# ---- block 1 ----
File: config.mk
export PLATFORM = sky130hd
export DESIGN_NAME = uart_rx_ctrl_flat
export DESIGN_NICKNAME = d
export VERILOG_FILES = /design/src/rtl/uart_pkg.sv /design/src/rtl/uart_rx_ctrl_if.sv /design/src/rtl/sync_fifo.sv /design/src/rtl/uart_rx_ctrl.sv /design/src/flat_wrapper.sv
export SDC_FILE = /design/constraint.sdc
export NUM_CORES = 1
export LEC_CHECK = 0
export CORE_MARGIN = 1
export CORE_UTILIZATION = 54
export DETAILED_ROUTE_END_ITERATION = 10
export PLACE_DENSITY = 0.78
export SLEW_MARGIN = 15
export SYNTH_ARGS = -nofsm -noshare
export SYNTH_HDL_FRONTEND = slang
export SYNTH_SLANG_ARGS = --single-unit
export TNS_END_PERCENT = 1
File: constraint.sdc
create_clock -name clk -period 6.1 [get_ports clk]
set_input_delay 0.915 -clock clk [delete_from_list [all_inputs] [get_ports clk]]
set_output_delay 0.915 -clock clk [all_outputs]
set_load 0.01 [all_outputs]
File: src/rtl/uart_pkg.sv
// Shared register map, bit positions and helpers for the UART receive controller.
package uart_pkg;

  localparam logic [3:0] ADDR_DATA   = 4'h0;
  localparam logic [3:0] ADDR_STATUS = 4'h4;
  localparam logic [3:0] ADDR_CTRL   = 4'h8;
  localparam logic [3:0] ADDR_CLEAR  = 4'hC;

  localparam int STAT_NOT_EMPTY = 0;
  localparam int STAT_FULL      = 1;
  localparam int STAT_OVERRUN   = 2;
  localparam int STAT_FRAME_ERR = 3;
  localparam int STAT_COUNT_LSB = 8;

  localparam int CTRL_RX_EN  = 0;
  localparam int CTRL_IRQ_EN = 1;
  localparam int CTRL_FLUSH  = 2;

  typedef enum logic [1:0] {
    SEL_DATA   = 2'(ADDR_DATA   >> 2),
    SEL_STATUS = 2'(ADDR_STATUS >> 2),
    SEL_CTRL   = 2'(ADDR_CTRL   >> 2),
    SEL_CLEAR  = 2'(ADDR_CLEAR  >> 2)
  } reg_sel_e;

  // Word address bits [3:2] select the register; the byte offset is ignored.
  function automatic reg_sel_e decode_sel(input logic [1:0] word_addr);
    return reg_sel_e'(word_addr);
  endfunction

  function automatic logic [31:0] pack_status(input logic       not_empty,
                                              input logic       full,
                                              input logic       overrun,
                                              input logic       frame_err,
                                              input logic [7:0] count);
    logic [31:0] word;
    word                          = '0;
    word[STAT_NOT_EMPTY]          = not_empty;
    word[STAT_FULL]               = full;
    word[STAT_OVERRUN]            = overrun;
    word[STAT_FRAME_ERR]          = frame_err;
    word[STAT_COUNT_LSB +: 8]     = count;
    return word;
  endfunction

endpackage

File: src/rtl/uart_rx_ctrl_if.sv
// Single-cycle register bus between a host and the UART receive controller.
interface uart_rx_ctrl_if;
  logic        bus_req_in;
  logic        bus_we_in;
  logic [3:0]  bus_addr_in;
  logic [31:0] bus_wdata_in;
  logic [31:0] bus_rdata_out;
  logic        bus_ack_out;

  modport master (
    output bus_req_in, bus_we_in, bus_addr_in, bus_wdata_in,
    input  bus_rdata_out, bus_ack_out
  );

  modport slave (
    input  bus_req_in, bus_we_in, bus_addr_in, bus_wdata_in,
    output bus_rdata_out, bus_ack_out
  );
endinterface

File: src/rtl/sync_fifo.sv
// Synchronous FIFO with flush; the head is read combinationally so a pop and a
// push to the same slot in one cycle return the old head and store the new byte.
module sync_fifo #(
  parameter int DEPTH = 16,
  parameter int WIDTH = 8
) (
  input  logic                       clk,
  input  logic                       rst,
  input  logic                       push_i,
  input  logic                       pop_i,
  input  logic                       flush_i,
  input  logic [WIDTH-1:0]           wdata_i,
  output logic [WIDTH-1:0]           rdata_o,
  output logic                       full_o,
  output logic                       empty_o,
  output logic [$clog2(DEPTH):0]     count_o
);

  localparam int AW    = $clog2(DEPTH);
  localparam int CNT_W = AW + 1;

  logic [AW-1:0]    rd_ptr_q, wr_ptr_q;
  logic [CNT_W-1:0] count_q;
  logic [WIDTH-1:0] mem_q [DEPTH];
  logic             do_push, do_pop;

  assign empty_o = (count_q == '0);
  assign full_o  = (count_q == CNT_W'(DEPTH));
  assign count_o = count_q;
  assign rdata_o = mem_q[rd_ptr_q];

  // Pop is resolved first so a full FIFO can accept a byte in the popping cycle.
  assign do_pop  = pop_i & ~empty_o & ~flush_i;
  assign do_push = push_i & (~full_o | do_pop) & ~flush_i;

  // NOTE: sequential state uses non-blocking assignments so every register
  // samples the pre-edge values regardless of statement order.
  always_ff @(posedge clk) begin
    if (rst || flush_i) begin
      rd_ptr_q <= '0;
      wr_ptr_q <= '0;
      count_q  <= '0;
    end else begin
      if (do_push) wr_ptr_q <= wr_ptr_q + 1'b1;
      if (do_pop)  rd_ptr_q <= rd_ptr_q + 1'b1;
      count_q <= count_q + CNT_W'(do_push) - CNT_W'(do_pop);
    end
  end

  // NOTE: storage has no reset; the count alone defines which entries are valid,
  // which keeps the array free of a reset fan-out and mappable to RAM.
  always_ff @(posedge clk) begin
    if (do_push) mem_q[wr_ptr_q] <= wdata_i;
  end

endmodule

File: src/rtl/uart_rx_ctrl.sv
// UART receive controller: buffers received bytes in a FIFO and exposes
// DATA/STATUS/CTRL/CLEAR registers over a fixed one-cycle-latency bus.
module uart_rx_ctrl
  import uart_pkg::*;
#(
  parameter int FIFO_DEPTH = 16
) (
  input  logic                clk,
  input  logic                rst,
  input  logic [7:0]          rx_byte_in,
  input  logic                rx_done_in,
  input  logic                rx_error_in,
  uart_rx_ctrl_if.slave       bus,
  output logic                irq_out
);

  localparam int CNT_W = $clog2(FIFO_DEPTH) + 1;

  logic             rx_enable_q, rx_enable_d;
  logic             irq_enable_q, irq_enable_d;
  logic             overrun_q, overrun_d;
  logic             frame_err_q, frame_err_d;
  logic             ack_q;
  logic [31:0]      rdata_q, rdata_d;
  logic             irq_q, irq_d;

  logic             fifo_full, fifo_empty;
  logic [CNT_W-1:0] fifo_count;
  logic [7:0]       fifo_head;

  reg_sel_e         sel;
  logic             rd_req, wr_req;
  logic             flush, pop_ok, push_ok, rx_accept;
  logic             overrun_set, frame_set, clr_overrun, clr_frame;
  logic             not_empty_d;
  logic             unused_bits;

  assign sel    = decode_sel(bus.bus_addr_in[3:2]);
  assign rd_req = bus.bus_req_in & ~bus.bus_we_in;
  assign wr_req = bus.bus_req_in &  bus.bus_we_in;
  assign unused_bits = ^{bus.bus_addr_in[1:0], bus.bus_wdata_in[31:4]};

  assign flush     = wr_req & (sel == SEL_CTRL) & bus.bus_wdata_in[CTRL_FLUSH];
  assign pop_ok    = rd_req & (sel == SEL_DATA) & ~fifo_empty;
  assign rx_accept = rx_done_in & rx_enable_q & ~rx_error_in;
  assign frame_set = rx_done_in & rx_enable_q &  rx_error_in;

  // Flush swallows the incoming byte silently: no push and no overrun.
  assign push_ok     = rx_accept & ~flush & (~fifo_full | pop_ok);
  assign overrun_set = rx_accept & ~flush &  fifo_full & ~pop_ok;

  assign clr_overrun = wr_req & (sel == SEL_CLEAR) & bus.bus_wdata_in[STAT_OVERRUN];
  assign clr_frame   = wr_req & (sel == SEL_CLEAR) & bus.bus_wdata_in[STAT_FRAME_ERR];
  assign overrun_d   = overrun_set | (overrun_q   & ~clr_overrun);
  assign frame_err_d = frame_set   | (frame_err_q & ~clr_frame);

  assign rx_enable_d  = (wr_req && sel == SEL_CTRL) ? bus.bus_wdata_in[CTRL_RX_EN]  : rx_enable_q;
  assign irq_enable_d = (wr_req && sel == SEL_CTRL) ? bus.bus_wdata_in[CTRL_IRQ_EN] : irq_enable_q;

  // Post-edge emptiness, so irq_out moves in the same cycle STATUS does.
  assign not_empty_d = ~flush & (push_ok | (~fifo_empty & ~(pop_ok && fifo_count == CNT_W'(1))));
  assign irq_d       = irq_enable_d & (not_empty_d | overrun_d | frame_err_d);

  // NOTE: every combinational output gets a default first so no path leaves it
  // unassigned and no latch is inferred.
  always_comb begin
    rdata_d = '0;
    if (rd_req) begin
      unique case (sel)
        SEL_DATA:   if (!fifo_empty) rdata_d = {24'h0, fifo_head};
        SEL_STATUS: rdata_d = pack_status(~fifo_empty, fifo_full, overrun_q,
                                          frame_err_q, 8'(fifo_count));
        SEL_CTRL: begin
          rdata_d[CTRL_RX_EN]  = rx_enable_q;
          rdata_d[CTRL_IRQ_EN] = irq_enable_q;
        end
        SEL_CLEAR:  rdata_d = '0;
        default:    rdata_d = '0;
      endcase
    end
  end

  always_ff @(posedge clk) begin
    if (rst) begin
      rx_enable_q  <= 1'b0;
      irq_enable_q <= 1'b0;
      overrun_q    <= 1'b0;
      frame_err_q  <= 1'b0;
      ack_q        <= 1'b0;
      rdata_q      <= '0;
      irq_q        <= 1'b0;
    end else begin
      rx_enable_q  <= rx_enable_d;
      irq_enable_q <= irq_enable_d;
      overrun_q    <= overrun_d;
      frame_err_q  <= frame_err_d;
      ack_q        <= bus.bus_req_in;
      rdata_q      <= rdata_d;
      irq_q        <= irq_d;
    end
  end

  assign bus.bus_ack_out   = ack_q;
  assign bus.bus_rdata_out = rdata_q;
  assign irq_out           = irq_q;

  sync_fifo #(
    .DEPTH (FIFO_DEPTH),
    .WIDTH (8)
  ) u_fifo (
    .clk     (clk),
    .rst     (rst),
    .push_i  (push_ok),
    .pop_i   (pop_ok),
    .flush_i (flush),
    .wdata_i (rx_byte_in),
    .rdata_o (fifo_head),
    .full_o  (fifo_full),
    .empty_o (fifo_empty),
    .count_o (fifo_count)
  );

endmodule

File: src/flat_wrapper.sv
// flat-port wrapper written by rule: the top's interface ports become plain ports
module uart_rx_ctrl_flat import uart_pkg::*;
#(
  parameter int FIFO_DEPTH = 16
)
  (clk, rst, rx_byte_in, rx_done_in, rx_error_in, irq_out, bus_bus_req_in, bus_bus_we_in, bus_bus_addr_in, bus_bus_wdata_in, bus_bus_rdata_out, bus_bus_ack_out);
  uart_rx_ctrl_if bus_i ();
  input  logic clk;
  input  logic rst;
  input  logic [7:0] rx_byte_in;
  input  logic rx_done_in;
  input  logic rx_error_in;
  output logic irq_out;
  input wire logic [$bits(bus_i.bus_req_in)-1:0] bus_bus_req_in;
  input wire logic [$bits(bus_i.bus_we_in)-1:0] bus_bus_we_in;
  input wire logic [$bits(bus_i.bus_addr_in)-1:0] bus_bus_addr_in;
  input wire logic [$bits(bus_i.bus_wdata_in)-1:0] bus_bus_wdata_in;
  output wire logic [$bits(bus_i.bus_rdata_out)-1:0] bus_bus_rdata_out;
  output wire logic [$bits(bus_i.bus_ack_out)-1:0] bus_bus_ack_out;
  assign bus_i.bus_req_in = bus_bus_req_in;
  assign bus_i.bus_we_in = bus_bus_we_in;
  assign bus_i.bus_addr_in = bus_bus_addr_in;
  assign bus_i.bus_wdata_in = bus_bus_wdata_in;
  assign bus_bus_rdata_out = bus_i.bus_rdata_out;
  assign bus_bus_ack_out = bus_i.bus_ack_out;
  uart_rx_ctrl #(.FIFO_DEPTH(FIFO_DEPTH)) u_core (.clk(clk), .rst(rst), .rx_byte_in(rx_byte_in), .rx_done_in(rx_done_in), .rx_error_in(rx_error_in), .bus(bus_i), .irq_out(irq_out));
endmodule
**Block 1: clock routing**

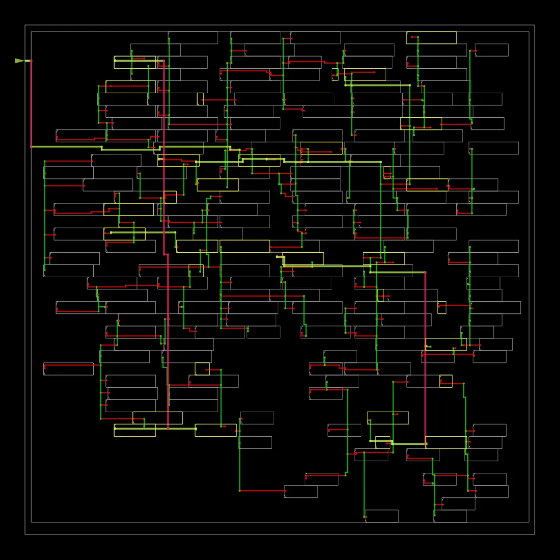
power attributed to the clock group: 1.14 mW
number of buffers inserted during clock tree synthesis: 17

**Block 1: placement by cell class**

Bar = 20 um. Fill, decap, tap and diode cells in grey.
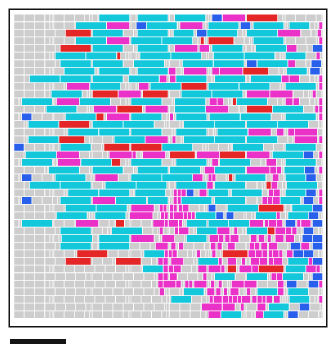
[registers] cyan | cells: 164 | share of their area: 61%
[remaining logic cells] magenta | cells: 221 | share of their area: 26%
[clock drivers and dummy loads] red | cells: 32 | share of their area: 8.5%
[remaining buffers and delay cells] blue | cells: 38 | share of their area: 4.9%
sequential fraction of total cell area: 59.39%
final std cell area, no fill: 7685 um2

==> Slide: Implementation Results <==
Synthesis and Place & Route Summary

Yosys
  • Avg Cell Area, Syn: 16.43 um2
  • Xor/xnor share: 0.7899%
  • Post-synth ARST share: 0%
  • Count of instantiated cells in the yosys netlist: 405
  • Cell variety after synth: 51
  • FA/HA/MAJ Cells, Area Fraction: 2.370%
  • Synthesized-area fraction occupied by ao, oa, aoi and oai cells: 3.404%
  • Chip area from the yosys synthesis statistics: 6653 um2
  • Post-synthesis cell type with the largest instance count: sky130_fd_sc_hd__edfxtp_1
  • Fraction of the mapped netlist area in simple logic gates: 7.147%
  • Cell area after synthesis: 6653 um2
  • Top logic family: multiplexers

Cells and area
  • Multi-input gate share of total cell area: 24.28%
  • Flip-flop count of the largest register after layout: 128
  • Number of multi-input combinational cells: 204
  • Final standard cell utilization of the core: 63.98%
  • Area growth syn-to-layout: 15.52%
  • Area share of buffers outside the clock network: 4.819%
  • Flop area: 4564 um2
  • Leading cell type in the layout, fill and taps excluded: sky130_fd_sc_hd__edfxtp_1
  • Count of plain and timing-repair buffers in the layout: 38
  • Clock Network Area Fraction: 8.287%
  • Seq cells: 164

Global routing
  • Busiest layer in global routing: met2
  • Grt met2 use: 33.42%
  • First-pass GRT wire length: 18.97 mm
  • Pin count of the biggest net entering global routing: 34
  • Met3 usage in global routing: 5.196%
  • Total gr overflow: 0
  • Via count of the first global-routing pass: 3,494

Final timing
  • Max transition margin: 21.43%
  • Maximum clock skew at final layout: 0.006501 ns
  • Max Clock Freq: 255.4 MHz
  • Final hold violations: 0
  • Final min period: 3.915 ns
  • Hold Slack: 0.4879 ns

Clock tree
  • Count of clock tree sinks: 164
  • Post-CTS resize count: 0
  • Maximum clock insertion buffer count: 2
  • Clock transition at the registers of the reported paths: 0.06 ns
  • Number of buffers inserted for hold repair after clock tree synthesis: 0
  • Post-CTS Setup Inserts: 0

Route
  • Met3 wire length: 880 um
  • Highest metal layer with signal wires: met4
  • Mean number of vias per cell: 5.865
  • Number of violations reported at the end of detailed-routing iteration 0: 405
  • Met2 wirelength from detailed routing: 6.084 mm
  • Per-cell routed wire length: 20.69 um
  • Via total after detailed routing: 3,531

Setup path
  • Worst reg2reg path endpoint: u_core.u_fifo.count_o[4]$_SDFF_PP0_
  • Required time of the critical path: 6.36 ns
  • Flop-to-flop setup slack: 2.72 ns
  • Worst path arrival time: 4.18 ns
  • Endpoint of the most critical setup path: u_core.u_fifo.count_o[4]$_SDFF_PP0_
  • Classification of the worst setup path: in -> reg

Flow run
  • Total tool warning count: 60

Run status
  • Result of the run: finished clean

Placement
  • Buffers added on ports: 34
  • Hpwl dp: 7.668 mm

Power
  • Static power due to leakage: 2.511 nW
  • Power density over cell area: 329.9 nW/um2
  • IR Drop Worst-Case VDD: 193.1 uV
  • Power Total: 2.535 mW

Floorplan
  • Core box area: 12,010 um2
  • Total number of placement rows: 40
  • Overall die area: 12,770 um2
  • Starting utilization of the core area: 55.39%
  • TAP cells: 147

Min path
  • Worst min-delay path category: reg -> reg
  • Worst hold path depth: 2
[where the power goes]
part	total, mW	internal, mW	switching (mW)	leakage, nW
clock network	1.14	0.726	0.419	0.303
logic	0.166	0.0711	0.0949	0.767
registers	1.22	1.21	0.00949	1.44
[worst max-delay path, stage by stage]
cell and delay [ns]:
sky130_fd_sc_hd__clkdlybuf4s50_1 0.67, sky130_fd_sc_hd__or4b_4 0.68, sky130_fd_sc_hd__nand2_1 0.25, sky130_fd_sc_hd__nand2_1 0.09, sky130_fd_sc_hd__ha_1 0.30, sky130_fd_sc_hd__inv_1 0.05
sky130_fd_sc_hd__ha_1 0.15, sky130_fd_sc_hd__inv_1 0.06, sky130_fd_sc_hd__fa_1 0.41, sky130_fd_sc_hd__nand2b_1 0.16, sky130_fd_sc_hd__a21oi_1 0.19, sky130_fd_sc_hd__o21ai_0 0.10
sky130_fd_sc_hd__nor3b_1 0.15
[metrics by stage]
step / worst slack (ns) / area, um2
finish: 2.185 / 7685
global route: 1.947 / 7685
CTS: 2.235 / 7685
detailed placement: 1.801 / 7048
global placement: 1.853 / 7048
floorplan: 2.652 / 6720

# ---- block 2 ----
**Block 2: clock routing**

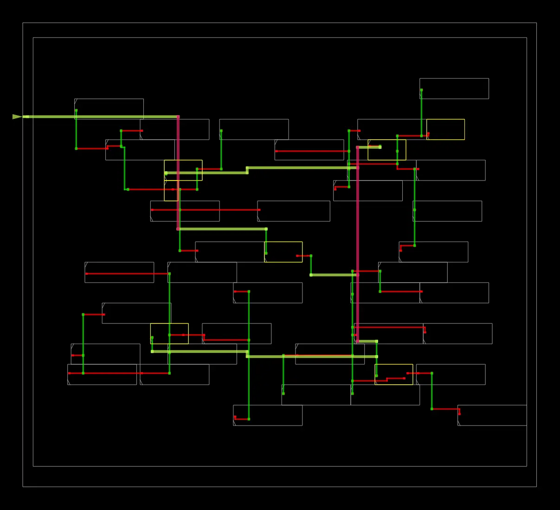
**Block 2: signal wires on met2**

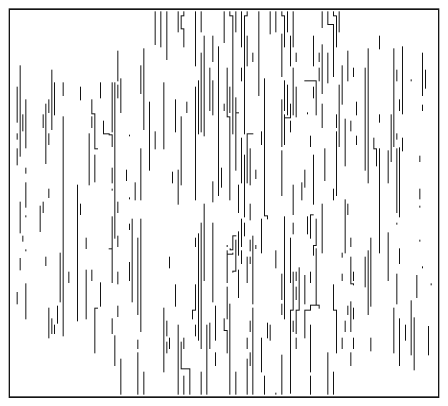
--- src/rtl/usb_pkg.sv ---
// Shared ULPI register-port widths, arbiter state encoding and the latched
// downstream command payload.
package usb_pkg;

  localparam int unsigned ULPI_REG_ADDR_W = 8;
  localparam int unsigned ULPI_REG_DATA_W = 8;
  localparam int unsigned ARB_ID_W        = 3;

  typedef enum logic [1:0] {
    ARB_IDLE  = 2'd0,
    ARB_GRANT = 2'd1,
    ARB_DONE  = 2'd2
  } arb_state_e;

  typedef struct packed {
    logic                       we;
    logic [ULPI_REG_ADDR_W-1:0] addr;
    logic [ULPI_REG_DATA_W-1:0] din;
  } ulpi_reg_cmd_t;

endpackage

--- src/rtl/usb_rr_picker.sv ---
// Combinational round-robin picker: first set request scanning upward from
// last_i+1 with wrap-around.
module usb_rr_picker
  import usb_pkg::*;
#(
  parameter int unsigned NUM_REQ = 2
) (
  input  logic [NUM_REQ-1:0]  req_i,
  input  logic [ARB_ID_W-1:0] last_i,
  output logic                valid_c,
  output logic [ARB_ID_W-1:0] idx_c
);

  // Scan from the farthest offset down so the nearest hit is assigned last.
  always_comb begin
    int unsigned        cand;
    logic [NUM_REQ-1:0] sh;
    valid_c = 1'b0;
    idx_c   = '0;
    cand    = 0;
    sh      = '0;
    for (int unsigned off = NUM_REQ; off >= 1; off--) begin
      cand = (32'(last_i) + off) % NUM_REQ;
      sh   = req_i >> cand;
      if (sh[0]) begin
        valid_c = 1'b1;
        idx_c   = ARB_ID_W'(cand);
      end
    end
  end

endmodule

--- src/rtl/ulpi_reg_arbiter.sv ---
// Round-robin arbiter sharing the ULPI controller register port between NUM_REQ
// requesters. Define ULPI_REG_ARB_TIMEOUT_EN to enable the GRANT watchdog.
module ulpi_reg_arbiter
  import usb_pkg::*;
#(
  parameter int unsigned NUM_REQ        = 2,
  parameter int unsigned TIMEOUT_CYCLES = 1024
) (
  input  logic                                 clk,
  input  logic                                 rst,
  input  logic [NUM_REQ-1:0]                   req_en,
  input  logic [NUM_REQ-1:0]                   req_we,
  input  logic [NUM_REQ*ULPI_REG_ADDR_W-1:0]   req_addr,
  input  logic [NUM_REQ*ULPI_REG_DATA_W-1:0]   req_din,
  output logic [NUM_REQ-1:0]                   req_rdy,
  output logic [NUM_REQ-1:0]                   req_err,
  output logic [ULPI_REG_DATA_W-1:0]           req_dout,
  output logic [ARB_ID_W-1:0]                  grant_id,
  output logic                                 busy,
  output logic                                 reg_en,
  output logic                                 reg_we,
  output logic [ULPI_REG_ADDR_W-1:0]           reg_addr,
  output logic [ULPI_REG_DATA_W-1:0]           reg_din,
  input  logic                                 reg_rdy,
  input  logic [ULPI_REG_DATA_W-1:0]           reg_dout
);

  if (NUM_REQ < 2 || NUM_REQ > 8) begin : g_bad_num_req
    $error("ulpi_reg_arbiter: NUM_REQ must be within 2..8");
  end
  if (TIMEOUT_CYCLES < 2) begin : g_bad_timeout
    $error("ulpi_reg_arbiter: TIMEOUT_CYCLES must be at least 2");
  end

  arb_state_e                 state_q, state_d;
  logic [ARB_ID_W-1:0]        last_q, last_d;
  logic [ARB_ID_W-1:0]        gid_q, gid_d;
  ulpi_reg_cmd_t              cmd_q, cmd_d;
  ulpi_reg_cmd_t              pick_cmd;
  logic                       en_q, en_d;
  logic                       busy_q, busy_d;
  logic [NUM_REQ-1:0]         rdy_q, rdy_d;
  logic [NUM_REQ-1:0]         grant_oh;
  logic [ULPI_REG_DATA_W-1:0] dout_q, dout_d;
  logic                       pick_valid;
  logic [ARB_ID_W-1:0]        pick_idx;

`ifdef ULPI_REG_ARB_TIMEOUT_EN
  localparam int unsigned TO_W = $clog2(TIMEOUT_CYCLES);
  logic [TO_W-1:0]    cnt_q, cnt_d;
  logic [NUM_REQ-1:0] err_q, err_d;
  assign req_err = err_q;
`else
  assign req_err = '0;
`endif

  usb_rr_picker #(
    .NUM_REQ (NUM_REQ)
  ) u_picker (
    .req_i   (req_en),
    .last_i  (last_q),
    .valid_c (pick_valid),
    .idx_c   (pick_idx)
  );

  always_comb begin
    pick_cmd.we   = 1'(req_we >> pick_idx);
    pick_cmd.addr = ULPI_REG_ADDR_W'(req_addr >> (ULPI_REG_ADDR_W * 32'(pick_idx)));
    pick_cmd.din  = ULPI_REG_DATA_W'(req_din >> (ULPI_REG_DATA_W * 32'(pick_idx)));
  end

  assign grant_oh = NUM_REQ'(1) << gid_q;

  // Next-state and registered-output logic; pulses default low every cycle.
  always_comb begin
    state_d = state_q;
    last_d  = last_q;
    gid_d   = gid_q;
    cmd_d   = cmd_q;
    en_d    = en_q;
    busy_d  = busy_q;
    dout_d  = dout_q;
    rdy_d   = '0;
`ifdef ULPI_REG_ARB_TIMEOUT_EN
    cnt_d   = cnt_q;
    err_d   = '0;
`endif
    case (state_q)
      ARB_IDLE: begin
        if (pick_valid) begin
          cmd_d   = pick_cmd;
          en_d    = 1'b1;
          busy_d  = 1'b1;
          gid_d   = pick_idx;
          last_d  = pick_idx;
          state_d = ARB_GRANT;
`ifdef ULPI_REG_ARB_TIMEOUT_EN
          cnt_d   = '0;
`endif
        end
      end
      ARB_GRANT: begin
        if (reg_rdy) begin
          en_d    = 1'b0;
          dout_d  = cmd_q.we ? '0 : reg_dout;
          rdy_d   = grant_oh;
          state_d = ARB_DONE;
        end
`ifdef ULPI_REG_ARB_TIMEOUT_EN
        else if (cnt_q == TO_W'(TIMEOUT_CYCLES - 1)) begin
          en_d    = 1'b0;
          dout_d  = '0;
          rdy_d   = grant_oh;
          err_d   = grant_oh;
          state_d = ARB_DONE;
        end else begin
          cnt_d   = cnt_q + TO_W'(1);
        end
`endif
      end
      ARB_DONE: begin
        busy_d  = 1'b0;
        state_d = ARB_IDLE;
      end
      default: begin
        en_d    = 1'b0;
        busy_d  = 1'b0;
        state_d = ARB_IDLE;
      end
    endcase
  end

  always_ff @(posedge clk or negedge rst) begin
    if (!rst) begin
      state_q <= ARB_IDLE;
      last_q  <= ARB_ID_W'(NUM_REQ - 1);
      gid_q   <= '0;
      cmd_q   <= '0;
      en_q    <= 1'b0;
      busy_q  <= 1'b0;
      dout_q  <= '0;
      rdy_q   <= '0;
`ifdef ULPI_REG_ARB_TIMEOUT_EN
      cnt_q   <= '0;
      err_q   <= '0;
`endif
    end else begin
      state_q <= state_d;
      last_q  <= last_d;
      gid_q   <= gid_d;
      cmd_q   <= cmd_d;
      en_q    <= en_d;
      busy_q  <= busy_d;
      dout_q  <= dout_d;
      rdy_q   <= rdy_d;
`ifdef ULPI_REG_ARB_TIMEOUT_EN
      cnt_q   <= cnt_d;
      err_q   <= err_d;
`endif
    end
  end

  assign req_rdy  = rdy_q;
  assign req_dout = dout_q;
  assign grant_id = gid_q;
  assign busy     = busy_q;
  assign reg_en   = en_q;
  assign reg_we   = cmd_q.we;
  assign reg_addr = cmd_q.addr;
  assign reg_din  = cmd_q.din;

endmodule

--- config.mk ---
export PLATFORM = sky130hd
export DESIGN_NAME = ulpi_reg_arbiter
export DESIGN_NICKNAME = d
export VERILOG_FILES = /design/src/rtl/usb_pkg.sv /design/src/rtl/usb_rr_picker.sv /design/src/rtl/ulpi_reg_arbiter.sv
export SDC_FILE = /design/constraint.sdc
export NUM_CORES = 1
export LEC_CHECK = 0
export CORE_ASPECT_RATIO = 0.9
export CORE_UTILIZATION = 40
export DETAILED_ROUTE_END_ITERATION = 10
export GPL_TIMING_DRIVEN = 0
export PLACE_DENSITY = 0.8
export SLEW_MARGIN = 20
export SYNTH_ARGS = -nofsm -noshare
export SYNTH_HDL_FRONTEND = slang
export SYNTH_HIERARCHICAL = 1
export SYNTH_SLANG_ARGS = --single-unit
--- constraint.sdc ---
create_clock -name clk -period 1.85 [get_ports clk]
set_input_delay 0.2775 -clock clk [delete_from_list [all_inputs] [get_ports clk]]
set_output_delay 0.2775 -clock clk [all_outputs]
set_load 0.03 [all_outputs]
==> Slide: Implementation Results <==
Synthesis and Place & Route Summary

Cells and area
  • Multi-input gate share of total cell area: 24.42%
  • Number of multi-input combinational cells: 96
  • Area growth syn-to-layout: 61.45%
  • Logic cell area: 626.9 um2
  • Final std cell area, no fill: 2567 um2
  • Net count of the finished layout: 281
  • Final standard cell utilization of the core: 68.33%
  • Sequential fraction of total cell area: 34.16%

Placement
  • Worst setup slack after placement: -0.4261 ns

Clock tree
  • Count of clock tree sinks: 35
  • Number of buffers inserted during clock tree synthesis: 5
  • Maximum level of the CTS H-tree: 2
  • CTS tree: built

Yosys
  • FA/HA/MAJ Cells, Area Fraction: 0%
  • Area share of the leading cell type in the synthesized netlist: 53.50%
  • Cells after synthesis: 147
  • Fraction of the yosys area taken by sequential cells: 55.15%
  • Synthesized flop and latch total: 35
  • Largest cells by area: sky130_fd_sc_hd__dfrtp_1 (54%), sky130_fd_sc_hd__mux2i_1 (11%), sky130_fd_sc_hd__nand2_1 (5.9%)
  • Post-synth ARST share: 100.0%
  • Avg Cell Area, Syn: 10.82 um2
  • Most common reg cell: sky130_fd_sc_hd__dfrtp_1

Final timing
  • Final count of pins violating max slew: 0
  • Aggregate negative setup slack: 0 ns
  • Number of failing setup endpoints in the final timing report: 0
  • Final hold violations: 0
  • Hold Slack: 0.4240 ns
  • Final min period: 1.790 ns
  • Worst Max-Slew Pin Slew: 0.5355 ns
  • Max transition margin: 64.30%

Power
  • Share of total power in sequential cells: 34.7%
  • Switch share: 39.58%
  • Combinational share of power: 50.0%
  • Fraction of power consumed by the clock network: 15.3%

Floorplan
  • Overall die area: 4232 um2
  • Starting utilization of the core area: 42.32%
  • Core box area: 3757 um2
  • Die width: 68.47 um

Global routing
  • Met3 usage in global routing: 8.942%
  • Total gr overflow: 0
  • All-layer global routing usage: 17.44%

Setup path
  • Worst path arrival time: 2.01 ns
  • Number of cells traversed by the worst register-to-register path: 5
  • Critical Path Start Type: primary input
  • Required time of the critical path: 2.07 ns
  • Critical path endpoint category: flip-flop

Route
  • Number of violations reported at the end of detailed-routing iteration 0: 121
  • Remaining routing DRC violations: 0
  • Mean number of vias per cell: 4.664

Run status
  • Result of the run: finished clean
Notes on 'clock routing' of block 2 above:
clock buffer count in the final layout: 6
power attributed to the clock group: 549 uW
maximum clock skew at final layout: 0.003570 ns

Notes on 'signal wires on met2' of block 2 above:
longest straight run: 35.0 um
share of all routed wire: 49%
wire length on this layer: 1,660 um
nets with wire on the layer: 230

## state kept, by name (all words and copies together) (netlist names)
signal and flops:
busy 1, reg_we 1, req_rdy 2, req_dout 8, reg_en 1, grant_id 1, reg_din 8, reg_addr 8
last_q 3, state_q 2
## what timing repair did
| item | CTS | global route |
|---|---|---|
| hold buffers | 1 | 0 |
| setup endpoints to repair | 11 | 13 |
| pin swaps | 0 | 1 |
| resized | 3 | 3 |
| buffers inserted | 0 | 0 |
| hold endpoints to repair | 11 | 0 |
## power groups by stage
stage          logic, mW  clock network, mW  registers (mW)
2_1_floorplan      0.591                  0            1.70
3_3_place_gp        1.78                  0            1.24
3_5_place_dp        1.80                  0            1.26
4_1_cts             1.81              0.559            1.25
5_1_grt             1.93              0.591            1.28
6_report            1.79              0.549            1.24
## critical path, delay by kind of cell
| kind | cells | cell delay [ns] |
|---|---|---|
| buffers and inverters | 3 | 0.74 |
| and+or+nand+nor | 3 | 0.86 |
| AOI/OAI and AO/OA | 1 | 0.12 |
## layer usage
layer	vias up	part of all wire, %	routed length (um)
met4	0	1.2	40
met3	6	8.8	297
met1	595	41	1379
met5	-	0	0
li1	656	-	-
met2	49	49	1658

# ---- block 3 ----
**Block 3: clock routing**

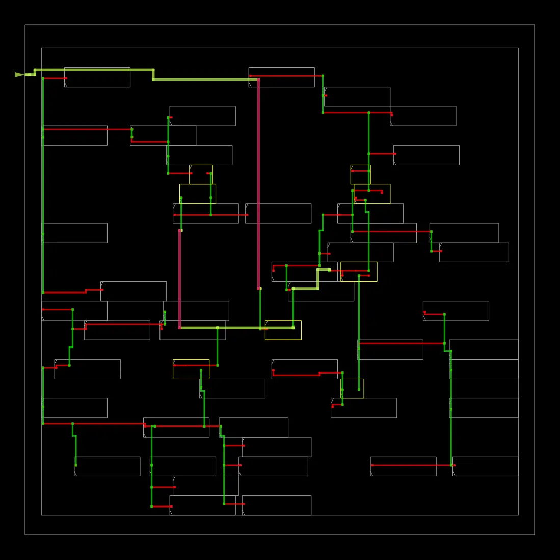
**Block 3: signal wires on met2**

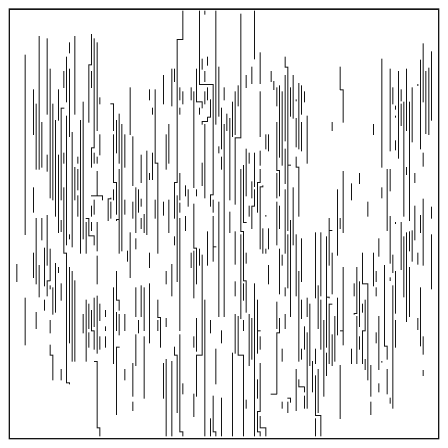
[src/rtl/hpdcache_sram_scrub_pkg.sv]
// Shared types for the SRAM scrub sequencer: top-level FSM state encoding.
package hpdcache_sram_scrub_pkg;

  typedef enum logic [1:0] {
    ST_RST       = 2'd0,
    ST_INIT      = 2'd1,
    ST_RUN       = 2'd2,
    ST_SCRUB_CHK = 2'd3
  } scrub_state_e;

endpackage

[src/rtl/hpdcache_sram_scrub_ctrl_if.sv]
// Client request/response bus of the scrub sequencer; master = cache client, slave = sequencer.
interface hpdcache_sram_scrub_ctrl_if #(
  parameter int unsigned ADDR_SIZE = 4,
  parameter int unsigned DATA_SIZE = 8,
  parameter int unsigned NDATA     = 1
) ();

  logic                         req_valid;
  logic                         req_ready;
  logic                         req_we;
  logic [ADDR_SIZE-1:0]         req_addr;
  logic [NDATA*DATA_SIZE-1:0]   req_wdata;
  logic                         rsp_valid;
  logic [NDATA*DATA_SIZE-1:0]   rsp_rdata;
  logic [NDATA-1:0]             rsp_err_cor;
  logic [NDATA-1:0]             rsp_err_unc;

  modport master (
    output req_valid, req_we, req_addr, req_wdata,
    input  req_ready, rsp_valid, rsp_rdata, rsp_err_cor, rsp_err_unc
  );

  modport slave (
    input  req_valid, req_we, req_addr, req_wdata,
    output req_ready, rsp_valid, rsp_rdata, rsp_err_cor, rsp_err_unc
  );

endinterface

[src/rtl/hpdcache_sram_scrub_timer.sv]
// Scrub period counter: raises pend_o every SCRUB_PERIOD enabled cycles, held until clear_i.
module hpdcache_sram_scrub_timer #(
  parameter int unsigned SCRUB_PERIOD = 1024
) (
  input  logic clk,
  input  logic rst_n,
  input  logic start_i,
  input  logic clear_i,
  output logic pend_o
);

  localparam int unsigned CW = (SCRUB_PERIOD > 1) ? $clog2(SCRUB_PERIOD) : 1;

  logic [CW-1:0] cnt_q;
  logic          pend_q;

  // The clearing cycle already counts, so idle scrubs land exactly SCRUB_PERIOD apart.
  always_ff @(posedge clk or negedge rst_n) begin
    if (!rst_n) begin
      cnt_q  <= '0;
      pend_q <= 1'b0;
    end else begin
      if (clear_i) pend_q <= 1'b0;
      if (start_i && (!pend_q || clear_i)) begin
        if (cnt_q == CW'(SCRUB_PERIOD - 1)) begin
          cnt_q  <= '0;
          pend_q <= 1'b1;
        end else begin
          cnt_q <= cnt_q + 1'b1;
        end
      end
    end
  end

  assign pend_o = pend_q;

endmodule

[src/rtl/hpdcache_sram_scrub_ctrl.sv]
// Sequencer in front of an ECC SRAM: zero-init, client pass-through, background scrub with
// write-back of corrected entries.
module hpdcache_sram_scrub_ctrl
  import hpdcache_sram_scrub_pkg::*;
#(
  parameter int unsigned ADDR_SIZE    = 4,
  parameter int unsigned DATA_SIZE    = 8,
  parameter int unsigned DEPTH        = 2**ADDR_SIZE,
  parameter int unsigned NDATA        = 1,
  parameter int unsigned SCRUB_PERIOD = 1024,
  parameter int unsigned STARVE_MAX   = 16,
  parameter int unsigned CNT_W        = 16
) (
  input  logic                       clk,
  input  logic                       rst_n,
  hpdcache_sram_scrub_ctrl_if.slave  bus,
  output logic                       sram_cs_o,
  output logic                       sram_we_o,
  output logic [ADDR_SIZE-1:0]       sram_addr_o,
  output logic [NDATA*DATA_SIZE-1:0] sram_wdata_o,
  input  logic [NDATA*DATA_SIZE-1:0] sram_rdata_i,
  input  logic [NDATA-1:0]           sram_err_cor_i,
  input  logic [NDATA-1:0]           sram_err_unc_i,
  input  logic                       scrub_en_i,
  output logic                       init_done_o,
  output logic                       scrub_unc_o,
  output logic [ADDR_SIZE-1:0]       scrub_unc_addr_o,
  output logic [CNT_W-1:0]           scrub_cor_cnt_o
);

  localparam int unsigned STW = $clog2(STARVE_MAX + 1);

  scrub_state_e         state_q;
  logic [ADDR_SIZE-1:0] scrub_addr_q;
  logic [STW-1:0]       starve_q;
  logic                 rsp_valid_q;
  logic                 init_done_q;
  logic                 scrub_unc_q;
  logic [ADDR_SIZE-1:0] scrub_unc_addr_q;
  logic [CNT_W-1:0]     cor_cnt_q;

  logic scrub_pend, scrub_grant, client_grant, cnt_en;
  logic any_cor, any_unc, wb_cor, addr_last;

  assign any_cor      = |sram_err_cor_i;
  assign any_unc      = |sram_err_unc_i;
  assign addr_last    = (scrub_addr_q == ADDR_SIZE'(DEPTH - 1));
  assign scrub_grant  = (state_q == ST_RUN) && scrub_pend &&
                        (!bus.req_valid || (starve_q == STW'(STARVE_MAX)));
  assign bus.req_ready = (state_q == ST_RUN) && !scrub_grant;
  assign client_grant = bus.req_valid && bus.req_ready;
  assign wb_cor       = (state_q == ST_SCRUB_CHK) && any_cor && !any_unc;
  assign cnt_en       = scrub_en_i && ((state_q == ST_RUN) || (state_q == ST_SCRUB_CHK));

  hpdcache_sram_scrub_timer #(
    .SCRUB_PERIOD (SCRUB_PERIOD)
  ) i_timer (
    .clk     (clk),
    .rst_n   (rst_n),
    .start_i (cnt_en),
    .clear_i (scrub_grant),
    .pend_o  (scrub_pend)
  );

  // Write-back happens in the check cycle itself, using the already-corrected read data.
  always_comb begin
    sram_cs_o    = 1'b0;
    sram_we_o    = 1'b0;
    sram_addr_o  = scrub_addr_q;
    sram_wdata_o = '0;
    unique case (state_q)
      ST_INIT: begin
        sram_cs_o = 1'b1;
        sram_we_o = 1'b1;
      end
      ST_RUN: begin
        if (scrub_grant) begin
          sram_cs_o = 1'b1;
        end else if (client_grant) begin
          sram_cs_o    = 1'b1;
          sram_we_o    = bus.req_we;
          sram_addr_o  = bus.req_addr;
          sram_wdata_o = bus.req_wdata;
        end
      end
      ST_SCRUB_CHK: begin
        if (wb_cor) begin
          sram_cs_o    = 1'b1;
          sram_we_o    = 1'b1;
          sram_wdata_o = sram_rdata_i;
        end
      end
      default: ;
    endcase
  end

  always_ff @(posedge clk or negedge rst_n) begin
    if (!rst_n) begin
      state_q          <= ST_RST;
      scrub_addr_q     <= '0;
      starve_q         <= '0;
      rsp_valid_q      <= 1'b0;
      init_done_q      <= 1'b0;
      scrub_unc_q      <= 1'b0;
      scrub_unc_addr_q <= '0;
      cor_cnt_q        <= '0;
    end else begin
      rsp_valid_q <= client_grant && !bus.req_we;
      scrub_unc_q <= 1'b0;
      unique case (state_q)
        ST_RST: state_q <= ST_INIT;
        ST_INIT: begin
          // Init walks the same address register the scrubber uses; it wraps back to 0.
          scrub_addr_q <= addr_last ? '0 : scrub_addr_q + 1'b1;
          if (addr_last) begin
            state_q     <= ST_RUN;
            init_done_q <= 1'b1;
          end
        end
        ST_RUN: begin
          if (scrub_grant) begin
            state_q  <= ST_SCRUB_CHK;
            starve_q <= '0;
          end else if (scrub_pend && client_grant) begin
            starve_q <= starve_q + 1'b1;
          end
        end
        ST_SCRUB_CHK: begin
          if (wb_cor && (cor_cnt_q != '1)) cor_cnt_q <= cor_cnt_q + 1'b1;
          if (any_unc) begin
            scrub_unc_q      <= 1'b1;
            scrub_unc_addr_q <= scrub_addr_q;
          end
          scrub_addr_q <= addr_last ? '0 : scrub_addr_q + 1'b1;
          state_q      <= ST_RUN;
        end
        default: state_q <= ST_RST;
      endcase
    end
  end

  assign bus.rsp_valid   = rsp_valid_q;
  assign bus.rsp_rdata   = sram_rdata_i;
  assign bus.rsp_err_cor = sram_err_cor_i;
  assign bus.rsp_err_unc = sram_err_unc_i;
  assign init_done_o      = init_done_q;
  assign scrub_unc_o      = scrub_unc_q;
  assign scrub_unc_addr_o = scrub_unc_addr_q;
  assign scrub_cor_cnt_o  = cor_cnt_q;

endmodule
[src/flat_wrapper.sv]
// flat-port wrapper written by rule: the top's interface ports become plain ports
module hpdcache_sram_scrub_ctrl_flat import hpdcache_sram_scrub_pkg::*;
#(
  parameter int unsigned ADDR_SIZE    = 4,
  parameter int unsigned DATA_SIZE    = 8,
  parameter int unsigned DEPTH        = 2**ADDR_SIZE,
  parameter int unsigned NDATA        = 1,
  parameter int unsigned SCRUB_PERIOD = 1024,
  parameter int unsigned STARVE_MAX   = 16,
  parameter int unsigned CNT_W        = 16
)
  (clk, rst_n, sram_cs_o, sram_we_o, sram_addr_o, sram_wdata_o, sram_rdata_i, sram_err_cor_i, sram_err_unc_i, scrub_en_i, init_done_o, scrub_unc_o, scrub_unc_addr_o, scrub_cor_cnt_o, bus_req_valid, bus_req_we, bus_req_addr, bus_req_wdata, bus_req_ready, bus_rsp_valid, bus_rsp_rdata, bus_rsp_err_cor, bus_rsp_err_unc);
  hpdcache_sram_scrub_ctrl_if #(.ADDR_SIZE(ADDR_SIZE), .DATA_SIZE(DATA_SIZE), .NDATA(NDATA)) bus_i ();
  input  logic clk;
  input  logic rst_n;
  output logic sram_cs_o;
  output logic sram_we_o;
  output logic [ADDR_SIZE-1:0] sram_addr_o;
  output logic [NDATA*DATA_SIZE-1:0] sram_wdata_o;
  input  logic [NDATA*DATA_SIZE-1:0] sram_rdata_i;
  input  logic [NDATA-1:0] sram_err_cor_i;
  input  logic [NDATA-1:0] sram_err_unc_i;
  input  logic scrub_en_i;
  output logic init_done_o;
  output logic scrub_unc_o;
  output logic [ADDR_SIZE-1:0] scrub_unc_addr_o;
  output logic [CNT_W-1:0] scrub_cor_cnt_o;
  input wire logic [$bits(bus_i.req_valid)-1:0] bus_req_valid;
  input wire logic [$bits(bus_i.req_we)-1:0] bus_req_we;
  input wire logic [$bits(bus_i.req_addr)-1:0] bus_req_addr;
  input wire logic [$bits(bus_i.req_wdata)-1:0] bus_req_wdata;
  output wire logic [$bits(bus_i.req_ready)-1:0] bus_req_ready;
  output wire logic [$bits(bus_i.rsp_valid)-1:0] bus_rsp_valid;
  output wire logic [$bits(bus_i.rsp_rdata)-1:0] bus_rsp_rdata;
  output wire logic [$bits(bus_i.rsp_err_cor)-1:0] bus_rsp_err_cor;
  output wire logic [$bits(bus_i.rsp_err_unc)-1:0] bus_rsp_err_unc;
  assign bus_i.req_valid = bus_req_valid;
  assign bus_i.req_we = bus_req_we;
  assign bus_i.req_addr = bus_req_addr;
  assign bus_i.req_wdata = bus_req_wdata;
  assign bus_req_ready = bus_i.req_ready;
  assign bus_rsp_valid = bus_i.rsp_valid;
  assign bus_rsp_rdata = bus_i.rsp_rdata;
  assign bus_rsp_err_cor = bus_i.rsp_err_cor;
  assign bus_rsp_err_unc = bus_i.rsp_err_unc;
  hpdcache_sram_scrub_ctrl #(.ADDR_SIZE(ADDR_SIZE), .DATA_SIZE(DATA_SIZE), .DEPTH(DEPTH), .NDATA(NDATA), .SCRUB_PERIOD(SCRUB_PERIOD), .STARVE_MAX(STARVE_MAX), .CNT_W(CNT_W)) u_core (.clk(clk), .rst_n(rst_n), .bus(bus_i), .sram_cs_o(sram_cs_o), .sram_we_o(sram_we_o), .sram_addr_o(sram_addr_o), .sram_wdata_o(sram_wdata_o), .sram_rdata_i(sram_rdata_i), .sram_err_cor_i(sram_err_cor_i), .sram_err_unc_i(sram_err_unc_i), .scrub_en_i(scrub_en_i), .init_done_o(init_done_o), .scrub_unc_o(scrub_unc_o), .scrub_unc_addr_o(scrub_unc_addr_o), .scrub_cor_cnt_o(scrub_cor_cnt_o));
endmodule
[config.mk]
export PLATFORM = sky130hd
export DESIGN_NAME = hpdcache_sram_scrub_ctrl_flat
export DESIGN_NICKNAME = d
export VERILOG_FILES = /design/src/rtl/hpdcache_sram_scrub_pkg.sv /design/src/rtl/hpdcache_sram_scrub_ctrl_if.sv /design/src/rtl/hpdcache_sram_scrub_timer.sv /design/src/rtl/hpdcache_sram_scrub_ctrl.sv /design/src/flat_wrapper.sv
export SDC_FILE = /design/constraint.sdc
export NUM_CORES = 1
export LEC_CHECK = 0
export CAP_MARGIN = 20
export CORE_MARGIN = 2
export CORE_UTILIZATION = 55
export CTS_BUF_LIST = sky130_fd_sc_hd__clkbuf_8
export DETAILED_ROUTE_END_ITERATION = 12
export DONT_BUFFER_PORTS = 1
export GPL_TIMING_DRIVEN = 0
export PLACE_DENSITY = 0.78
export SLEW_MARGIN = 20
export SYNTH_ARGS = -nofsm -noshare
export SYNTH_HDL_FRONTEND = slang
export SYNTH_SLANG_ARGS = --single-unit
export TNS_END_PERCENT = 20
[constraint.sdc]
create_clock -name clk -period 1.8 [get_ports clk]
set_input_delay 0.18 -clock clk [delete_from_list [all_inputs] [get_ports clk]]
set_output_delay 0.18 -clock clk [all_outputs]
set_load 0.01 [all_outputs]
==> Slide: Implementation Results <==
Synthesis and Place & Route Summary

Cells and area
  • Final standard cell utilization of the core: 69.83%
  • Fraction of layout instances using a drive strength above 1: 35.52%
  • Final std cell area, no fill: 3040 um2
  • Area growth syn-to-layout: 22.30%
  • Leading cell type in the layout, fill and taps excluded: sky130_fd_sc_hd__dfrtp_1

Power
  • Power Total: 2.026 mW
  • Power of the combinational group: 238 uW
  • Static power due to leakage: 1.403 nW
  • NetSw: 557.2 uW
  • Group with the largest share of power: sequential cells

Global routing
  • Via count of the first global-routing pass: 1,823
  • First-pass GRT wire length: 8.756 mm
  • Busiest layer in global routing: met2
  • Total gr overflow: 0

Clock tree
  • Number of buffers inserted during clock tree synthesis: 5
  • Clock Root Buffer: sky130_fd_sc_hd__clkbuf_8
  • Maximum level of the CTS H-tree: 2
  • Post-CTS Setup Inserts: 18
  • Post-CTS resize count: 27

Floorplan
  • Overall die area: 5074 um2
  • Die Span Y: 71.23 um
  • Core box area: 4354 um2
  • Die width: 71.23 um

Run status
  • Result of the run: finished with violations
  • Failing checks: negative setup slack

Final timing
  • Part of the cycle the worst path needs: 115.1%
  • Max transition margin: 66.91%
  • Final count of pins violating max slew: 0
  • Setup slack of the critical path after layout: -0.2722 ns
  • Final hold violations: 0
  • Number of failing setup endpoints in the final timing report: 16
  • Worst Max-Slew Pin Slew: 0.4926 ns

Setup path
  • Worst setup startpoint: u_core.starve_q[1]$_DFFE_PN0P_
  • CP Cell Sequence: inv_2, ha_4, and4bb_2, nand2b_4, a21oi_4, buf_6, mux2_4
  • Required time of the critical path: 1.62 ns
  • Critical path endpoint category: output port
  • Worst reg2reg path endpoint: u_core.starve_q[1]$_DFFE_PN0P_
  • Classification of the worst setup path: reg -> out
  • Endpoint of the most critical setup path: sram_addr_o[2]
  • Worst path arrival time: 1.89 ns

Min path
  • Worst Hold Launch: scrub_en_i
  • Hold worst-path end: u_core.i_timer.pend_o$_DFF_PN0_

Yosys
  • Library cell with the largest summed area after synthesis: sky130_fd_sc_hd__dfrtp_1
  • Avg Cell Area, Syn: 10.86 um2
  • Mapped Nets: 261
  • Count of instantiated cells in the yosys netlist: 229
  • Synthesized flop and latch total: 45

Route
  • Per-cell routed wire length: 17.70 um
  • Met2 wirelength from detailed routing: 2.752 mm
  • Met3 wire length: 415 um
  • Mean number of vias per cell: 5.981

Placement
  • Cell area reported after detailed placement: 2551 um2

Flow run
  • Tally of max-capacitance violations: 0
## Picture notes: 'clock routing' of block 3
count of clock tree sinks: 45
power attributed to the clock group: 649 uW

## Picture notes: 'signal wires on met2' of block 3
share of all routed wire: 50%
main direction: vertical

==> registers in the layout, summed over array words and instances (netlist names) <==
register                 count
u_core.bus.rsp_valid         1
u_core.i_timer.cnt_q        10
u_core.i_timer.pend_o        1
u_core.init_done_o           1
u_core.scrub_addr_q          4
u_core.scrub_cor_cnt_o      16
u_core.scrub_unc_addr_o      4
u_core.scrub_unc_o           1
u_core.starve_q              5
u_core.state_q               2
==> cell type report <==
type | instances | area (um2) | share of cell area [%]
Clock buffer | 5 | 68.82 | 2.263
Buffer | 15 | 108.9 | 3.580
Sequential cell | 45 | 1137 | 37.41
Clock inverter | 3 | 25.02 | 0.8230
Timing Repair Buffer | 23 | 239.0 | 7.860
Tap cell | 52 | 65.06 | 2.140
Multi-Input combinational cell | 161 | 1370 | 45.06
Inverter | 7 | 26.28 | 0.8642
==> cells by family (layout without fill, tap and decap cells) <==
family | after synthesis | in the layout | synth area share (%)
adder cells (fa/ha/maj) | 5 | 5 | 2.516
AND-OR/OR-AND | 42 | 42 | 11.88
flip-flops | 45 | 45 | 45.29
buffers and inverters | 23 | 53 | 5.737
multiplexers | 14 | 14 | 6.442
AND/OR/NAND/NOR | 82 | 82 | 21.79
XOR/XNOR | 18 | 18 | 6.341

# ---- block 4 ----
--- src/rtl/load_store_unit.sv ---
// RV32I load/store sequencer for a word-addressed, byte-masked data memory.
// Each op becomes one memory transaction; the core is stalled until the handshake completes or times out.
module load_store_unit #(
  parameter int ADDR_WIDTH = 8,
  parameter int TIMEOUT    = 15
) (
  input  logic                  clk,
  input  logic                  rst,
  input  logic                  load_en,
  input  logic                  store_en,
  input  logic [2:0]            funct3,
  input  logic [31:0]           addr,
  input  logic [31:0]           store_data,
  output logic                  stall,
  output logic                  done,
  output logic [31:0]           load_result,
  output logic                  misaligned,
  output logic                  fault,
  output logic                  mem_request,
  output logic [ADDR_WIDTH-1:0] mem_address,
  output logic [31:0]           mem_w_data,
  output logic [3:0]            mem_masking,
  output logic                  mem_we_re,
  input  logic                  mem_valid,
  input  logic [31:0]           mem_r_data
);

  typedef enum logic [1:0] {
    S_IDLE,
    S_ISSUE,
    S_WAIT,
    S_DONE
  } state_t;

  localparam logic [7:0] LP_CNT_LAST = 8'(TIMEOUT - 1);

  state_t                r_state;
  logic                  r_is_store;
  logic [2:0]            r_funct3;
  logic [1:0]            r_lane;
  logic [7:0]            r_cnt;
  logic                  r_done;
  logic                  r_fault;
  logic                  r_misaligned;
  logic [31:0]           r_load_result;
  logic                  r_mem_request;
  logic [ADDR_WIDTH-1:0] r_mem_address;
  logic [31:0]           r_mem_w_data;
  logic [3:0]            r_mem_masking;
  logic                  r_mem_we_re;

  logic                  w_accept;
  logic                  w_is_store;
  logic                  w_legal;
  logic                  w_align_err;
  logic                  w_go;
  logic [3:0]            w_mask;
  logic [31:0]           w_wdata;
  logic [7:0]            w_rd_byte [4];
  logic [7:0]            w_sel_byte;
  logic [15:0]           w_sel_half;
  logic [31:0]           w_extracted;
  logic                  w_unused;

  // Upper address bits wrap away in the word-addressed memory.
  assign w_unused = ^{addr[31:ADDR_WIDTH+2]};

  // ---------------------------------------------------------------- decode
  assign w_accept   = ((r_state == S_IDLE) || (r_state == S_DONE)) && (load_en || store_en);
  assign w_is_store = store_en;

  always_comb begin
    w_legal = 1'b0;
    if (w_is_store) begin
      w_legal = (funct3 == 3'b000) || (funct3 == 3'b001) || (funct3 == 3'b010);
    end else begin
      w_legal = (funct3 != 3'b011) && (funct3 != 3'b110) && (funct3 != 3'b111);
    end
  end

  always_comb begin
    w_align_err = 1'b0;
    case (funct3[1:0])
      2'b01:   w_align_err = addr[0];
      2'b10:   w_align_err = (addr[1:0] != 2'b00);
      default: w_align_err = 1'b0;
    endcase
  end

  assign w_go  = w_accept && w_legal && !w_align_err;
  assign stall = (r_state == S_ISSUE) || (r_state == S_WAIT) || w_go;

  // ------------------------------------------------------ store lane setup
  always_comb begin
    w_mask  = 4'b1111;
    w_wdata = '0;
    if (w_is_store) begin
      case (funct3[1:0])
        2'b00: begin
          w_mask  = 4'b0001 << addr[1:0];
          w_wdata = {4{store_data[7:0]}};
        end
        2'b01: begin
          w_mask  = addr[1] ? 4'b1100 : 4'b0011;
          w_wdata = {2{store_data[15:0]}};
        end
        default: begin
          w_mask  = 4'b1111;
          w_wdata = store_data;
        end
      endcase
    end
  end

  // ------------------------------------------------------- load extraction
  generate
    for (genvar gi = 0; gi < 4; gi++) begin : g_rd_lane
      assign w_rd_byte[gi] = mem_r_data[8*gi +: 8];
    end
  endgenerate

  assign w_sel_byte = w_rd_byte[r_lane];
  assign w_sel_half = r_lane[1] ? mem_r_data[31:16] : mem_r_data[15:0];

  always_comb begin
    w_extracted = '0;
    if (!r_is_store) begin
      case (r_funct3)
        3'b000:  w_extracted = {{24{w_sel_byte[7]}}, w_sel_byte};
        3'b001:  w_extracted = {{16{w_sel_half[15]}}, w_sel_half};
        3'b010:  w_extracted = mem_r_data;
        3'b100:  w_extracted = {24'd0, w_sel_byte};
        3'b101:  w_extracted = {16'd0, w_sel_half};
        default: w_extracted = '0;
      endcase
    end
  end

  // -------------------------------------------------------------- control
  always_ff @(posedge clk) begin
    if (rst) begin
      r_state       <= S_IDLE;
      r_is_store    <= 1'b0;
      r_funct3      <= '0;
      r_lane        <= '0;
      r_cnt         <= '0;
      r_done        <= 1'b0;
      r_fault       <= 1'b0;
      r_misaligned  <= 1'b0;
      r_load_result <= '0;
      r_mem_request <= 1'b0;
      r_mem_address <= '0;
      r_mem_w_data  <= '0;
      r_mem_masking <= '0;
      r_mem_we_re   <= 1'b0;
    end else begin
      r_done        <= 1'b0;
      r_fault       <= 1'b0;
      r_misaligned  <= 1'b0;
      r_mem_request <= 1'b0;
      r_load_result <= '0;
      case (r_state)
        S_IDLE, S_DONE: begin
          r_state <= S_IDLE;
          if (w_accept) begin
            if (!w_legal) begin
              r_state <= S_DONE;
              r_done  <= 1'b1;
              r_fault <= 1'b1;
            end else if (w_align_err) begin
              r_misaligned <= 1'b1;
            end else begin
              r_state       <= S_ISSUE;
              r_is_store    <= w_is_store;
              r_funct3      <= funct3;
              r_lane        <= addr[1:0];
              r_mem_request <= 1'b1;
              r_mem_address <= addr[ADDR_WIDTH+1:2];
              r_mem_w_data  <= w_wdata;
              r_mem_masking <= w_mask;
              r_mem_we_re   <= w_is_store;
            end
          end
        end
        S_ISSUE: begin
          r_cnt <= '0;
          if (mem_valid) begin
            r_state       <= S_DONE;
            r_done        <= 1'b1;
            r_load_result <= w_extracted;
          end else begin
            r_state <= S_WAIT;
          end
        end
        S_WAIT: begin
          if (mem_valid) begin
            r_state       <= S_DONE;
            r_done        <= 1'b1;
            r_load_result <= w_extracted;
          end else if (r_cnt == LP_CNT_LAST) begin
            // Memory never answered: finish with a fault so the core is released.
            r_state <= S_DONE;
            r_done  <= 1'b1;
            r_fault <= 1'b1;
          end else begin
            r_cnt <= r_cnt + 8'd1;
          end
        end
        default: r_state <= S_IDLE;
      endcase
    end
  end

  assign done        = r_done;
  assign fault       = r_fault;
  assign misaligned  = r_misaligned;
  assign load_result = r_load_result;
  assign mem_request = r_mem_request;
  assign mem_address = r_mem_address;
  assign mem_w_data  = r_mem_w_data;
  assign mem_masking = r_mem_masking;
  assign mem_we_re   = r_mem_we_re;

endmodule

--- config.mk ---
export PLATFORM = sky130hd
export DESIGN_NAME = load_store_unit
export DESIGN_NICKNAME = d
export VERILOG_FILES = /design/src/rtl/load_store_unit.sv
export SDC_FILE = /design/constraint.sdc
export NUM_CORES = 1
export LEC_CHECK = 0
export ABC_AREA = 1
export CORE_UTILIZATION = 44
export CTS_BUF_LIST = sky130_fd_sc_hd__clkbuf_4 sky130_fd_sc_hd__clkbuf_8 sky130_fd_sc_hd__clkbuf_16
export DETAILED_ROUTE_END_ITERATION = 7
export PLACE_DENSITY = 0.81
export SLEW_MARGIN = 40
export SYNTH_ARGS = -nofsm -noshare
export SYNTH_HDL_FRONTEND = slang
export SYNTH_SLANG_ARGS = --single-unit
export TNS_END_PERCENT = 10
--- constraint.sdc ---
create_clock -name clk -period 1.9 [get_ports clk]
set_clock_uncertainty 0.2 [all_clocks]
set_input_delay 0.285 -clock clk [delete_from_list [all_inputs] [get_ports clk]]
set_output_delay 0.285 -clock clk [all_outputs]
set_load 0.05 [all_outputs]
==> Slide: Implementation Results <==
Synthesis and Place & Route Summary

Setup path
  • Launch instance of the worst register-to-register path: r_state[0]$_SDFFE_PP0P_
  • WP buf/inv: 4
  • Worst reg2reg path endpoint: r_funct3[0]$_SDFFE_PP0P_
  • Number of cells traversed by the worst register-to-register path: 11

Clock tree
  • Clock transition at the registers of the reported paths: 0.10 ns
  • Number of buffers inserted for hold repair after clock tree synthesis: 0

Min path
  • Worst Hold Launch: rst

Power
  • Switch share: 45.46%
  • IR Drop Worst-Case VDD: 614.6 uV

Cells and area
  • Antenna diode count: 0

Placement
  • Hpwl dp: 10.82 mm

Yosys
  • Cells after synthesis: 661
  • Mux contribution to synthesized area: 0%
  • Post-synth ARST share: 0%

Route
  • Per-cell routed wire length: 14.53 um
  • Met3 wire length: 1.262 mm

Final timing
  • Number of failing setup endpoints in the final timing report: 1
  • Setup slack of the critical path after layout: -0.1492 ns
  • Aggregate negative setup slack: -0.1492 ns

Run status
  • Failing checks: negative setup slack
  • Result of the run: finished with violations

Flow run
  • Tally of max-capacitance violations: 0

Floorplan
  • Die Span Y: 106.2 um
per-stage QoR:
stage | total power, mW | hold slack [ns] | cell area [um2] | util, %
2_1_floorplan | 5.359 | 0.2304 | 4806 | -
3_3_place_gp | 6.544 | 0.2547 | 6549 | 62.87
3_5_place_dp | 6.624 | 0.2653 | 6549 | 62.87
4_1_cts | 8.077 | 0.1076 | 6828 | 65.55
5_1_grt | 8.684 | 0.06773 | 6882 | 66.07
6_report | 8.239 | 0.06474 | 6882 | 66.07
sequential cells by signal, indices dropped and copies added (netlist names), 2 cells and up:
name / flops
load_result: 32
mem_address: 8
mem_masking: 4
mem_w_data: 32
r_cnt: 8
r_funct3: 3
r_lane: 2
r_state: 2
worst min-delay path, stage by stage:
cell and delay [ns]:
sky130_fd_sc_hd__buf_2 0.09, sky130_fd_sc_hd__nor2_1 0.04, sky130_fd_sc_hd__nand3_2 0.12, sky130_fd_sc_hd__a31oi_1 0.06
area by class of cell:
type / count / area share (%)
multi-input combinational: 480 / 36.24
tap: 136 / 2.473
timing repair buffer: 217 / 27.65
inverter: 49 / 2.745
clock inverter: 7 / 1.145
sequential: 96 / 27.95
clock buffer: 9 / 1.800
**Block 4: logic cells by family**

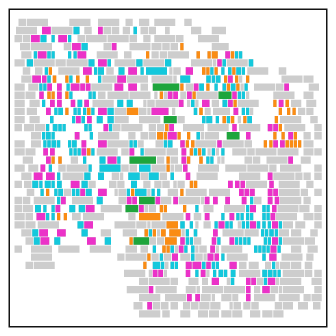
[nand cells] cyan | cells: 227
[fa/ha/maj cells] green | cells: 8
[aoi and oai cells] magenta | cells: 149
[nor cells] orange | cells: 89
multi-input gate share of total cell area: 36.24%
count of non-filler cells in the finished layout: 994
leading cell type in the layout, fill and taps excluded: sky130_fd_sc_hd__nand2_1


# ---- block 5 ----
===== src/rtl/nand_logic_unit_seq.sv =====
// Sequential N-bit two-operand logic unit: eight NAND-built Boolean functions
// evaluated BITS_PER_CYCLE bits per clock, LSB chunk first, with a ones count.
module nand_logic_unit_seq #(
  parameter  int unsigned WIDTH          = 8,
  parameter  int unsigned BITS_PER_CYCLE = 1,
  localparam int unsigned CW             = $clog2(WIDTH + 1)
) (
  input  logic             clk,
  input  logic             rst_n,
  input  logic             start,
  input  logic [2:0]       op,
  input  logic [WIDTH-1:0] a,
  input  logic [WIDTH-1:0] b,
  output logic             busy,
  output logic             done,
  output logic [WIDTH-1:0] s,
  output logic [CW-1:0]    ones
);

  localparam int unsigned BPC = BITS_PER_CYCLE;
  localparam int unsigned N   = WIDTH / BPC;
  localparam int unsigned IW  = (N > 1) ? $clog2(N) : 1;

  typedef enum logic [1:0] {IDLE, RUN, FINISH} state_t;

  state_t           state, state_nxt;
  logic [WIDTH-1:0] a_q, b_q;
  logic [2:0]       op_q;
  logic [IW-1:0]    idx;

  logic             last;
  int unsigned      shamt;
  logic [BPC-1:0]   ca, cb, na, nb, ab, t_or, t_xor, res;
  logic [CW-1:0]    pop;
  logic [WIDTH-1:0] s_nxt;
  logic [CW-1:0]    ones_nxt;

  function automatic logic [BPC-1:0] nd(input logic [BPC-1:0] x, input logic [BPC-1:0] y);
    return ~(x & y);
  endfunction

  // Chunk evaluation: every function is composed from the nd() primitive.
  always_comb begin
    shamt = 32'(idx) * BPC;
    last  = (idx == IW'(N - 1));
    ca    = BPC'(a_q >> shamt);
    cb    = BPC'(b_q >> shamt);
    na    = nd(ca, ca);
    nb    = nd(cb, cb);
    ab    = nd(ca, cb);
    t_or  = nd(na, nb);
    t_xor = nd(nd(ca, ab), nd(cb, ab));
    case (op_q)
      3'b000:  res = nd(ab, ab);
      3'b001:  res = t_or;
      3'b010:  res = ab;
      3'b011:  res = nd(t_or, t_or);
      3'b100:  res = t_xor;
      3'b101:  res = nd(t_xor, t_xor);
      3'b110:  res = nd(na, cb);
      default: res = nd(ca, nb);
    endcase
    pop = '0;
    for (int i = 0; i < int'(BPC); i++) begin
      pop = pop + CW'(res[i]);
    end
    // Unprocessed bits of s are still zero, so OR-ing in the chunk is exact.
    s_nxt    = s | (WIDTH'(res) << shamt);
    ones_nxt = ones + pop;
  end

  // State register.
  always_ff @(posedge clk or negedge rst_n) begin
    if (!rst_n) state <= IDLE;
    else        state <= state_nxt;
  end

  // Next-state logic.
  always_comb begin
    state_nxt = state;
    case (state)
      IDLE:    if (start) state_nxt = RUN;
      RUN:     if (last)  state_nxt = FINISH;
      FINISH:  state_nxt = IDLE;
      default: state_nxt = IDLE;
    endcase
  end

  // Registered status outputs, decoded from the upcoming state.
  always_ff @(posedge clk or negedge rst_n) begin
    if (!rst_n) begin
      busy <= 1'b0;
      done <= 1'b0;
    end else begin
      busy <= (state_nxt == RUN);
      done <= (state_nxt == FINISH);
    end
  end

  // Operand capture and result accumulation.
  always_ff @(posedge clk or negedge rst_n) begin
    if (!rst_n) begin
      a_q  <= '0;
      b_q  <= '0;
      op_q <= '0;
      idx  <= '0;
      s    <= '0;
      ones <= '0;
    end else begin
      case (state)
        IDLE: begin
          if (start) begin
            a_q  <= a;
            b_q  <= b;
            op_q <= op;
            idx  <= '0;
            s    <= '0;
            ones <= '0;
          end
        end
        RUN: begin
          s    <= s_nxt;
          ones <= ones_nxt;
          idx  <= last ? '0 : idx + IW'(1);
        end
        default: ;
      endcase
    end
  end

endmodule


===== config.mk =====
export PLATFORM = sky130hd
export DESIGN_NAME = nand_logic_unit_seq
export DESIGN_NICKNAME = d
export VERILOG_FILES = /design/src/rtl/nand_logic_unit_seq.sv
export SDC_FILE = /design/constraint.sdc
export NUM_CORES = 1
export LEC_CHECK = 0
export CAP_MARGIN = 20
export CORE_ASPECT_RATIO = 1.75
export CORE_UTILIZATION = 39
export DETAILED_ROUTE_END_ITERATION = 7
export MAX_ROUTING_LAYER = met4
export SKIP_LAST_GASP = 1
export SLEW_MARGIN = 15
export SYNTH_ARGS = -nofsm -noshare
export SYNTH_HDL_FRONTEND = slang
export SYNTH_SLANG_ARGS = --single-unit
export TNS_END_PERCENT = 10

===== constraint.sdc =====
create_clock -name clk -period 4.7 [get_ports clk]
set_input_delay 1.41 -clock clk [delete_from_list [all_inputs] [get_ports clk]]
set_output_delay 1.41 -clock clk [all_outputs]
set_load 0.01 [all_outputs]

**Block 5: placement by cell class**

Bar = 20 um. Fill, decap, tap and diode cells in grey.
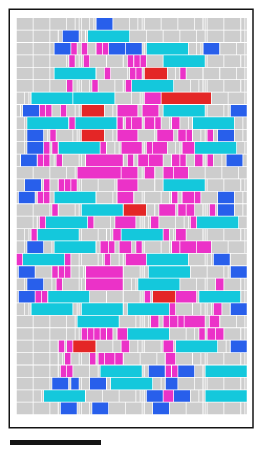
[remaining logic cells] magenta | cells: 137 | share of their area: 36%
[remaining buffers and delay cells] blue | cells: 36 | share of their area: 16%
[registers] cyan | cells: 38 | share of their area: 43%
[clock drivers and dummy loads] red | cells: 7 | share of their area: 5.1%
final std cell area, no fill: 2271 um2
final standard cell utilization of the core: 51.56%

**Block 5: signal wires on met2**

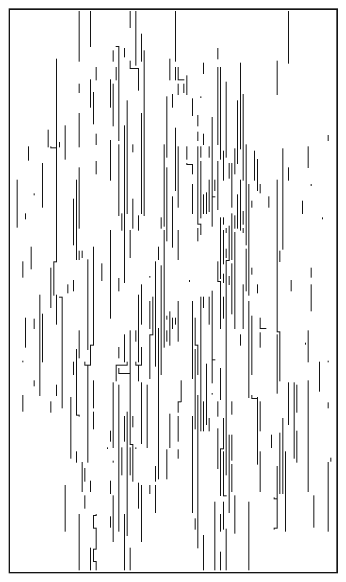
wire length on this layer: 1,860 um
main direction: vertical
longest straight run: 34.8 um
nets with wire on the layer: 200
share of all routed wire: 54%

==> Slide: Implementation Results <==
Synthesis and Place & Route Summary

Run status
  • Result of the run: finished clean

Cells and area
  • Clock buffer count in the final layout: 6
  • Fraction of layout instances using a drive strength above 1: 6.422%
  • Leading cell type in the layout, fill and taps excluded: sky130_fd_sc_hd__nand2_1
  • Seq cells: 38
  • Sequential fraction of total cell area: 41.87%

Route
  • Via total after detailed routing: 1,366

Yosys
  • Cell area after synthesis: 1783 um2
  • Most common reg cell: sky130_fd_sc_hd__dfrtp_1
  • Count of instantiated cells in the yosys netlist: 185

Power
  • Share of total power in sequential cells: 38.4%
  • Total sequential power: 609 uW
  • IR Drop Worst-Case VDD: 374.0 uV
  • Internal power: 990.1 uW

Clock tree
  • Number of buffers inserted during clock tree synthesis: 5
  • Clock Root Buffer: sky130_fd_sc_hd__clkbuf_8
  • Count of clock tree sinks: 38

Setup path
  • Crit path max fanout: 14
  • Worst path arrival time: 3.48 ns
  • Required time of the critical path: 4.91 ns
  • Max incr delay on CP: 0.67 ns
  • Flop-to-flop setup slack: 1.43 ns
  • Number of cells traversed by the worst register-to-register path: 13

Min path
  • Worst hold path depth: 2

Final timing
  • Final min period: 3.267 ns
  • Setup slack of the critical path after layout: 1.433 ns
  • Part of the cycle the worst path needs: 69.52%

Floorplan
  • Total number of placement rows: 32
  • Overall die area: 4857 um2
  • Core box area: 4404 um2

Placement
  • Placed insts: 262
[critical path, delay by kind of cell (launching register included)]
family	cells	cell delay [ns]
multiplexers	2	0.86
buffers and inverters	2	0.17
flip-flops	1	0.67
adder cells (fa/ha/maj)	3	0.57
AND/OR/NAND/NOR	4	0.49
AND-OR/OR-AND	2	0.42
[stage by stage]
stage | power (mW) | util (%)
4_1_cts | 1.612 | 51.56
6_report | 1.585 | 51.56
3_5_place_dp | 1.326 | 49.01
5_1_grt | 1.740 | 51.56
2_1_floorplan | 1.082 | -
3_3_place_gp | 1.288 | 49.01
[state kept, by name, indices dropped and copies added, names as in the netlist]
register / count
done: 1
op_q: 3
a_q: 8
state: 2
idx: 3
ones: 4
b_q: 8
s: 8
busy: 1
[cells by family after synthesis]
logic type / count (synthesis) / share of synthesized area (%)
AND/OR/NAND/NOR: 100 / 24.42
AND-OR/OR-AND: 19 / 6.737
multiplexers: 7 / 6.947
flip-flops: 38 / 53.33
adder cells (fa/ha/maj): 8 / 5.614
buffers and inverters: 13 / 2.947
[per-layer routing]
metal,up-vias,GRT usage [%],wire (um)
met3,7,3.518,112
li1,679,-,-
met2,29,29.85,1857
met4,0,9.868,93
met5,-,-,0
met1,651,19.00,1371

# ---- block 6 ----
**Block 6: clock routing**

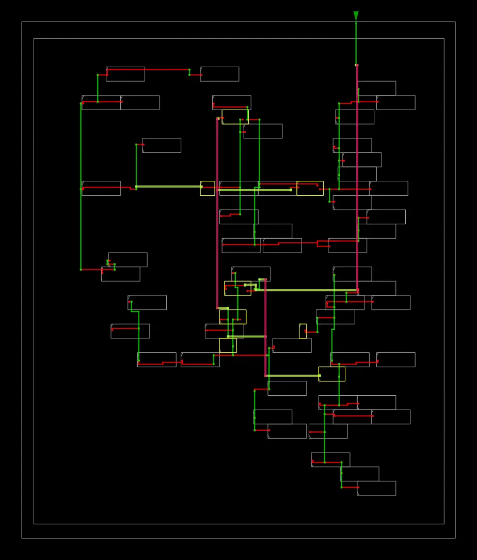
**Block 6: signal wires on met2**

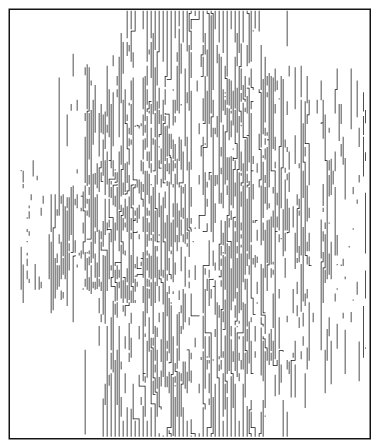
`src/rtl/effect_chain_sequencer.sv`:
```
// Walks one latched sample through the enabled effect slots in index order,
// skipping hung slots after TIMEOUT wait cycles, and emits the final sample.
module effect_chain_sequencer #(
  parameter int DATA_WIDTH = 16,
  parameter int N_EFFECTS  = 4,
  parameter int TIMEOUT    = 64
) (
  input  logic                            clk,
  input  logic                            rst,
  input  logic                            sample_valid,
  input  logic [DATA_WIDTH-1:0]           sample_in,
  input  logic [N_EFFECTS-1:0]            effect_enable,
  input  logic [N_EFFECTS*DATA_WIDTH-1:0] effect_out,
  input  logic [N_EFFECTS-1:0]            effect_done,
  input  logic                            clear_status,
  output logic [DATA_WIDTH-1:0]           effect_data,
  output logic [N_EFFECTS-1:0]            my_turn,
  output logic [N_EFFECTS-1:0]            cs,
  output logic [DATA_WIDTH-1:0]           sample_out,
  output logic                            sample_out_valid,
  output logic                            busy,
  output logic                            overrun,
  output logic                            timeout_err
);

  localparam int                IDX_W    = $clog2(N_EFFECTS + 1);
  localparam logic [IDX_W-1:0]  IDX_LAST = IDX_W'(N_EFFECTS);
  localparam logic [7:0]        TCNT_MAX = 8'(TIMEOUT - 1);

  typedef enum logic [2:0] {
    S_IDLE,
    S_SELECT,
    S_ISSUE,
    S_WAIT,
    S_OUTPUT
  } state_t;

  state_t                        state_q, state_d;
  logic [IDX_W-1:0]              idx_q, idx_d;
  logic signed [DATA_WIDTH-1:0]  cur_q, cur_d;
  logic [N_EFFECTS-1:0]          en_lat_q, en_lat_d;
  logic [7:0]                    tcnt_q, tcnt_d;
  logic signed [DATA_WIDTH-1:0]  sample_out_q, sample_out_d;
  logic                          overrun_q, overrun_d;
  logic                          timeout_err_q, timeout_err_d;
  logic                          timeout_set;

  logic                          en_sel;
  logic                          done_sel;
  logic signed [DATA_WIDTH-1:0]  res_sel;

  // Per-slot views of the current index; idx==N_EFFECTS matches no slot.
  always_comb begin
    en_sel   = 1'b0;
    done_sel = 1'b0;
    res_sel  = '0;
    my_turn  = '0;
    for (int i = 0; i < N_EFFECTS; i++) begin
      if (idx_q == IDX_W'(i)) begin
        en_sel     = en_lat_q[i];
        done_sel   = effect_done[i];
        res_sel    = effect_out[i*DATA_WIDTH +: DATA_WIDTH];
        my_turn[i] = (state_q == S_ISSUE);
      end
    end
  end

  always_comb begin
    state_d      = state_q;
    idx_d        = idx_q;
    cur_d        = cur_q;
    en_lat_d     = en_lat_q;
    tcnt_d       = tcnt_q;
    sample_out_d = sample_out_q;
    timeout_set  = 1'b0;
    case (state_q)
      S_IDLE: begin
        if (sample_valid) begin
          cur_d    = sample_in;
          en_lat_d = effect_enable;
          idx_d    = '0;
          state_d  = S_SELECT;
        end
      end
      S_SELECT: begin
        if (idx_q == IDX_LAST) begin
          sample_out_d = cur_q;
          state_d      = S_OUTPUT;
        end else if (en_sel) begin
          tcnt_d  = '0;
          state_d = S_ISSUE;
        end else begin
          idx_d = idx_q + 1'b1;
        end
      end
      S_ISSUE: state_d = S_WAIT;
      S_WAIT: begin
        if (done_sel) begin
          cur_d   = res_sel;
          idx_d   = idx_q + 1'b1;
          state_d = S_SELECT;
        end else if (tcnt_q == TCNT_MAX) begin
          // Hung slot: skip it and keep the previous stage's sample.
          timeout_set = 1'b1;
          idx_d       = idx_q + 1'b1;
          state_d     = S_SELECT;
        end else begin
          tcnt_d = tcnt_q + 8'd1;
        end
      end
      S_OUTPUT: state_d = S_IDLE;
      default:  state_d = S_IDLE;
    endcase
  end

  // Set has priority over clear on the sticky flags.
  assign overrun_d     = (sample_valid && (state_q != S_IDLE)) || (overrun_q && !clear_status);
  assign timeout_err_d = timeout_set || (timeout_err_q && !clear_status);

  always_ff @(posedge clk) begin
    if (!rst) begin
      state_q       <= S_IDLE;
      idx_q         <= '0;
      cur_q         <= '0;
      en_lat_q      <= '0;
      tcnt_q        <= '0;
      sample_out_q  <= '0;
      overrun_q     <= 1'b0;
      timeout_err_q <= 1'b0;
    end else begin
      state_q       <= state_d;
      idx_q         <= idx_d;
      cur_q         <= cur_d;
      en_lat_q      <= en_lat_d;
      tcnt_q        <= tcnt_d;
      sample_out_q  <= sample_out_d;
      overrun_q     <= overrun_d;
      timeout_err_q <= timeout_err_d;
    end
  end

  assign effect_data      = cur_q;
  assign cs               = en_lat_q;
  assign sample_out       = sample_out_q;
  assign sample_out_valid = (state_q == S_OUTPUT);
  assign busy             = (state_q != S_IDLE);
  assign overrun          = overrun_q;
  assign timeout_err      = timeout_err_q;

endmodule

```
`config.mk`:
```
export PLATFORM = sky130hd
export DESIGN_NAME = effect_chain_sequencer
export DESIGN_NICKNAME = d
export VERILOG_FILES = /design/src/rtl/effect_chain_sequencer.sv
export SDC_FILE = /design/constraint.sdc
export NUM_CORES = 1
export LEC_CHECK = 0
export CORE_ASPECT_RATIO = 1.2
export CORE_MARGIN = 2
export CORE_UTILIZATION = 41
export CTS_CLUSTER_DIAMETER = 80
export CTS_CLUSTER_SIZE = 24
export DETAILED_ROUTE_END_ITERATION = 16
export GPL_ROUTABILITY_DRIVEN = 0
export GPL_TIMING_DRIVEN = 0
export PLACE_DENSITY = 0.86
export SLEW_MARGIN = 20
export SYNTH_ARGS = -nofsm -noshare
export SYNTH_HDL_FRONTEND = slang
export SYNTH_SLANG_ARGS = --single-unit
```
`constraint.sdc`:
```
create_clock -name clk -period 3.2 [get_ports clk]
set_input_delay 0.64 -clock clk [delete_from_list [all_inputs] [get_ports clk]]
set_output_delay 0.64 -clock clk [all_outputs]
set_load 0.01 [all_outputs]
```
==> Slide: Implementation Results <==
Synthesis and Place & Route Summary

Power
  • Power attributed to the clock group: 388 uW
  • Group with the largest share of power: sequential cells
  • Switch share: 33.07%

Yosys
  • Fraction of the mapped netlist area in simple logic gates: 22.12%
  • Synthesized-area fraction occupied by ao, oa, aoi and oai cells: 29.89%
  • Synthesized flop and latch total: 52
  • Most common reg cell: sky130_fd_sc_hd__dfxtp_1
  • Yosys warnings: 0
  • Mapped Nets: 494
  • Post-synth ARST share: 0%
  • Largest cells by area: sky130_fd_sc_hd__dfxtp_1 (34%), sky130_fd_sc_hd__nand2_1 (8.9%), sky130_fd_sc_hd__o221a_2 (5.9%)
  • Avg Cell Area, Syn: 7.684 um2

Global routing
  • Total gr overflow: 0
  • Met1 track utilization from global routing: 31.72%
  • Met3 usage in global routing: 4.991%
  • All-layer global routing usage: 27.82%
  • Via count of the first global-routing pass: 3,731
  • Busiest layer in global routing: met2

Cells and area
  • Flop area: 1041 um2
  • Count of non-filler cells in the finished layout: 627
  • Antenna diode count: 0
  • Area growth syn-to-layout: 51.07%
  • Most used cells in the layout excluding fill and tap cells: sky130_fd_sc_hd__clkdlybuf4s50_1 (134), sky130_fd_sc_hd__nand2_1 (72), sky130_fd_sc_hd__dfxtp_1 (52), sky130_fd_sc_hd__nor3_1 (24), sky130_fd_sc_hd__inv_1 (23)

Floorplan
  • IO Pins: 136
  • Overall die area: 8130 um2
  • Core box area: 7232 um2
  • Total number of placement rows: 34

Setup path
  • Critical Path Start Type: flip-flop
  • Required time of the critical path: 2.56 ns
  • CP Cell Sequence: clkbuf_2, inv_1, ha_1, buf_4, clkinv_4, nor4_1, clkdlybuf4s50_1
  • Critical path endpoint category: output port
  • Slowest-stage cell, CP: sky130_fd_sc_hd__clkdlybuf4s50_1

Clock tree
  • Clock transition at the registers of the reported paths: 0.10 ns

Final timing
  • Setup slack of the critical path after layout: 0.09156 ns
  • Final min period: 3.108 ns
  • Max transition margin: 58.35%
  • Worst Max-Slew Pin Slew: 0.6236 ns

Placement
  • Buffers added on ports: 134
  • Placed insts: 620
  • Cell area reported after detailed placement: 4497 um2

Min path
  • Worst min-delay path category: reg -> reg

Flow run
  • Tally of max-capacitance violations: 0
  • Total tool warning count: 29

Route
  • Number of violations reported at the end of detailed-routing iteration 0: 232
  • Per-cell routed wire length: 17.88 um

Run status
  • Result of the run: finished clean
Notes on 'clock routing' of block 6 above:
Seq cells: 52
maximum clock skew at final layout: 0.01104 ns
clock buffer count in the final layout: 6
count of clock tree sinks: 52
clock latency of the later-clocked register in the worst-skew pair: 0.32 ns

Notes on 'signal wires on met2' of block 6 above:
share of all routed wire: 50%
main direction: vertical
wire length on this layer: 5,650 um
via total after detailed routing: 3,700
total routed wirelength: 11.21 mm

## area by class of cell
class	count	share of cell area, %
timing repair buffer	134	29.18
clock inverter	2	0.3538
inverter	25	2.150
tap	90	2.450
multi-input combinational	287	38.27
sequential	52	22.65
buffer	31	3.375
clock buffer	6	1.579
## repair_timing
action,CTS,global route
gates resized,5,6
endpoints found under the setup margin,3,4
hold buffers,0,0
hold endpoints to repair,0,0
## through the flow
step,setup TNS (ns),util [%]
floorplan,0,-
global placement,-0.09676,62.18
detailed placement,-0.08556,62.18
CTS,0,63.49
global route,0,63.56
finish,0,63.56
## final timing paths
path / from / end / slack (ns) / cells past startpoint
worst max-delay path: idx_q[2]$_SDFFE_PN0P_ / my_turn[3] / 0.09 / 7
worst min-delay path: sample_out[4]$_SDFFE_PN0P_ / sample_out[4]$_SDFFE_PN0P_ / 0.46 / 2
worst max register to register: idx_q[2]$_SDFFE_PN0P_ / effect_data[6]$_SDFFE_PN0P_ / 0.54 / 10
worst min register to register: sample_out[4]$_SDFFE_PN0P_ / sample_out[4]$_SDFFE_PN0P_ / 0.46 / 2

# ---- block 7 ----
### config.mk
export PLATFORM = sky130hd
export DESIGN_NAME = nn_output_grad
export DESIGN_NICKNAME = d
export VERILOG_FILES = /design/src/rtl/nn_pkg.sv /design/src/rtl/nn_shift_sat.sv /design/src/rtl/nn_output_grad.sv
export SDC_FILE = /design/constraint.sdc
export NUM_CORES = 1
export LEC_CHECK = 0
export CAP_MARGIN = 20
export CELL_PAD_IN_SITES_DETAIL_PLACEMENT = 0
export CELL_PAD_IN_SITES_GLOBAL_PLACEMENT = 1
export CORE_MARGIN = 10
export CORE_UTILIZATION = 36
export CTS_CLUSTER_DIAMETER = 150
export CTS_CLUSTER_SIZE = 8
export DETAILED_ROUTE_END_ITERATION = 6
export PLACE_DENSITY = 0.75
export SYNTH_ARGS = -nofsm -noshare
export SYNTH_HDL_FRONTEND = slang
export SYNTH_SLANG_ARGS = --single-unit
export TNS_END_PERCENT = 20
### constraint.sdc
create_clock -name CLK -period 11.1 [get_ports CLK]
set_input_delay 1.665 -clock CLK [delete_from_list [all_inputs] [get_ports CLK]]
set_output_delay 1.665 -clock CLK [all_outputs]
set_load 0.03 [all_outputs]
### src/rtl/nn_pkg.sv
// nn_pkg: shared constants for the small feed-forward network and its
// backward-direction blocks.
//   - Network geometry (data width, input width, layer sizes)
//   - Output-gradient defaults (update width, learning-rate shift)
//   - FSM state encoding for the output-gradient sequencer
//   - Width helpers for the error/product datapath
package nn_pkg;

    localparam int NN_DW      = 17;
    localparam int NN_XW      = 9;
    localparam int NN_NUM_IN  = 4;
    localparam int NN_NUM_HID = 4;
    localparam int NN_NUM_OUT = 2;

    localparam int NN_GW       = 17;
    localparam int NN_LR_SHIFT = 8;

    // One update per (output neuron, hidden neuron) pair.
    localparam int NN_NUM_UPD = NN_NUM_OUT * NN_NUM_HID;

    localparam logic [2:0] ST_IDLE = 3'd0;
    localparam logic [2:0] ST_ERR  = 3'd1;
    localparam logic [2:0] ST_LOAD = 3'd2;
    localparam logic [2:0] ST_EMIT = 3'd3;
    localparam logic [2:0] ST_DONE = 3'd4;

    // Difference of two dw-bit signed values is exact in dw+1 bits.
    function automatic int nn_err_w(input int dw);
        return dw + 1;
    endfunction

    // Product of an error (dw+1 bits) and an activation (dw bits).
    function automatic int nn_prod_w(input int dw);
        return 2 * dw + 1;
    endfunction

endpackage

### src/rtl/nn_shift_sat.sv
// nn_shift_sat: combinational arithmetic right shift followed by signed
// saturation to a narrower width.
//   din  in  IW  signed value
//   dout out OW  signed, sat_OW(din >>> SH), shift rounds toward -inf
// IW must be >= OW.
module nn_shift_sat #(
    parameter int IW = 35,
    parameter int OW = 17,
    parameter int SH = 8
) (
    input  logic signed [IW-1:0] din,
    output logic signed [OW-1:0] dout
);

    // Output range limits expressed at the input width so the comparison
    // is done on the full shifted value.
    localparam logic signed [IW-1:0] MAX_V = {{(IW-OW+1){1'b0}}, {(OW-1){1'b1}}};
    localparam logic signed [IW-1:0] MIN_V = {{(IW-OW+1){1'b1}}, {(OW-1){1'b0}}};

    logic signed [IW-1:0] shifted;

    // Arithmetic shift of a signed operand floors toward minus infinity.
    assign shifted = din >>> SH;

    always_comb begin
        dout = shifted[OW-1:0];
        if (shifted > MAX_V) begin
            dout = MAX_V[OW-1:0];
        end else if (shifted < MIN_V) begin
            dout = MIN_V[OW-1:0];
        end
    end

endmodule

### src/rtl/nn_output_grad.sv
// nn_output_grad: output-layer weight-gradient sequencer.
// Captures one inference (y0,y1), its targets (t0,t1) and the hidden
// activations (h0..h3), forms errors e_k = t_k - y_k, then streams the
// eight updates dw[k][j] = sat((e_k * h_j) >>> LR_SHIFT) through one
// shared multiplier over a valid/ready handshake.
//   CLK, RST         clock (rising edge), async active-high reset
//   start            capture request, ignored while busy
//   y0,y1,t0,t1      outputs / targets (DW signed)
//   h0..h3           hidden activations (DW signed)
//   busy             high from start acceptance until DONE exits
//   e0,e1            registered errors (DW+1 signed)
//   dw_valid/ready   update handshake
//   dw_data          update value (GW signed, saturated)
//   dw_k, dw_j       output / hidden neuron index of the update
//   done             one-cycle pulse after the last update is accepted
module nn_output_grad
    import nn_pkg::*;
#(
    parameter int DW       = NN_DW,
    parameter int GW       = NN_GW,
    parameter int LR_SHIFT = NN_LR_SHIFT
) (
    input  logic                 CLK,
    input  logic                 RST,
    input  logic                 start,
    input  logic signed [DW-1:0] y0,
    input  logic signed [DW-1:0] y1,
    input  logic signed [DW-1:0] t0,
    input  logic signed [DW-1:0] t1,
    input  logic signed [DW-1:0] h0,
    input  logic signed [DW-1:0] h1,
    input  logic signed [DW-1:0] h2,
    input  logic signed [DW-1:0] h3,
    output logic                 busy,
    output logic signed [DW:0]   e0,
    output logic signed [DW:0]   e1,
    output logic                 dw_valid,
    input  logic                 dw_ready,
    output logic signed [GW-1:0] dw_data,
    output logic                 dw_k,
    output logic [1:0]           dw_j,
    output logic                 done
);

    localparam int EW = nn_err_w(DW);
    localparam int PW = nn_prod_w(DW);
    localparam logic [2:0] LAST_IDX = 3'(NN_NUM_UPD - 1);

    logic [2:0]           state_reg;
    logic [2:0]           idx_reg;
    logic signed [DW-1:0] y0_reg, y1_reg, t0_reg, t1_reg;
    logic signed [DW-1:0] h_reg [NN_NUM_HID];
    logic signed [DW-1:0] h_in  [NN_NUM_HID];

    logic                 accept;
    logic signed [EW-1:0] e_sel;
    logic signed [DW-1:0] h_sel;
    logic signed [PW-1:0] e_ext, h_ext, prod;
    logic signed [GW-1:0] dw_sat;

    assign h_in[0] = h0;
    assign h_in[1] = h1;
    assign h_in[2] = h2;
    assign h_in[3] = h3;

    assign accept = (state_reg == ST_IDLE) && start;

    // Shared multiplier: idx[2] picks the output neuron, idx[1:0] the
    // hidden neuron. Operands are sign-extended to the full product width
    // so the multiply is exact.
    assign e_sel = idx_reg[2] ? e1 : e0;
    assign h_sel = h_reg[idx_reg[1:0]];
    assign e_ext = PW'(e_sel);
    assign h_ext = PW'(h_sel);
    assign prod  = e_ext * h_ext;

    nn_shift_sat #(
        .IW (PW),
        .OW (GW),
        .SH (LR_SHIFT)
    ) u_shift_sat (
        .din  (prod),
        .dout (dw_sat)
    );

    // Operand capture; only an accepted start loads new values.
    always_ff @(posedge CLK or posedge RST) begin
        if (RST) begin
            y0_reg <= '0;
            y1_reg <= '0;
            t0_reg <= '0;
            t1_reg <= '0;
            for (int i = 0; i < NN_NUM_HID; i++) begin
                h_reg[i] <= '0;
            end
        end else if (accept) begin
            y0_reg <= y0;
            y1_reg <= y1;
            t0_reg <= t0;
            t1_reg <= t1;
            for (int i = 0; i < NN_NUM_HID; i++) begin
                h_reg[i] <= h_in[i];
            end
        end
    end

    // Sequencer. Outputs are registered so each state's outputs are
    // visible one edge after it is entered.
    always_ff @(posedge CLK or posedge RST) begin
        if (RST) begin
            state_reg <= ST_IDLE;
            idx_reg   <= '0;
            busy      <= 1'b0;
            e0        <= '0;
            e1        <= '0;
            dw_valid  <= 1'b0;
            dw_data   <= '0;
            dw_k      <= 1'b0;
            dw_j      <= '0;
            done      <= 1'b0;
        end else begin
            case (state_reg)
                ST_IDLE: begin
                    if (start) begin
                        busy      <= 1'b1;
                        state_reg <= ST_ERR;
                    end
                end
                ST_ERR: begin
                    e0        <= {t0_reg[DW-1], t0_reg} - {y0_reg[DW-1], y0_reg};
                    e1        <= {t1_reg[DW-1], t1_reg} - {y1_reg[DW-1], y1_reg};
                    idx_reg   <= '0;
                    state_reg <= ST_LOAD;
                end
                ST_LOAD: begin
                    dw_data   <= dw_sat;
                    dw_k      <= idx_reg[2];
                    dw_j      <= idx_reg[1:0];
                    dw_valid  <= 1'b1;
                    state_reg <= ST_EMIT;
                end
                ST_EMIT: begin
                    if (dw_ready) begin
                        dw_valid <= 1'b0;
                        if (idx_reg == LAST_IDX) begin
                            done      <= 1'b1;
                            state_reg <= ST_DONE;
                        end else begin
                            idx_reg   <= idx_reg + 3'd1;
                            state_reg <= ST_LOAD;
                        end
                    end
                end
                ST_DONE: begin
                    done      <= 1'b0;
                    busy      <= 1'b0;
                    state_reg <= ST_IDLE;
                end
                default: begin
                    state_reg <= ST_IDLE;
                end
            endcase
        end
    end

endmodule
**Block 7: drive-strength map**

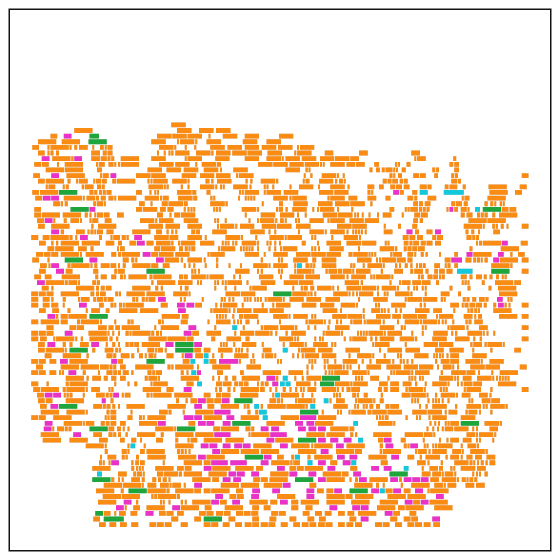
[x1 and smaller] orange | cells: 2,086 | share: 91%
[x2] magenta | cells: 155 | share: 6.7%
[x6 and larger] green | cells: 33 | share: 1.4%
[x3 and x4] cyan | cells: 30 | share: 1.3%

==> Slide: Implementation Results <==
Synthesis and Place & Route Summary

Run status
  • Result of the run: finished clean

Placement
  • Hpwl dp: 47.21 mm

Cells and area
  • Antenna diode count: 0
  • Clock buffer count in the final layout: 31
  • Most used cells in the layout excluding fill and tap cells: sky130_fd_sc_hd__inv_1 (378), sky130_fd_sc_hd__fa_1 (312), sky130_fd_sc_hd__nand2_1 (247), sky130_fd_sc_hd__dfrtp_1 (200), sky130_fd_sc_hd__clkdlybuf4s50_1 (198)
  • Count of non-CTS inverters in the layout: 379
  • Seq cells: 201
  • Logic cell area: 14,170 um2
  • Filler instances: 5,512
  • Multi-input gate share of total cell area: 57.71%
  • Area growth syn-to-layout: 17.59%
  • Sequential fraction of total cell area: 20.49%

Yosys
  • Mux contribution to synthesized area: 9.203%
  • Library cell with the largest summed area after synthesis: sky130_fd_sc_hd__fa_1
  • Xor/xnor share: 2.181%
  • Most common reg cell: sky130_fd_sc_hd__dfrtp_1
  • Post-synthesis cell type with the largest instance count: sky130_fd_sc_hd__inv_1
  • Yosys warnings: 0
  • Post-synth ARST share: 100.0%
  • Top post-synthesis cells by count: sky130_fd_sc_hd__inv_1 (379), sky130_fd_sc_hd__fa_1 (312), sky130_fd_sc_hd__nand2_1 (247), sky130_fd_sc_hd__dfrtp_1 (201), sky130_fd_sc_hd__nor2_1 (176)
  • Number of synthesized flops with an enable pin: 0
  • Cells after synthesis: 2,115
  • Chip area from the yosys synthesis statistics: 20,880 um2
  • FA/HA/MAJ Cells, Area Fraction: 37.04%

Final timing
  • Final min period: 8.975 ns
  • Max transition margin: 20.17%
  • Final count of pins violating max slew: 0
  • Worst Max-Slew Pin Slew: 1.164 ns
  • Setup repair after global routing missed its margin: no
  • Number of failing setup endpoints in the final timing report: 0

Floorplan
  • Starting utilization of the core area: 36.27%
  • TAP cells: 765
  • Die Span Y: 260.9 um
  • Total number of placement rows: 88
  • Core box area: 57,590 um2
  • IO Pins: 199

Global routing
  • Met3 usage in global routing: 5.100%
  • Via count of the first global-routing pass: 16.73k
  • Total gr overflow: 0
  • Pin count of the biggest net entering global routing: 149
  • All-layer global routing usage: 17.29%

Clock tree
  • Number of buffers inserted for hold repair after clock tree synthesis: 0
  • Maximum clock insertion buffer count: 3
  • Post-CTS Setup Inserts: 0

Route
  • Number of violations reported at the end of detailed-routing iteration 0: 844
  • Total routed wirelength: 57.45 mm
  • M1 WL: 24.39 mm
  • Met2 wirelength from detailed routing: 27.25 mm
  • Per-cell routed wire length: 18.72 um

Flow run
  • Total tool warning count: 27

Setup path
  • Crit path max fanout: 17
  • Max incr delay on CP: 0.88 ns
  • Most frequent cell on the critical path: sky130_fd_sc_hd__fa_1
  • Cell family contributing the most delay on the critical path: adder cells
-- path summary, 6_finish.rpt --
check                                        startpoint                      end  slack, ns  cells after the start
worst min register to register  dw_data[16]$_DFFE_PP0P_  dw_data[16]$_DFFE_PP0P_       0.48                      2
worst max register to register   idx_reg[1]$_DFFE_PP0P_  dw_data[14]$_DFFE_PP0P_       2.12                     24
max in group asynchronous                           RST  dw_data[14]$_DFFE_PP0P_       8.05                      4
worst max-delay path             idx_reg[1]$_DFFE_PP0P_  dw_data[14]$_DFFE_PP0P_       2.12                     24
worst min-delay path            dw_data[16]$_DFFE_PP0P_  dw_data[16]$_DFFE_PP0P_       0.48                      2
min in group asynchronous                           RST    y1_reg[6]$_DFFE_PP0P_       1.50                      2
-- per-stage QoR --
step | setup slack (ns) | util, % | cells | instance area [um2] | hold slack [ns]
2_1_floorplan | 3.070 | - | 2115 | 20880 | 0.4750
3_3_place_gp | 2.093 | 41.17 | 3028 | 23710 | 0.4581
3_5_place_dp | 1.971 | 41.19 | 3030 | 23720 | 0.4752
4_1_cts | 1.902 | 42.53 | 3063 | 24490 | 0.4903
5_1_grt | 1.433 | 42.65 | 3069 | 24560 | 0.5167
6_report | 2.125 | 42.65 | 3069 | 24560 | 0.4801

# ---- block 8 ----
**src/rtl/muldiv_pkg.sv**
```systemverilog
`default_nettype none
// ============================================================================
// Module   : muldiv_pkg
// Purpose  : Shared encodings for the HI/LO multiply/divide unit: operation
//            codes, HI/LO read selects, default busy latencies, FSM state
//            codes and the latched-request record.
// Config   : MULDIV_DIV_EN (define on the command line) enables DIVU/DIV in
//            muldiv_unit; when undefined, divide starts are ignored and no
//            divider is built.
// Revision : 1.0 - initial release
// ============================================================================
package muldiv_pkg;

    // mul_op encodings
    localparam logic [1:0] C_OP_MULTU = 2'b00;
    localparam logic [1:0] C_OP_MULT  = 2'b01;
    localparam logic [1:0] C_OP_DIVU  = 2'b10;
    localparam logic [1:0] C_OP_DIV   = 2'b11;

    // mfhilo_sel encodings (2'b11 reads as zero as well)
    localparam logic [1:0] C_SEL_ZERO = 2'b00;
    localparam logic [1:0] C_SEL_LO   = 2'b01;
    localparam logic [1:0] C_SEL_HI   = 2'b10;

    // Default busy latencies
    localparam int C_DEF_MULT_CYCLES = 5;
    localparam int C_DEF_DIV_CYCLES  = 10;

    // FSM state codes
    localparam logic [0:0] C_ST_IDLE = 1'b0;
    localparam logic [0:0] C_ST_BUSY = 1'b1;

    // Operands captured on an accepted start
    typedef struct packed {
        logic [1:0]  op;
        logic [31:0] a;
        logic [31:0] b;
    } muldiv_req_t;

endpackage : muldiv_pkg
`default_nettype wire

```
**src/rtl/muldiv_unit.sv**
```systemverilog
`default_nettype none
// ============================================================================
// Module   : muldiv_unit
// Purpose  : Multi-cycle MIPS-style HI/LO multiply/divide unit. An accepted
//            start latches the operands and holds busy for MULT_CYCLES or
//            DIV_CYCLES cycles; the result is registered into HI/LO on the
//            final busy edge only. MTHI/MTLO writes are accepted in IDLE.
// Ports    : clk        - rising-edge clock
//            reset      - synchronous active-high reset
//            start      - launch operation mul_op
//            mul_op     - 00 MULTU, 01 MULT, 10 DIVU, 11 DIV
//            mthilo_we  - write a into HI/LO (IDLE only, start wins)
//            mthilo_sel - write target: 0 LO, 1 HI
//            mfhilo_sel - read select: 01 LO, 10 HI, otherwise zero
//            a, b       - rs / rt operands
//            busy       - registered, operation in progress
//            hilo_out   - combinational read of the selected register
// Config   : MULDIV_DIV_EN - when defined, DIVU/DIV are supported; when
//            undefined, a start with mul_op[1]==1 is ignored and no divider
//            logic is present.
// Revision : 1.0 - initial release
// ============================================================================
module muldiv_unit
    import muldiv_pkg::*;
#(
    parameter int MULT_CYCLES = C_DEF_MULT_CYCLES,
    parameter int DIV_CYCLES  = C_DEF_DIV_CYCLES
) (
    input  logic        clk,
    input  logic        reset,
    input  logic        start,
    input  logic [1:0]  mul_op,
    input  logic        mthilo_we,
    input  logic        mthilo_sel,
    input  logic [1:0]  mfhilo_sel,
    input  logic [31:0] a,
    input  logic [31:0] b,
    output logic        busy,
    output logic [31:0] hilo_out
);

    localparam int C_MAX_CYCLES = (MULT_CYCLES > DIV_CYCLES) ? MULT_CYCLES : DIV_CYCLES;
    localparam int C_CNT_W      = $clog2(C_MAX_CYCLES + 1);

    localparam logic [C_CNT_W-1:0] C_MULT_LOAD = C_CNT_W'(MULT_CYCLES);
    localparam logic [C_CNT_W-1:0] C_CNT_ONE   = C_CNT_W'(1);
`ifdef MULDIV_DIV_EN
    localparam logic [C_CNT_W-1:0] C_DIV_LOAD  = C_CNT_W'(DIV_CYCLES);
`endif

    // ------------------------------------------------------------------------
    // State
    // ------------------------------------------------------------------------
    logic [0:0]         state_q, state_d;
    logic               busy_q, busy_d;
    logic [C_CNT_W-1:0] cnt_q, cnt_d;
    muldiv_req_t        req_q, req_d;
    logic [31:0]        hi_q, hi_d;
    logic [31:0]        lo_q, lo_d;

    // ------------------------------------------------------------------------
    // Start qualification: without the divider, divide starts are dropped and
    // the cycle behaves as if start were low.
    // ------------------------------------------------------------------------
    logic w_start_ok;
    logic w_accept;

`ifdef MULDIV_DIV_EN
    assign w_start_ok = start;
`else
    assign w_start_ok = start & ~mul_op[1];
`endif
    assign w_accept = (state_q == C_ST_IDLE) && w_start_ok;

    // ------------------------------------------------------------------------
    // Multiplier: the low 64 bits of a 64x64 product equal the signed product
    // once both operands are sign-extended, so one multiplier covers both.
    // ------------------------------------------------------------------------
    logic [63:0] w_mul_a;
    logic [63:0] w_mul_b;
    logic [63:0] w_prod;

    assign w_mul_a = {{32{req_q.op[0] & req_q.a[31]}}, req_q.a};
    assign w_mul_b = {{32{req_q.op[0] & req_q.b[31]}}, req_q.b};
    assign w_prod  = w_mul_a * w_mul_b;

`ifdef MULDIV_DIV_EN
    // ------------------------------------------------------------------------
    // Divider: divide magnitudes unsigned, then restore signs. This keeps
    // INT_MIN / -1 well defined (quotient wraps to 0x80000000, remainder 0).
    // ------------------------------------------------------------------------
    logic        w_a_neg;
    logic        w_b_neg;
    logic [31:0] w_a_mag;
    logic [31:0] w_b_mag;
    logic        w_div_by_zero;
    logic [31:0] w_divisor;
    logic [31:0] w_q_mag;
    logic [31:0] w_r_mag;
    logic [31:0] w_quot;
    logic [31:0] w_rem;

    assign w_a_neg       = req_q.op[0] & req_q.a[31];
    assign w_b_neg       = req_q.op[0] & req_q.b[31];
    assign w_a_mag       = w_a_neg ? (~req_q.a + 32'd1) : req_q.a;
    assign w_b_mag       = w_b_neg ? (~req_q.b + 32'd1) : req_q.b;
    assign w_div_by_zero = (req_q.b == 32'd0);
    // Substitute divisor only keeps the arithmetic defined; the result is
    // discarded for a zero divisor.
    assign w_divisor     = w_div_by_zero ? 32'd1 : w_b_mag;
    assign w_q_mag       = w_a_mag / w_divisor;
    assign w_r_mag       = w_a_mag % w_divisor;
    assign w_quot        = (w_a_neg ^ w_b_neg) ? (~w_q_mag + 32'd1) : w_q_mag;
    assign w_rem         = w_a_neg ? (~w_r_mag + 32'd1) : w_r_mag;
`endif

    // ------------------------------------------------------------------------
    // State register
    // ------------------------------------------------------------------------
    always_ff @(posedge clk) begin
        if (reset) begin
            state_q <= C_ST_IDLE;
            busy_q  <= 1'b0;
            cnt_q   <= '0;
            req_q   <= '0;
            hi_q    <= 32'd0;
            lo_q    <= 32'd0;
        end else begin
            state_q <= state_d;
            busy_q  <= busy_d;
            cnt_q   <= cnt_d;
            req_q   <= req_d;
            hi_q    <= hi_d;
            lo_q    <= lo_d;
        end
    end

    // ------------------------------------------------------------------------
    // Next-state logic
    // ------------------------------------------------------------------------
    always_comb begin
        state_d = state_q;
        cnt_d   = cnt_q;
        req_d   = req_q;
        hi_d    = hi_q;
        lo_d    = lo_q;

        case (state_q)
            C_ST_IDLE: begin
                if (w_accept) begin
                    // A same-cycle MTHI/MTLO is dropped in favour of start.
                    state_d = C_ST_BUSY;
                    req_d   = '{op: mul_op, a: a, b: b};
`ifdef MULDIV_DIV_EN
                    cnt_d   = mul_op[1] ? C_DIV_LOAD : C_MULT_LOAD;
`else
                    cnt_d   = C_MULT_LOAD;
`endif
                end else if (mthilo_we) begin
                    if (mthilo_sel) begin
                        hi_d = a;
                    end else begin
                        lo_d = a;
                    end
                end
            end

            C_ST_BUSY: begin
                if (cnt_q == C_CNT_ONE) begin
                    // Final busy edge: the only point HI/LO change.
                    state_d = C_ST_IDLE;
                    cnt_d   = '0;
                    if (req_q.op[1] == 1'b0) begin
                        hi_d = w_prod[63:32];
                        lo_d = w_prod[31:0];
                    end
`ifdef MULDIV_DIV_EN
                    else if (!w_div_by_zero) begin
                        lo_d = w_quot;
                        hi_d = w_rem;
                    end
`endif
                end else begin
                    cnt_d = cnt_q - C_CNT_ONE;
                end
            end

            default: begin
                state_d = C_ST_IDLE;
                cnt_d   = '0;
            end
        endcase
    end

    // ------------------------------------------------------------------------
    // Output logic
    // ------------------------------------------------------------------------
    always_comb begin
        busy_d = (state_d == C_ST_BUSY);
        busy   = busy_q;
        case (mfhilo_sel)
            C_SEL_LO: hilo_out = lo_q;
            C_SEL_HI: hilo_out = hi_q;
            default:  hilo_out = 32'd0;
        endcase
    end

endmodule : muldiv_unit
`default_nettype wire

```
**config.mk**
```make
export PLATFORM = sky130hd
export DESIGN_NAME = muldiv_unit
export DESIGN_NICKNAME = d
export VERILOG_FILES = /design/src/rtl/muldiv_pkg.sv /design/src/rtl/muldiv_unit.sv
export SDC_FILE = /design/constraint.sdc
export NUM_CORES = 2
export LEC_CHECK = 0
export ABC_AREA = 1
export CAP_MARGIN = 10
export CORE_ASPECT_RATIO = 2
export CORE_MARGIN = 4
export CORE_UTILIZATION = 60
export CTS_CLUSTER_SIZE = 12
export DETAILED_ROUTE_END_ITERATION = 10
export PLACE_DENSITY_LB_ADDON = 0.2
export SYNTH_ARGS = -nofsm -noshare
export SYNTH_HDL_FRONTEND = slang
export SYNTH_SLANG_ARGS = --single-unit
```
**constraint.sdc**
```tcl
create_clock -name clk -period 13.5 [get_ports clk]
set_input_delay 2.025 -clock clk [delete_from_list [all_inputs] [get_ports clk]]
set_output_delay 2.025 -clock clk [all_outputs]
set_load 0.05 [all_outputs]
```
**Block 8: signal wires on met2**

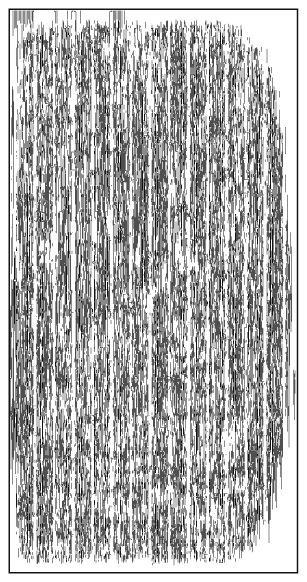
longest straight run: 128 um
nets with wire on the layer: 6,151
via total after detailed routing: 37.77k
grt met2 use: 69.08%
total routed wirelength: 147.2 mm

==> Slide: Implementation Results <==
Synthesis and Place & Route Summary

Run status
  • Result of the run: finished clean

Yosys
  • Mapped Nets: 7,255
  • Most common reg cell: sky130_fd_sc_hd__dfxtp_1
  • FA/HA/MAJ Cells, Area Fraction: 55.31%
  • Library cell with the largest summed area after synthesis: sky130_fd_sc_hd__fa_1
  • Post-synth ARST share: 0%
  • Avg Cell Area, Syn: 7.808 um2
  • Count of instantiated cells in the yosys netlist: 5,841
  • Chip area from the yosys synthesis statistics: 45,600 um2
  • Mux contribution to synthesized area: 0%
  • Number of synthesized flops with an enable pin: 0
  • Cell area after synthesis: 45,600 um2
  • Top logic family: adder cells
  • Yosys warnings: 0

Setup path
  • Critical path endpoint category: flip-flop
  • Number of cells traversed by the worst register-to-register path: 25
  • Cell family contributing the most delay on the critical path: adder cells
  • Max incr delay on CP: 0.87 ns
  • Required time of the critical path: 13.89 ns
  • Launch instance of the worst register-to-register path: req_q[64]$_SDFFE_PP0P_
  • Flop-to-flop setup slack: 4.70 ns
  • Crit path max fanout: 30
  • Slowest-stage cell, CP: sky130_fd_sc_hd__fa_1

Cells and area
  • Multi-input gate share of total cell area: 74.06%
  • Count of non-CTS inverters in the layout: 1,665
  • Count of plain and timing-repair buffers in the layout: 177
  • Net count of the finished layout: 7,123
  • Filler instances: 6,660
  • Flop area: 2711 um2
  • Cell type taking the most area: multi-input combinational cells
  • Leading cell type in the layout, fill and taps excluded: sky130_fd_sc_hd__inv_1
  • Number of multi-input combinational cells: 3,713
  • Seq cells: 135

Clock tree
  • Post-CTS resize count: 0
  • CTS tree: built
  • Clock latency of the later-clocked register in the worst-skew pair: 0.48 ns
  • Clock transition at the registers of the reported paths: 0.07 ns
  • Number of buffers inserted during clock tree synthesis: 17
  • Number of buffers inserted for hold repair after clock tree synthesis: 0

Placement
  • Placed insts: 6,698
  • Buffers added on ports: 105
  • Last weighted congestion value of the routability-driven placer: 1.037
  • Hpwl dp: 121.0 mm

Route
  • Number of search-and-repair iterations in the first detailed-routing pass: 6
  • Mean number of vias per cell: 5.611
  • Number of violations reported at the end of detailed-routing iteration 0: 2,641
  • Per-cell routed wire length: 21.86 um

Final timing
  • Worst Max-Slew Pin Slew: 1.121 ns
  • Max Clock Freq: 113.7 MHz
  • Max transition margin: 25.24%
  • Maximum clock skew at final layout: 0.02648 ns
  • Part of the cycle the worst path needs: 65.16%

Global routing
  • Total gr overflow: 0
  • Pin count of the biggest net entering global routing: 103
  • Antenna violations before repair: 2
  • Via count of the first global-routing pass: 42.07k

Power
  • Power density over cell area: 44.59 nW/um2
  • Static power due to leakage: 25.94 nW
  • IR Drop Worst-Case VDD: 97.06 uV

Min path
  • Worst Hold Launch: req_q[65]$_SDFFE_PP0P_
  • Worst hold path depth: 2
  • Worst min-delay path category: reg -> reg
  • Hold worst-path end: req_q[65]$_SDFFE_PP0P_

Flow run
  • Tally of max-capacitance violations: 0
  • Total tool warning count: 31

Floorplan
  • TAP cells: 1,008
-- worst register-to-register path, delay by kind of cell (launching register included) --
kind / cells / cell delay (ns)
adder cells (fa/ha/maj): 9 / 5.20
AND/OR/NAND/NOR: 9 / 2.02
buffers and inverters: 5 / 0.82
flip-flops: 1 / 0.35
AND-OR/OR-AND: 2 / 0.32
-- per-layer routing --
layer  global-route usage, %  vias to the layer above  wire, um
li1                        -                    16270         -
met1                   38.78                    18880     45390
met2                   69.08                     1849     77520
met3                   5.042                      764      9199
met4                   29.07                        2     15050
met5                       0                        -        13
-- sequential cells by signal (all words and copies together) (netlist names) --
register	count
cnt_q	4
busy	1
lo_q	32
req_q	66
hi_q	32
-- metrics by stage --
stage	hold WS [ns]	util (%)	power (mW)	worst slack, ns
6_report	0.4553	63.59	2.131	4.703
5_1_grt	0.4830	63.59	2.254	4.395
4_1_cts	0.4578	63.59	2.128	4.779
3_5_place_dp	0.4465	62.82	1.622	4.835
3_3_place_gp	0.4431	62.82	1.610	4.843
2_1_floorplan	0.4315	-	1.171	6.060
-- power breakdown --
part           switching (mW)  total [mW]  internal (mW)
Clock                   0.253       0.499          0.247
Combinational           0.796        1.17          0.372
Sequential             0.0326       0.464          0.432

# ---- block 9 ----
$ cat config.mk
export PLATFORM = sky130hd
export DESIGN_NAME = rfphoenix_ifq
export DESIGN_NICKNAME = d
export VERILOG_FILES = /design/src/rtl/rfphoenix_ifq_pkg.sv /design/src/rtl/rfphoenix_ifq.sv
export SDC_FILE = /design/constraint.sdc
export NUM_CORES = 1
export LEC_CHECK = 0
export ABC_AREA = 1
export CAP_MARGIN = 15
export CORE_UTILIZATION = 35
export DETAILED_ROUTE_END_ITERATION = 8
export HOLD_SLACK_MARGIN = 0.12
export PLACE_DENSITY = 0.64
export SYNTH_ARGS = -nofsm -noshare
export SYNTH_HDL_FRONTEND = slang
export SYNTH_SLANG_ARGS = --single-unit
$ cat constraint.sdc
create_clock -name clk_i -period 9 [get_ports clk_i]
set_input_delay 1.8 -clock clk_i [delete_from_list [all_inputs] [get_ports clk_i]]
set_output_delay 1.8 -clock clk_i [all_outputs]
set_load 0.01 [all_outputs]
$ cat src/rtl/rfphoenix_ifq_pkg.sv
// Shared instruction-word types and opcode constants for the rfPhoenix
// fetch/decode path.
package rfphoenix_ifq_pkg;

    typedef logic [39:0] Instruction;
    typedef logic [39:0] Postfix;
    typedef logic [5:0]  opcode_t;

    // Opcode occupies the low six bits of every 40-bit word.
    localparam opcode_t OPC_ADD  = 6'h02;
    localparam opcode_t OPC_ADDI = 6'h04;
    localparam opcode_t OPC_XOR  = 6'h0A;
    localparam opcode_t OPC_PFX  = 6'h3F;

    // All-zero word; its opcode is not OPC_PFX, so it never reads as a postfix.
    localparam Postfix NULL_PFX = '0;

    function automatic logic is_pfx(input Instruction w);
        return w[5:0] == OPC_PFX;
    endfunction

endpackage

$ cat src/rtl/rfphoenix_ifq.sv
// Instruction fetch queue: buffers raw fetched words and pairs each
// instruction with an immediately following postfix before decode.
module rfphoenix_ifq
    import rfphoenix_ifq_pkg::*;
#(
    parameter int unsigned DEPTH = 4,
    parameter int unsigned PCW   = 32
) (
    input  logic           rst_ni,
    input  logic           clk_i,
    input  logic           flush_i,
    input  Instruction     word_i,
    input  logic [PCW-1:0] pc_i,
    input  logic           valid_i,
    output logic           ready_o,
    output Instruction     ir_o,
    output Postfix         pfx_o,
    output logic [PCW-1:0] pc_o,
    output logic           valid_o,
    input  logic           ready_i,
    output logic           orphan_o
);

    localparam int unsigned AW = $clog2(DEPTH);
    localparam int unsigned CW = AW + 1;

    logic [AW-1:0] head_q, head_d;
    logic [AW-1:0] tail_q, tail_d;
    logic [CW-1:0] count_q, count_d;
    logic          orphan_q, orphan_d;

    Instruction     word_mem [DEPTH];
    logic [PCW-1:0] pc_mem   [DEPTH];

    logic [AW-1:0] head_nxt;
    Instruction    head_word;
    Instruction    next_word;
    logic          head_pfx;
    logic          next_pfx;
    logic          push;
    logic [1:0]    pop_n;

    // Head/tail pointers, occupancy and orphan pulse.
    always_ff @(posedge clk_i or negedge rst_ni) begin
        if (!rst_ni) begin
            head_q   <= '0;
            tail_q   <= '0;
            count_q  <= '0;
            orphan_q <= 1'b0;
        end else begin
            head_q   <= head_d;
            tail_q   <= tail_d;
            count_q  <= count_d;
            orphan_q <= orphan_d;
        end
    end

    // Storage is not reset; contents are meaningless while count is zero.
    always_ff @(posedge clk_i) begin
        if (push) begin
            word_mem[tail_q] <= word_i;
            pc_mem[tail_q]   <= pc_i;
        end
    end

    // Pairing, output selection, push/pop and next-state pointer arithmetic.
    always_comb begin
        head_nxt  = head_q + 1'b1;
        head_word = word_mem[head_q];
        next_word = word_mem[head_nxt];
        head_pfx  = is_pfx(head_word);
        next_pfx  = is_pfx(next_word);

        ready_o   = !flush_i && (count_q < CW'(DEPTH));
        valid_o   = !flush_i && (count_q >= CW'(2)) && !head_pfx;
        ir_o      = head_word;
        pc_o      = pc_mem[head_q];
        pfx_o     = next_pfx ? next_word : NULL_PFX;
        orphan_o  = orphan_q;

        push      = valid_i && ready_o;
        pop_n     = 2'd0;
        orphan_d  = 1'b0;

        if (!flush_i) begin
            if ((count_q != '0) && head_pfx) begin
                pop_n    = 2'd1;
                orphan_d = 1'b1;
            end else if (valid_o && ready_i) begin
                pop_n    = next_pfx ? 2'd2 : 2'd1;
            end
        end

        // Push slot uses the pre-pop tail; pop only moves head.
        if (flush_i) begin
            head_d  = '0;
            tail_d  = '0;
            count_d = '0;
        end else begin
            head_d  = head_q + AW'(pop_n);
            tail_d  = tail_q + AW'(push);
            count_d = count_q + CW'(push) - CW'(pop_n);
        end
    end

endmodule

**Block 9: logic cells by family**

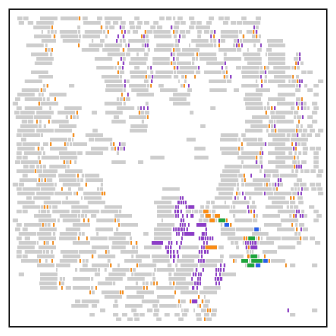
[nand cells] purple | cells: 201
[xor and xnor cells] blue | cells: 4 | where: lower right
[fa/ha/maj cells] green | cells: 6 | where: lower right
[nor cells] orange | cells: 155 | where: all over the die

-- where the power goes --
group	switching, mW	internal [mW]	total, mW	leakage (nW)
sequential	0.0354	1.58	1.61	2.72
clock	0.516	0.720	1.24	0.483
combinational	0.342	0.259	0.601	2.24
-- stage by stage --
stage | hold slack (ns) | total power, mW | worst slack, ns | area [um2]
4_1_cts | 0.6214 | 3.481 | 2.653 | 15800
3_3_place_gp | 0.5991 | 2.236 | 3.300 | 14800
3_5_place_dp | 0.6060 | 2.243 | 3.258 | 14800
6_report | 0.6179 | 3.451 | 2.773 | 15820
5_1_grt | 0.6803 | 3.588 | 2.561 | 15820
2_1_floorplan | 0.5442 | 1.958 | 1.129 | 12550
-- worst max-delay path: stages, from the launching register on --
cell and delay (ns):
sky130_fd_sc_hd__dfrtp_4 0.84, sky130_fd_sc_hd__inv_12 0.30, sky130_fd_sc_hd__nand2_8 0.54, sky130_fd_sc_hd__clkinv_1 0.71, sky130_fd_sc_hd__buf_16 0.41, sky130_fd_sc_hd__a22oi_1 0.19, sky130_fd_sc_hd__a21oi_2 0.08, sky130_fd_sc_hd__clkdlybuf4s50_1 0.50
==> Slide: Implementation Results <==
Synthesis and Place & Route Summary

Route
  • Total routed wirelength: 31.46 mm
  • Number of routed nets with antenna violations: 0

Global routing
  • Grt met2 use: 29.28%
  • First-pass GRT wire length: 48.49 mm
  • Total gr overflow: 0
  • All-layer global routing usage: 17.02%

Setup path
  • Worst path arrival time: 4.43 ns
  • Classification of the worst setup path: reg -> out
  • Number of cells traversed by the worst register-to-register path: 17
  • Required time of the critical path: 7.20 ns
  • Flop-to-flop setup slack: 4.70 ns

Yosys
  • Largest cells by area: sky130_fd_sc_hd__edfxtp_1 (69%), sky130_fd_sc_hd__nand2_1 (5.4%), sky130_fd_sc_hd__o21ai_0 (5.3%)
  • Most common reg cell: sky130_fd_sc_hd__edfxtp_1
  • Post-synth ARST share: 2.703%
  • Cell variety after synth: 36
  • Avg Cell Area, Syn: 12.15 um2
  • Top post-synthesis cells by count: sky130_fd_sc_hd__edfxtp_1 (288), sky130_fd_sc_hd__nand2_1 (179), sky130_fd_sc_hd__nor2_1 (149), sky130_fd_sc_hd__o21ai_0 (134), sky130_fd_sc_hd__o22ai_1 (65)
  • FA/HA/MAJ Cells, Area Fraction: 0.6578%

Run status
  • Result of the run: finished clean

Placement
  • Placed insts: 1,620

Cells and area
  • Seq cells: 296
  • Multi-input gate share of total cell area: 20.61%
  • Count of non-filler cells in the finished layout: 1,679
  • Net count of the finished layout: 1,282
  • Fraction of layout instances using a drive strength above 1: 6.863%

Final timing
  • Setup repair after global routing missed its margin: no

Clock tree
  • Clock Root Buffer: sky130_fd_sc_hd__clkbuf_16
  • Post-CTS Setup Inserts: 0
  • Clock latency of the later-clocked register in the worst-skew pair: 0.57 ns

Power
  • Static power due to leakage: 5.444 nW

# ---- block 10 ----
**Block 10: drive-strength map**

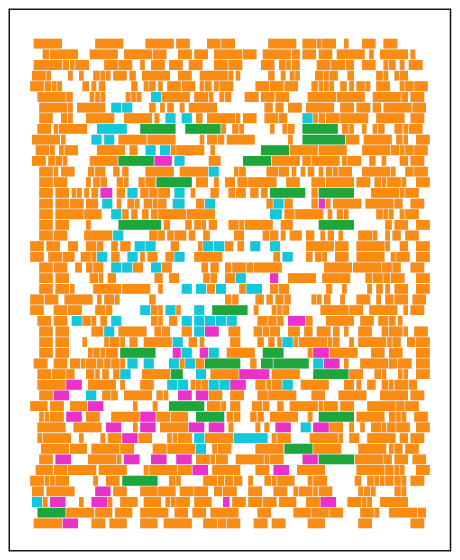
**Block 10: placement by cell class**

Bar = 20 um. Fill, decap, tap and diode cells in grey.
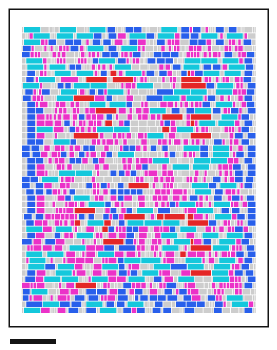
--- config.mk ---
export PLATFORM = sky130hd
export DESIGN_NAME = fetch_redirect_unit
export DESIGN_NICKNAME = d
export VERILOG_FILES = /design/src/rtl/fetch_redirect_unit.sv
export SDC_FILE = /design/constraint.sdc
export NUM_CORES = 1
export LEC_CHECK = 0
export CAP_MARGIN = 20
export CORE_ASPECT_RATIO = 1.25
export CORE_MARGIN = 5
export CORE_UTILIZATION = 46
export CTS_BUF_LIST = sky130_fd_sc_hd__clkbuf_16
export CTS_CLUSTER_SIZE = 24
export DETAILED_ROUTE_END_ITERATION = 16
export HOLD_SLACK_MARGIN = 0.05
export PLACE_DENSITY_LB_ADDON = 0.1
export SYNTH_ARGS = -nofsm -noshare
export SYNTH_HDL_FRONTEND = slang
export SYNTH_SLANG_ARGS = --single-unit
--- constraint.sdc ---
create_clock -name clk -period 2.3 [get_ports clk]
set_input_delay 0.46 -clock clk [delete_from_list [all_inputs] [get_ports clk]]
set_output_delay 0.46 -clock clk [all_outputs]
set_load 0.01 [all_outputs]
--- src/rtl/fetch_redirect_unit.sv ---
// ============================================================================
// Module      : fetch_redirect_unit
// Description : Program counter and instruction fetch sequencer. Issues
//               req/ack fetches to instruction memory, presents one registered
//               instruction to decode, and redirects on branch/jump, discarding
//               any wrong-path fetch still in flight.
// Config      : FETCH_MISALIGN_CHECK_EN - misaligned redirect targets raise a
//               sticky misalign_err_o and park the unit in ERROR until rst.
//               Undefined: target[1:0] is forced to 2'b00.
// Revision    : 1.0 - initial release
// ============================================================================
`default_nettype none

module fetch_redirect_unit #(
  parameter logic [31:0] RESET_VECTOR = 32'h0000_0000,
  parameter logic [31:0] NOP_INSTR    = 32'h0000_0013
) (
  input  logic        clk,
  input  logic        rst,
  input  logic        branch_taken_i,
  input  logic [31:0] branch_target_i,
  input  logic        jump_i,
  input  logic [31:0] jump_target_i,
  input  logic        stall_i,
  output logic        imem_req_o,
  output logic [31:0] imem_addr_o,
  input  logic        imem_ack_i,
  input  logic [31:0] imem_rdata_i,
  output logic        instr_valid_o,
  output logic [31:0] instr_o,
  output logic [31:0] instr_pc_o,
  output logic        misalign_err_o
);

  typedef enum logic [1:0] {
    S_FETCH = 2'd0,
    S_VALID = 2'd1
`ifdef FETCH_MISALIGN_CHECK_EN
    , S_ERROR = 2'd2
`endif
  } state_t;

  state_t      state_q, state_d;
  logic [31:0] pc_q, pc_d;
  logic        kill_q, kill_d;
  logic [31:0] kill_addr_q, kill_addr_d;   // address of the fetch being discarded
  logic [31:0] instr_q, instr_d;
  logic [31:0] instr_pc_q, instr_pc_d;

  // Redirect request; jump has priority over branch.
  logic        redirect;
  logic [31:0] target_raw;
  logic [31:0] target;
  assign redirect   = jump_i | branch_taken_i;
  assign target_raw = jump_i ? jump_target_i : branch_target_i;
  assign target     = target_raw & 32'hFFFF_FFFC;

`ifdef FETCH_MISALIGN_CHECK_EN
  logic misalign_q, misalign_d;
  logic misaligned;
  assign misaligned = |target_raw[1:0];
`endif

  // Next-state logic: sequencing of fetch, hand-off to decode and redirects.
  always_comb begin
    state_d     = state_q;
    pc_d        = pc_q;
    kill_d      = kill_q;
    kill_addr_d = kill_addr_q;
    instr_d     = instr_q;
    instr_pc_d  = instr_pc_q;
`ifdef FETCH_MISALIGN_CHECK_EN
    misalign_d  = misalign_q;
`endif
    case (state_q)
      S_FETCH: begin
`ifdef FETCH_MISALIGN_CHECK_EN
        if (redirect && misaligned) begin
          state_d    = S_ERROR;
          misalign_d = 1'b1;
          kill_d     = 1'b0;
        end else
`endif
        if (redirect) begin
          // Any returning data belongs to the old path and is dropped.
          pc_d = target;
          if (imem_ack_i) begin
            kill_d = 1'b0;
          end else begin
            // Keep the outstanding request's address stable until it is acked.
            kill_d = 1'b1;
            if (!kill_q) begin
              kill_addr_d = pc_q;
            end
          end
        end else if (imem_ack_i) begin
          if (kill_q) begin
            kill_d = 1'b0;
          end else begin
            instr_d    = imem_rdata_i;
            instr_pc_d = pc_q;
            pc_d       = pc_q + 32'd4;
            state_d    = S_VALID;
          end
        end
      end
      S_VALID: begin
`ifdef FETCH_MISALIGN_CHECK_EN
        if (redirect && misaligned) begin
          state_d    = S_ERROR;
          misalign_d = 1'b1;
        end else
`endif
        if (redirect) begin
          pc_d    = target;
          state_d = S_FETCH;
        end else if (!stall_i) begin
          state_d = S_FETCH;
        end
      end
`ifdef FETCH_MISALIGN_CHECK_EN
      S_ERROR: begin
        state_d = S_ERROR;
      end
`endif
      default: begin
        state_d = S_FETCH;
      end
    endcase
  end

  // State registers with synchronous reset.
  always_ff @(posedge clk) begin
    if (rst) begin
      state_q     <= S_FETCH;
      pc_q        <= RESET_VECTOR;
      kill_q      <= 1'b0;
      kill_addr_q <= RESET_VECTOR;
      instr_q     <= NOP_INSTR;
      instr_pc_q  <= 32'h0000_0000;
`ifdef FETCH_MISALIGN_CHECK_EN
      misalign_q  <= 1'b0;
`endif
    end else begin
      state_q     <= state_d;
      pc_q        <= pc_d;
      kill_q      <= kill_d;
      kill_addr_q <= kill_addr_d;
      instr_q     <= instr_d;
      instr_pc_q  <= instr_pc_d;
`ifdef FETCH_MISALIGN_CHECK_EN
      misalign_q  <= misalign_d;
`endif
    end
  end

  // Request is suppressed while rst is held so it first rises after release.
  assign imem_req_o    = (state_q == S_FETCH) && !rst;
  assign imem_addr_o   = kill_q ? kill_addr_q : pc_q;
  assign instr_valid_o = (state_q == S_VALID);
  assign instr_o       = instr_valid_o ? instr_q : NOP_INSTR;
  assign instr_pc_o    = instr_pc_q;

`ifdef FETCH_MISALIGN_CHECK_EN
  assign misalign_err_o = misalign_q;
`else
  assign misalign_err_o = 1'b0;
`endif

endmodule

`default_nettype wire

==> Slide: Implementation Results <==
Synthesis and Place & Route Summary

Run status
  • Result of the run: finished clean

Final timing
  • Worst Max-Slew Pin Slew: 0.6059 ns
  • Max Clock Freq: 442.7 MHz

Cells and area
  • Number of multi-input combinational cells: 557
  • Seq cells: 126
  • Count of non-filler cells in the finished layout: 1,150
  • Clock Network Area Fraction: 6.251%

Yosys
  • Cell area after synthesis: 6010 um2
  • Number of synthesized flops with an enable pin: 0

Flow run
  • Tally of max-capacitance violations: 0

Setup path
  • CP Cell Sequence: buf_12, mux2_2, clkdlybuf4s50_1
  • Crit path max fanout: 14

Clock tree
  • Number of buffers inserted for hold repair after clock tree synthesis: 0
  • Maximum level of the CTS H-tree: 4
  • Maximum clock insertion buffer count: 2

Power
  • Internal power: 4.352 mW
  • Static power due to leakage: 3.679 nW
  • NetSw: 1.505 mW
  • Power Total: 5.857 mW

Floorplan
  • Overall die area: 15,460 um2

Route
  • Total routed wirelength: 19.93 mm
  • Via total after detailed routing: 6,209
  • Number of routed nets with antenna violations: 0
  • Mean number of vias per cell: 5.399
## Picture notes: 'drive-strength map' of block 10
[x3 and x4] cyan | cells: 74 | share: 7.5%
[x6 and larger] green | cells: 27 | share: 2.7%
[x2] magenta | cells: 39 | share: 4.0%
[x1 and smaller] orange | cells: 842 | share: 86%

## Picture notes: 'placement by cell class' of block 10
[remaining logic cells] magenta | cells: 563 | share of their area: 37%
[clock drivers and dummy loads] red | cells: 31 | share of their area: 6.4%
[remaining buffers and delay cells] blue | cells: 262 | share of their area: 29%
[registers] cyan | cells: 126 | share of their area: 28%
sequential fraction of total cell area: 27.69%
core box area: 12,780 um2
final std cell area, no fill: 9128 um2

[repair_timing]
item                                    4_1_cts  5_1_grt
endpoints found under the setup margin       59       24
gates resized                                10       23
buffers inserted                              0        1
gates cloned                                  0        0
[final timing paths]
kind / slack [ns] / to / startpoint / cells after the start
hold / removal: 0.45 / instr_q[30]$_SDFFE_PP0P_ / instr_q[30]$_SDFFE_PP0P_ / 2
setup / recovery: 0.04 / imem_addr_o[30] / kill_q$_SDFFE_PP0P_ / 3
setup reg to reg: 0.16 / pc_q[28]$_SDFFE_PP0P_ / pc_q[3]$_SDFFE_PP0P_ / 5
hold reg to reg: 0.45 / instr_q[30]$_SDFFE_PP0P_ / instr_q[30]$_SDFFE_PP0P_ / 2
[per-layer routing]
metal	vias to the layer above	wire length, um	share of wire (%)
li1	3030	-	-
met1	2861	7392	37
met2	258	10200	51
met3	60	1179	5.9
met4	0	1154	5.8
met5	-	0	0
[flip-flops by register name (all words and copies together), names as in the netlist]
signal and flops:
instr_pc_o 30, instr_q 32, kill_addr_q 32, kill_q 1, pc_q 30, state_q 1
[worst max-delay path: cells and delay by family (launching register included)]
family | cells | cell delay [ns]
DFF | 1 | 0.40
muxes | 1 | 0.35
buffers and inverters | 2 | 0.64


==> gallery <==
Drive-strength map.
Plate I
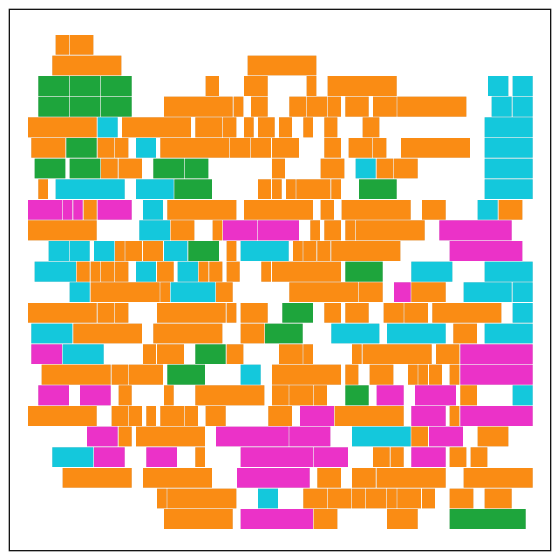
Plate II
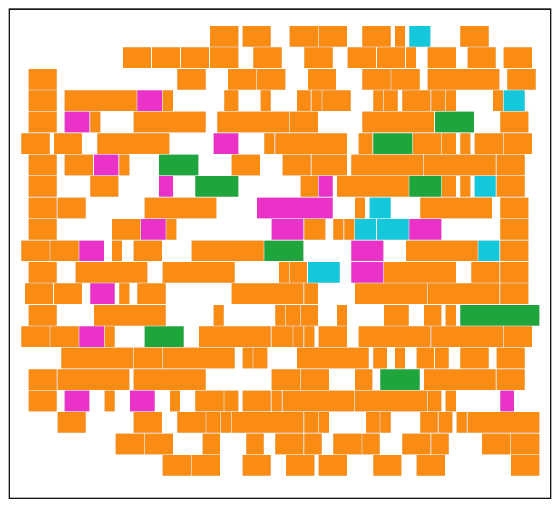
Plate III
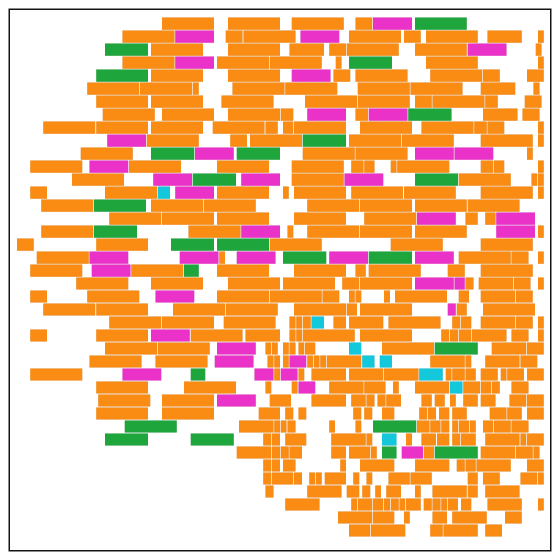
Plate IV
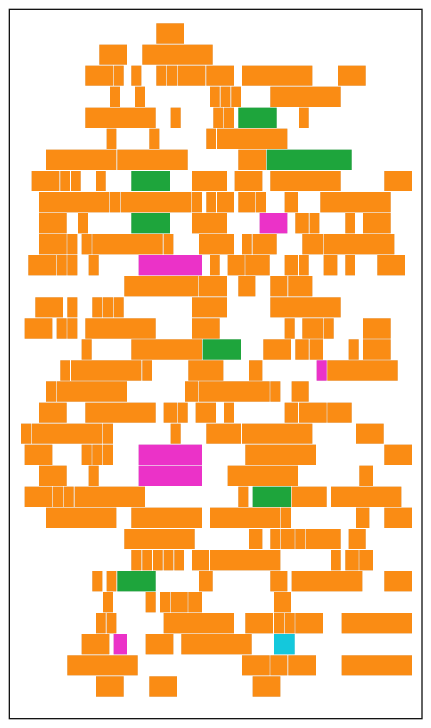
Plate V
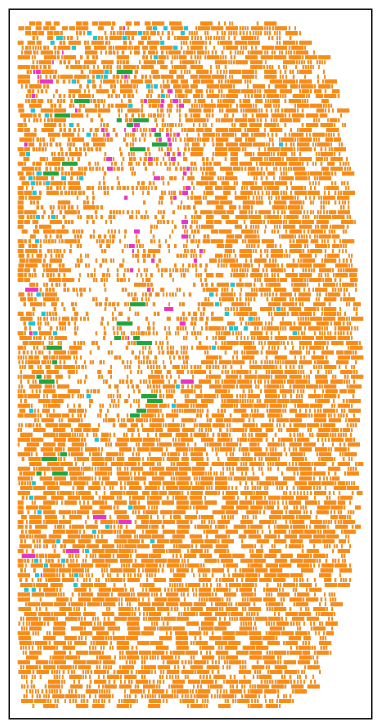
Plate VI
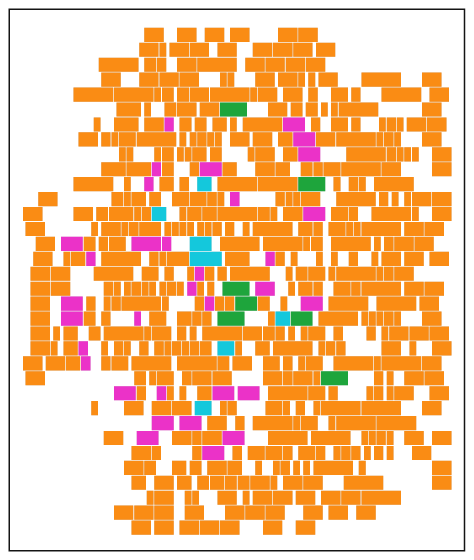
Of these, most cells: Plate V
- Plate IV = block 5
- Plate V = block 8
- Plate I = block 3
- Plate III = block 1
- Plate VI = block 6
- Plate II = block 2

Key to Plate V:
[x2] magenta | cells: 63 | share: 1.1%
[x3 and x4] cyan | cells: 77 | share: 1.3%
[x6 and larger] green | cells: 28 | share: 0.49%
[x1 and smaller] orange | cells: 5,554 | share: 97%


## Gallery

Signal wires on met2.
image #1
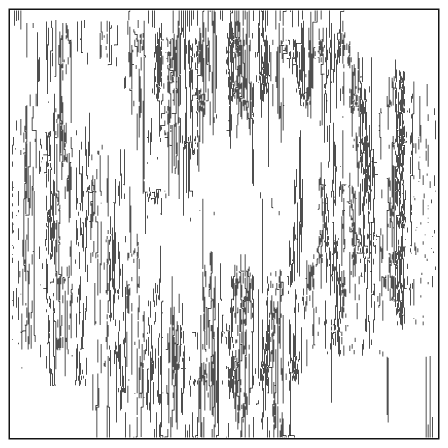
image #2
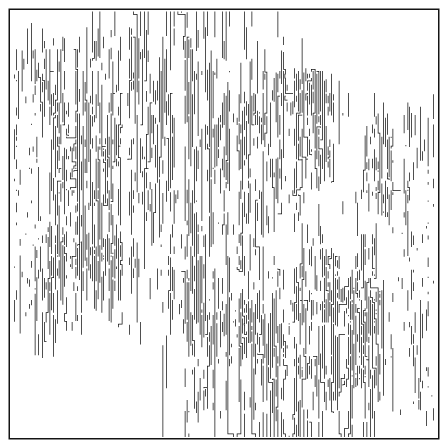
image #3
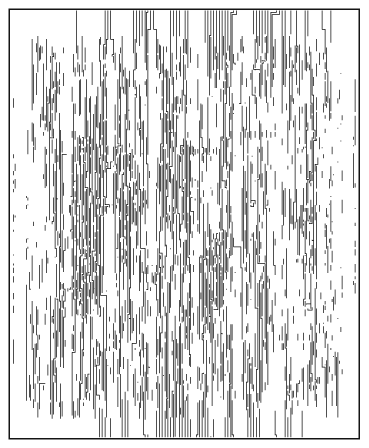
image #4
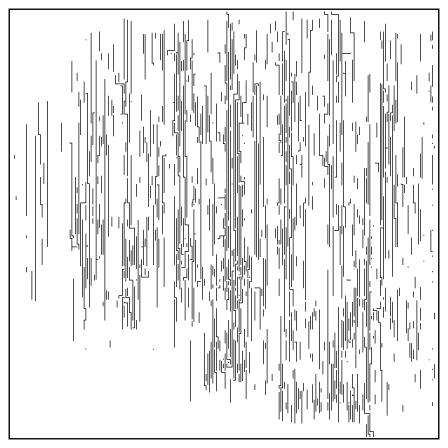
image #5
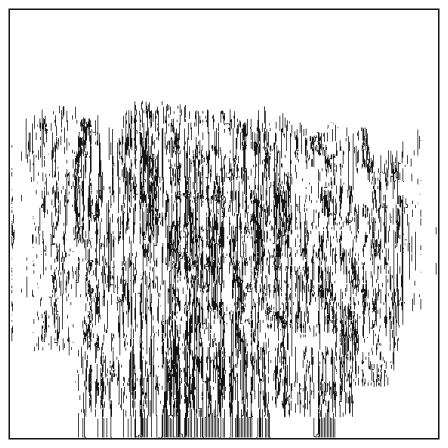
For block 10, see image #3.
For block 9, see image #1.
For block 4, see image #2.
For block 1, see image #4.
For block 7, see image #5.

Power and IR drop assume default switching activity.
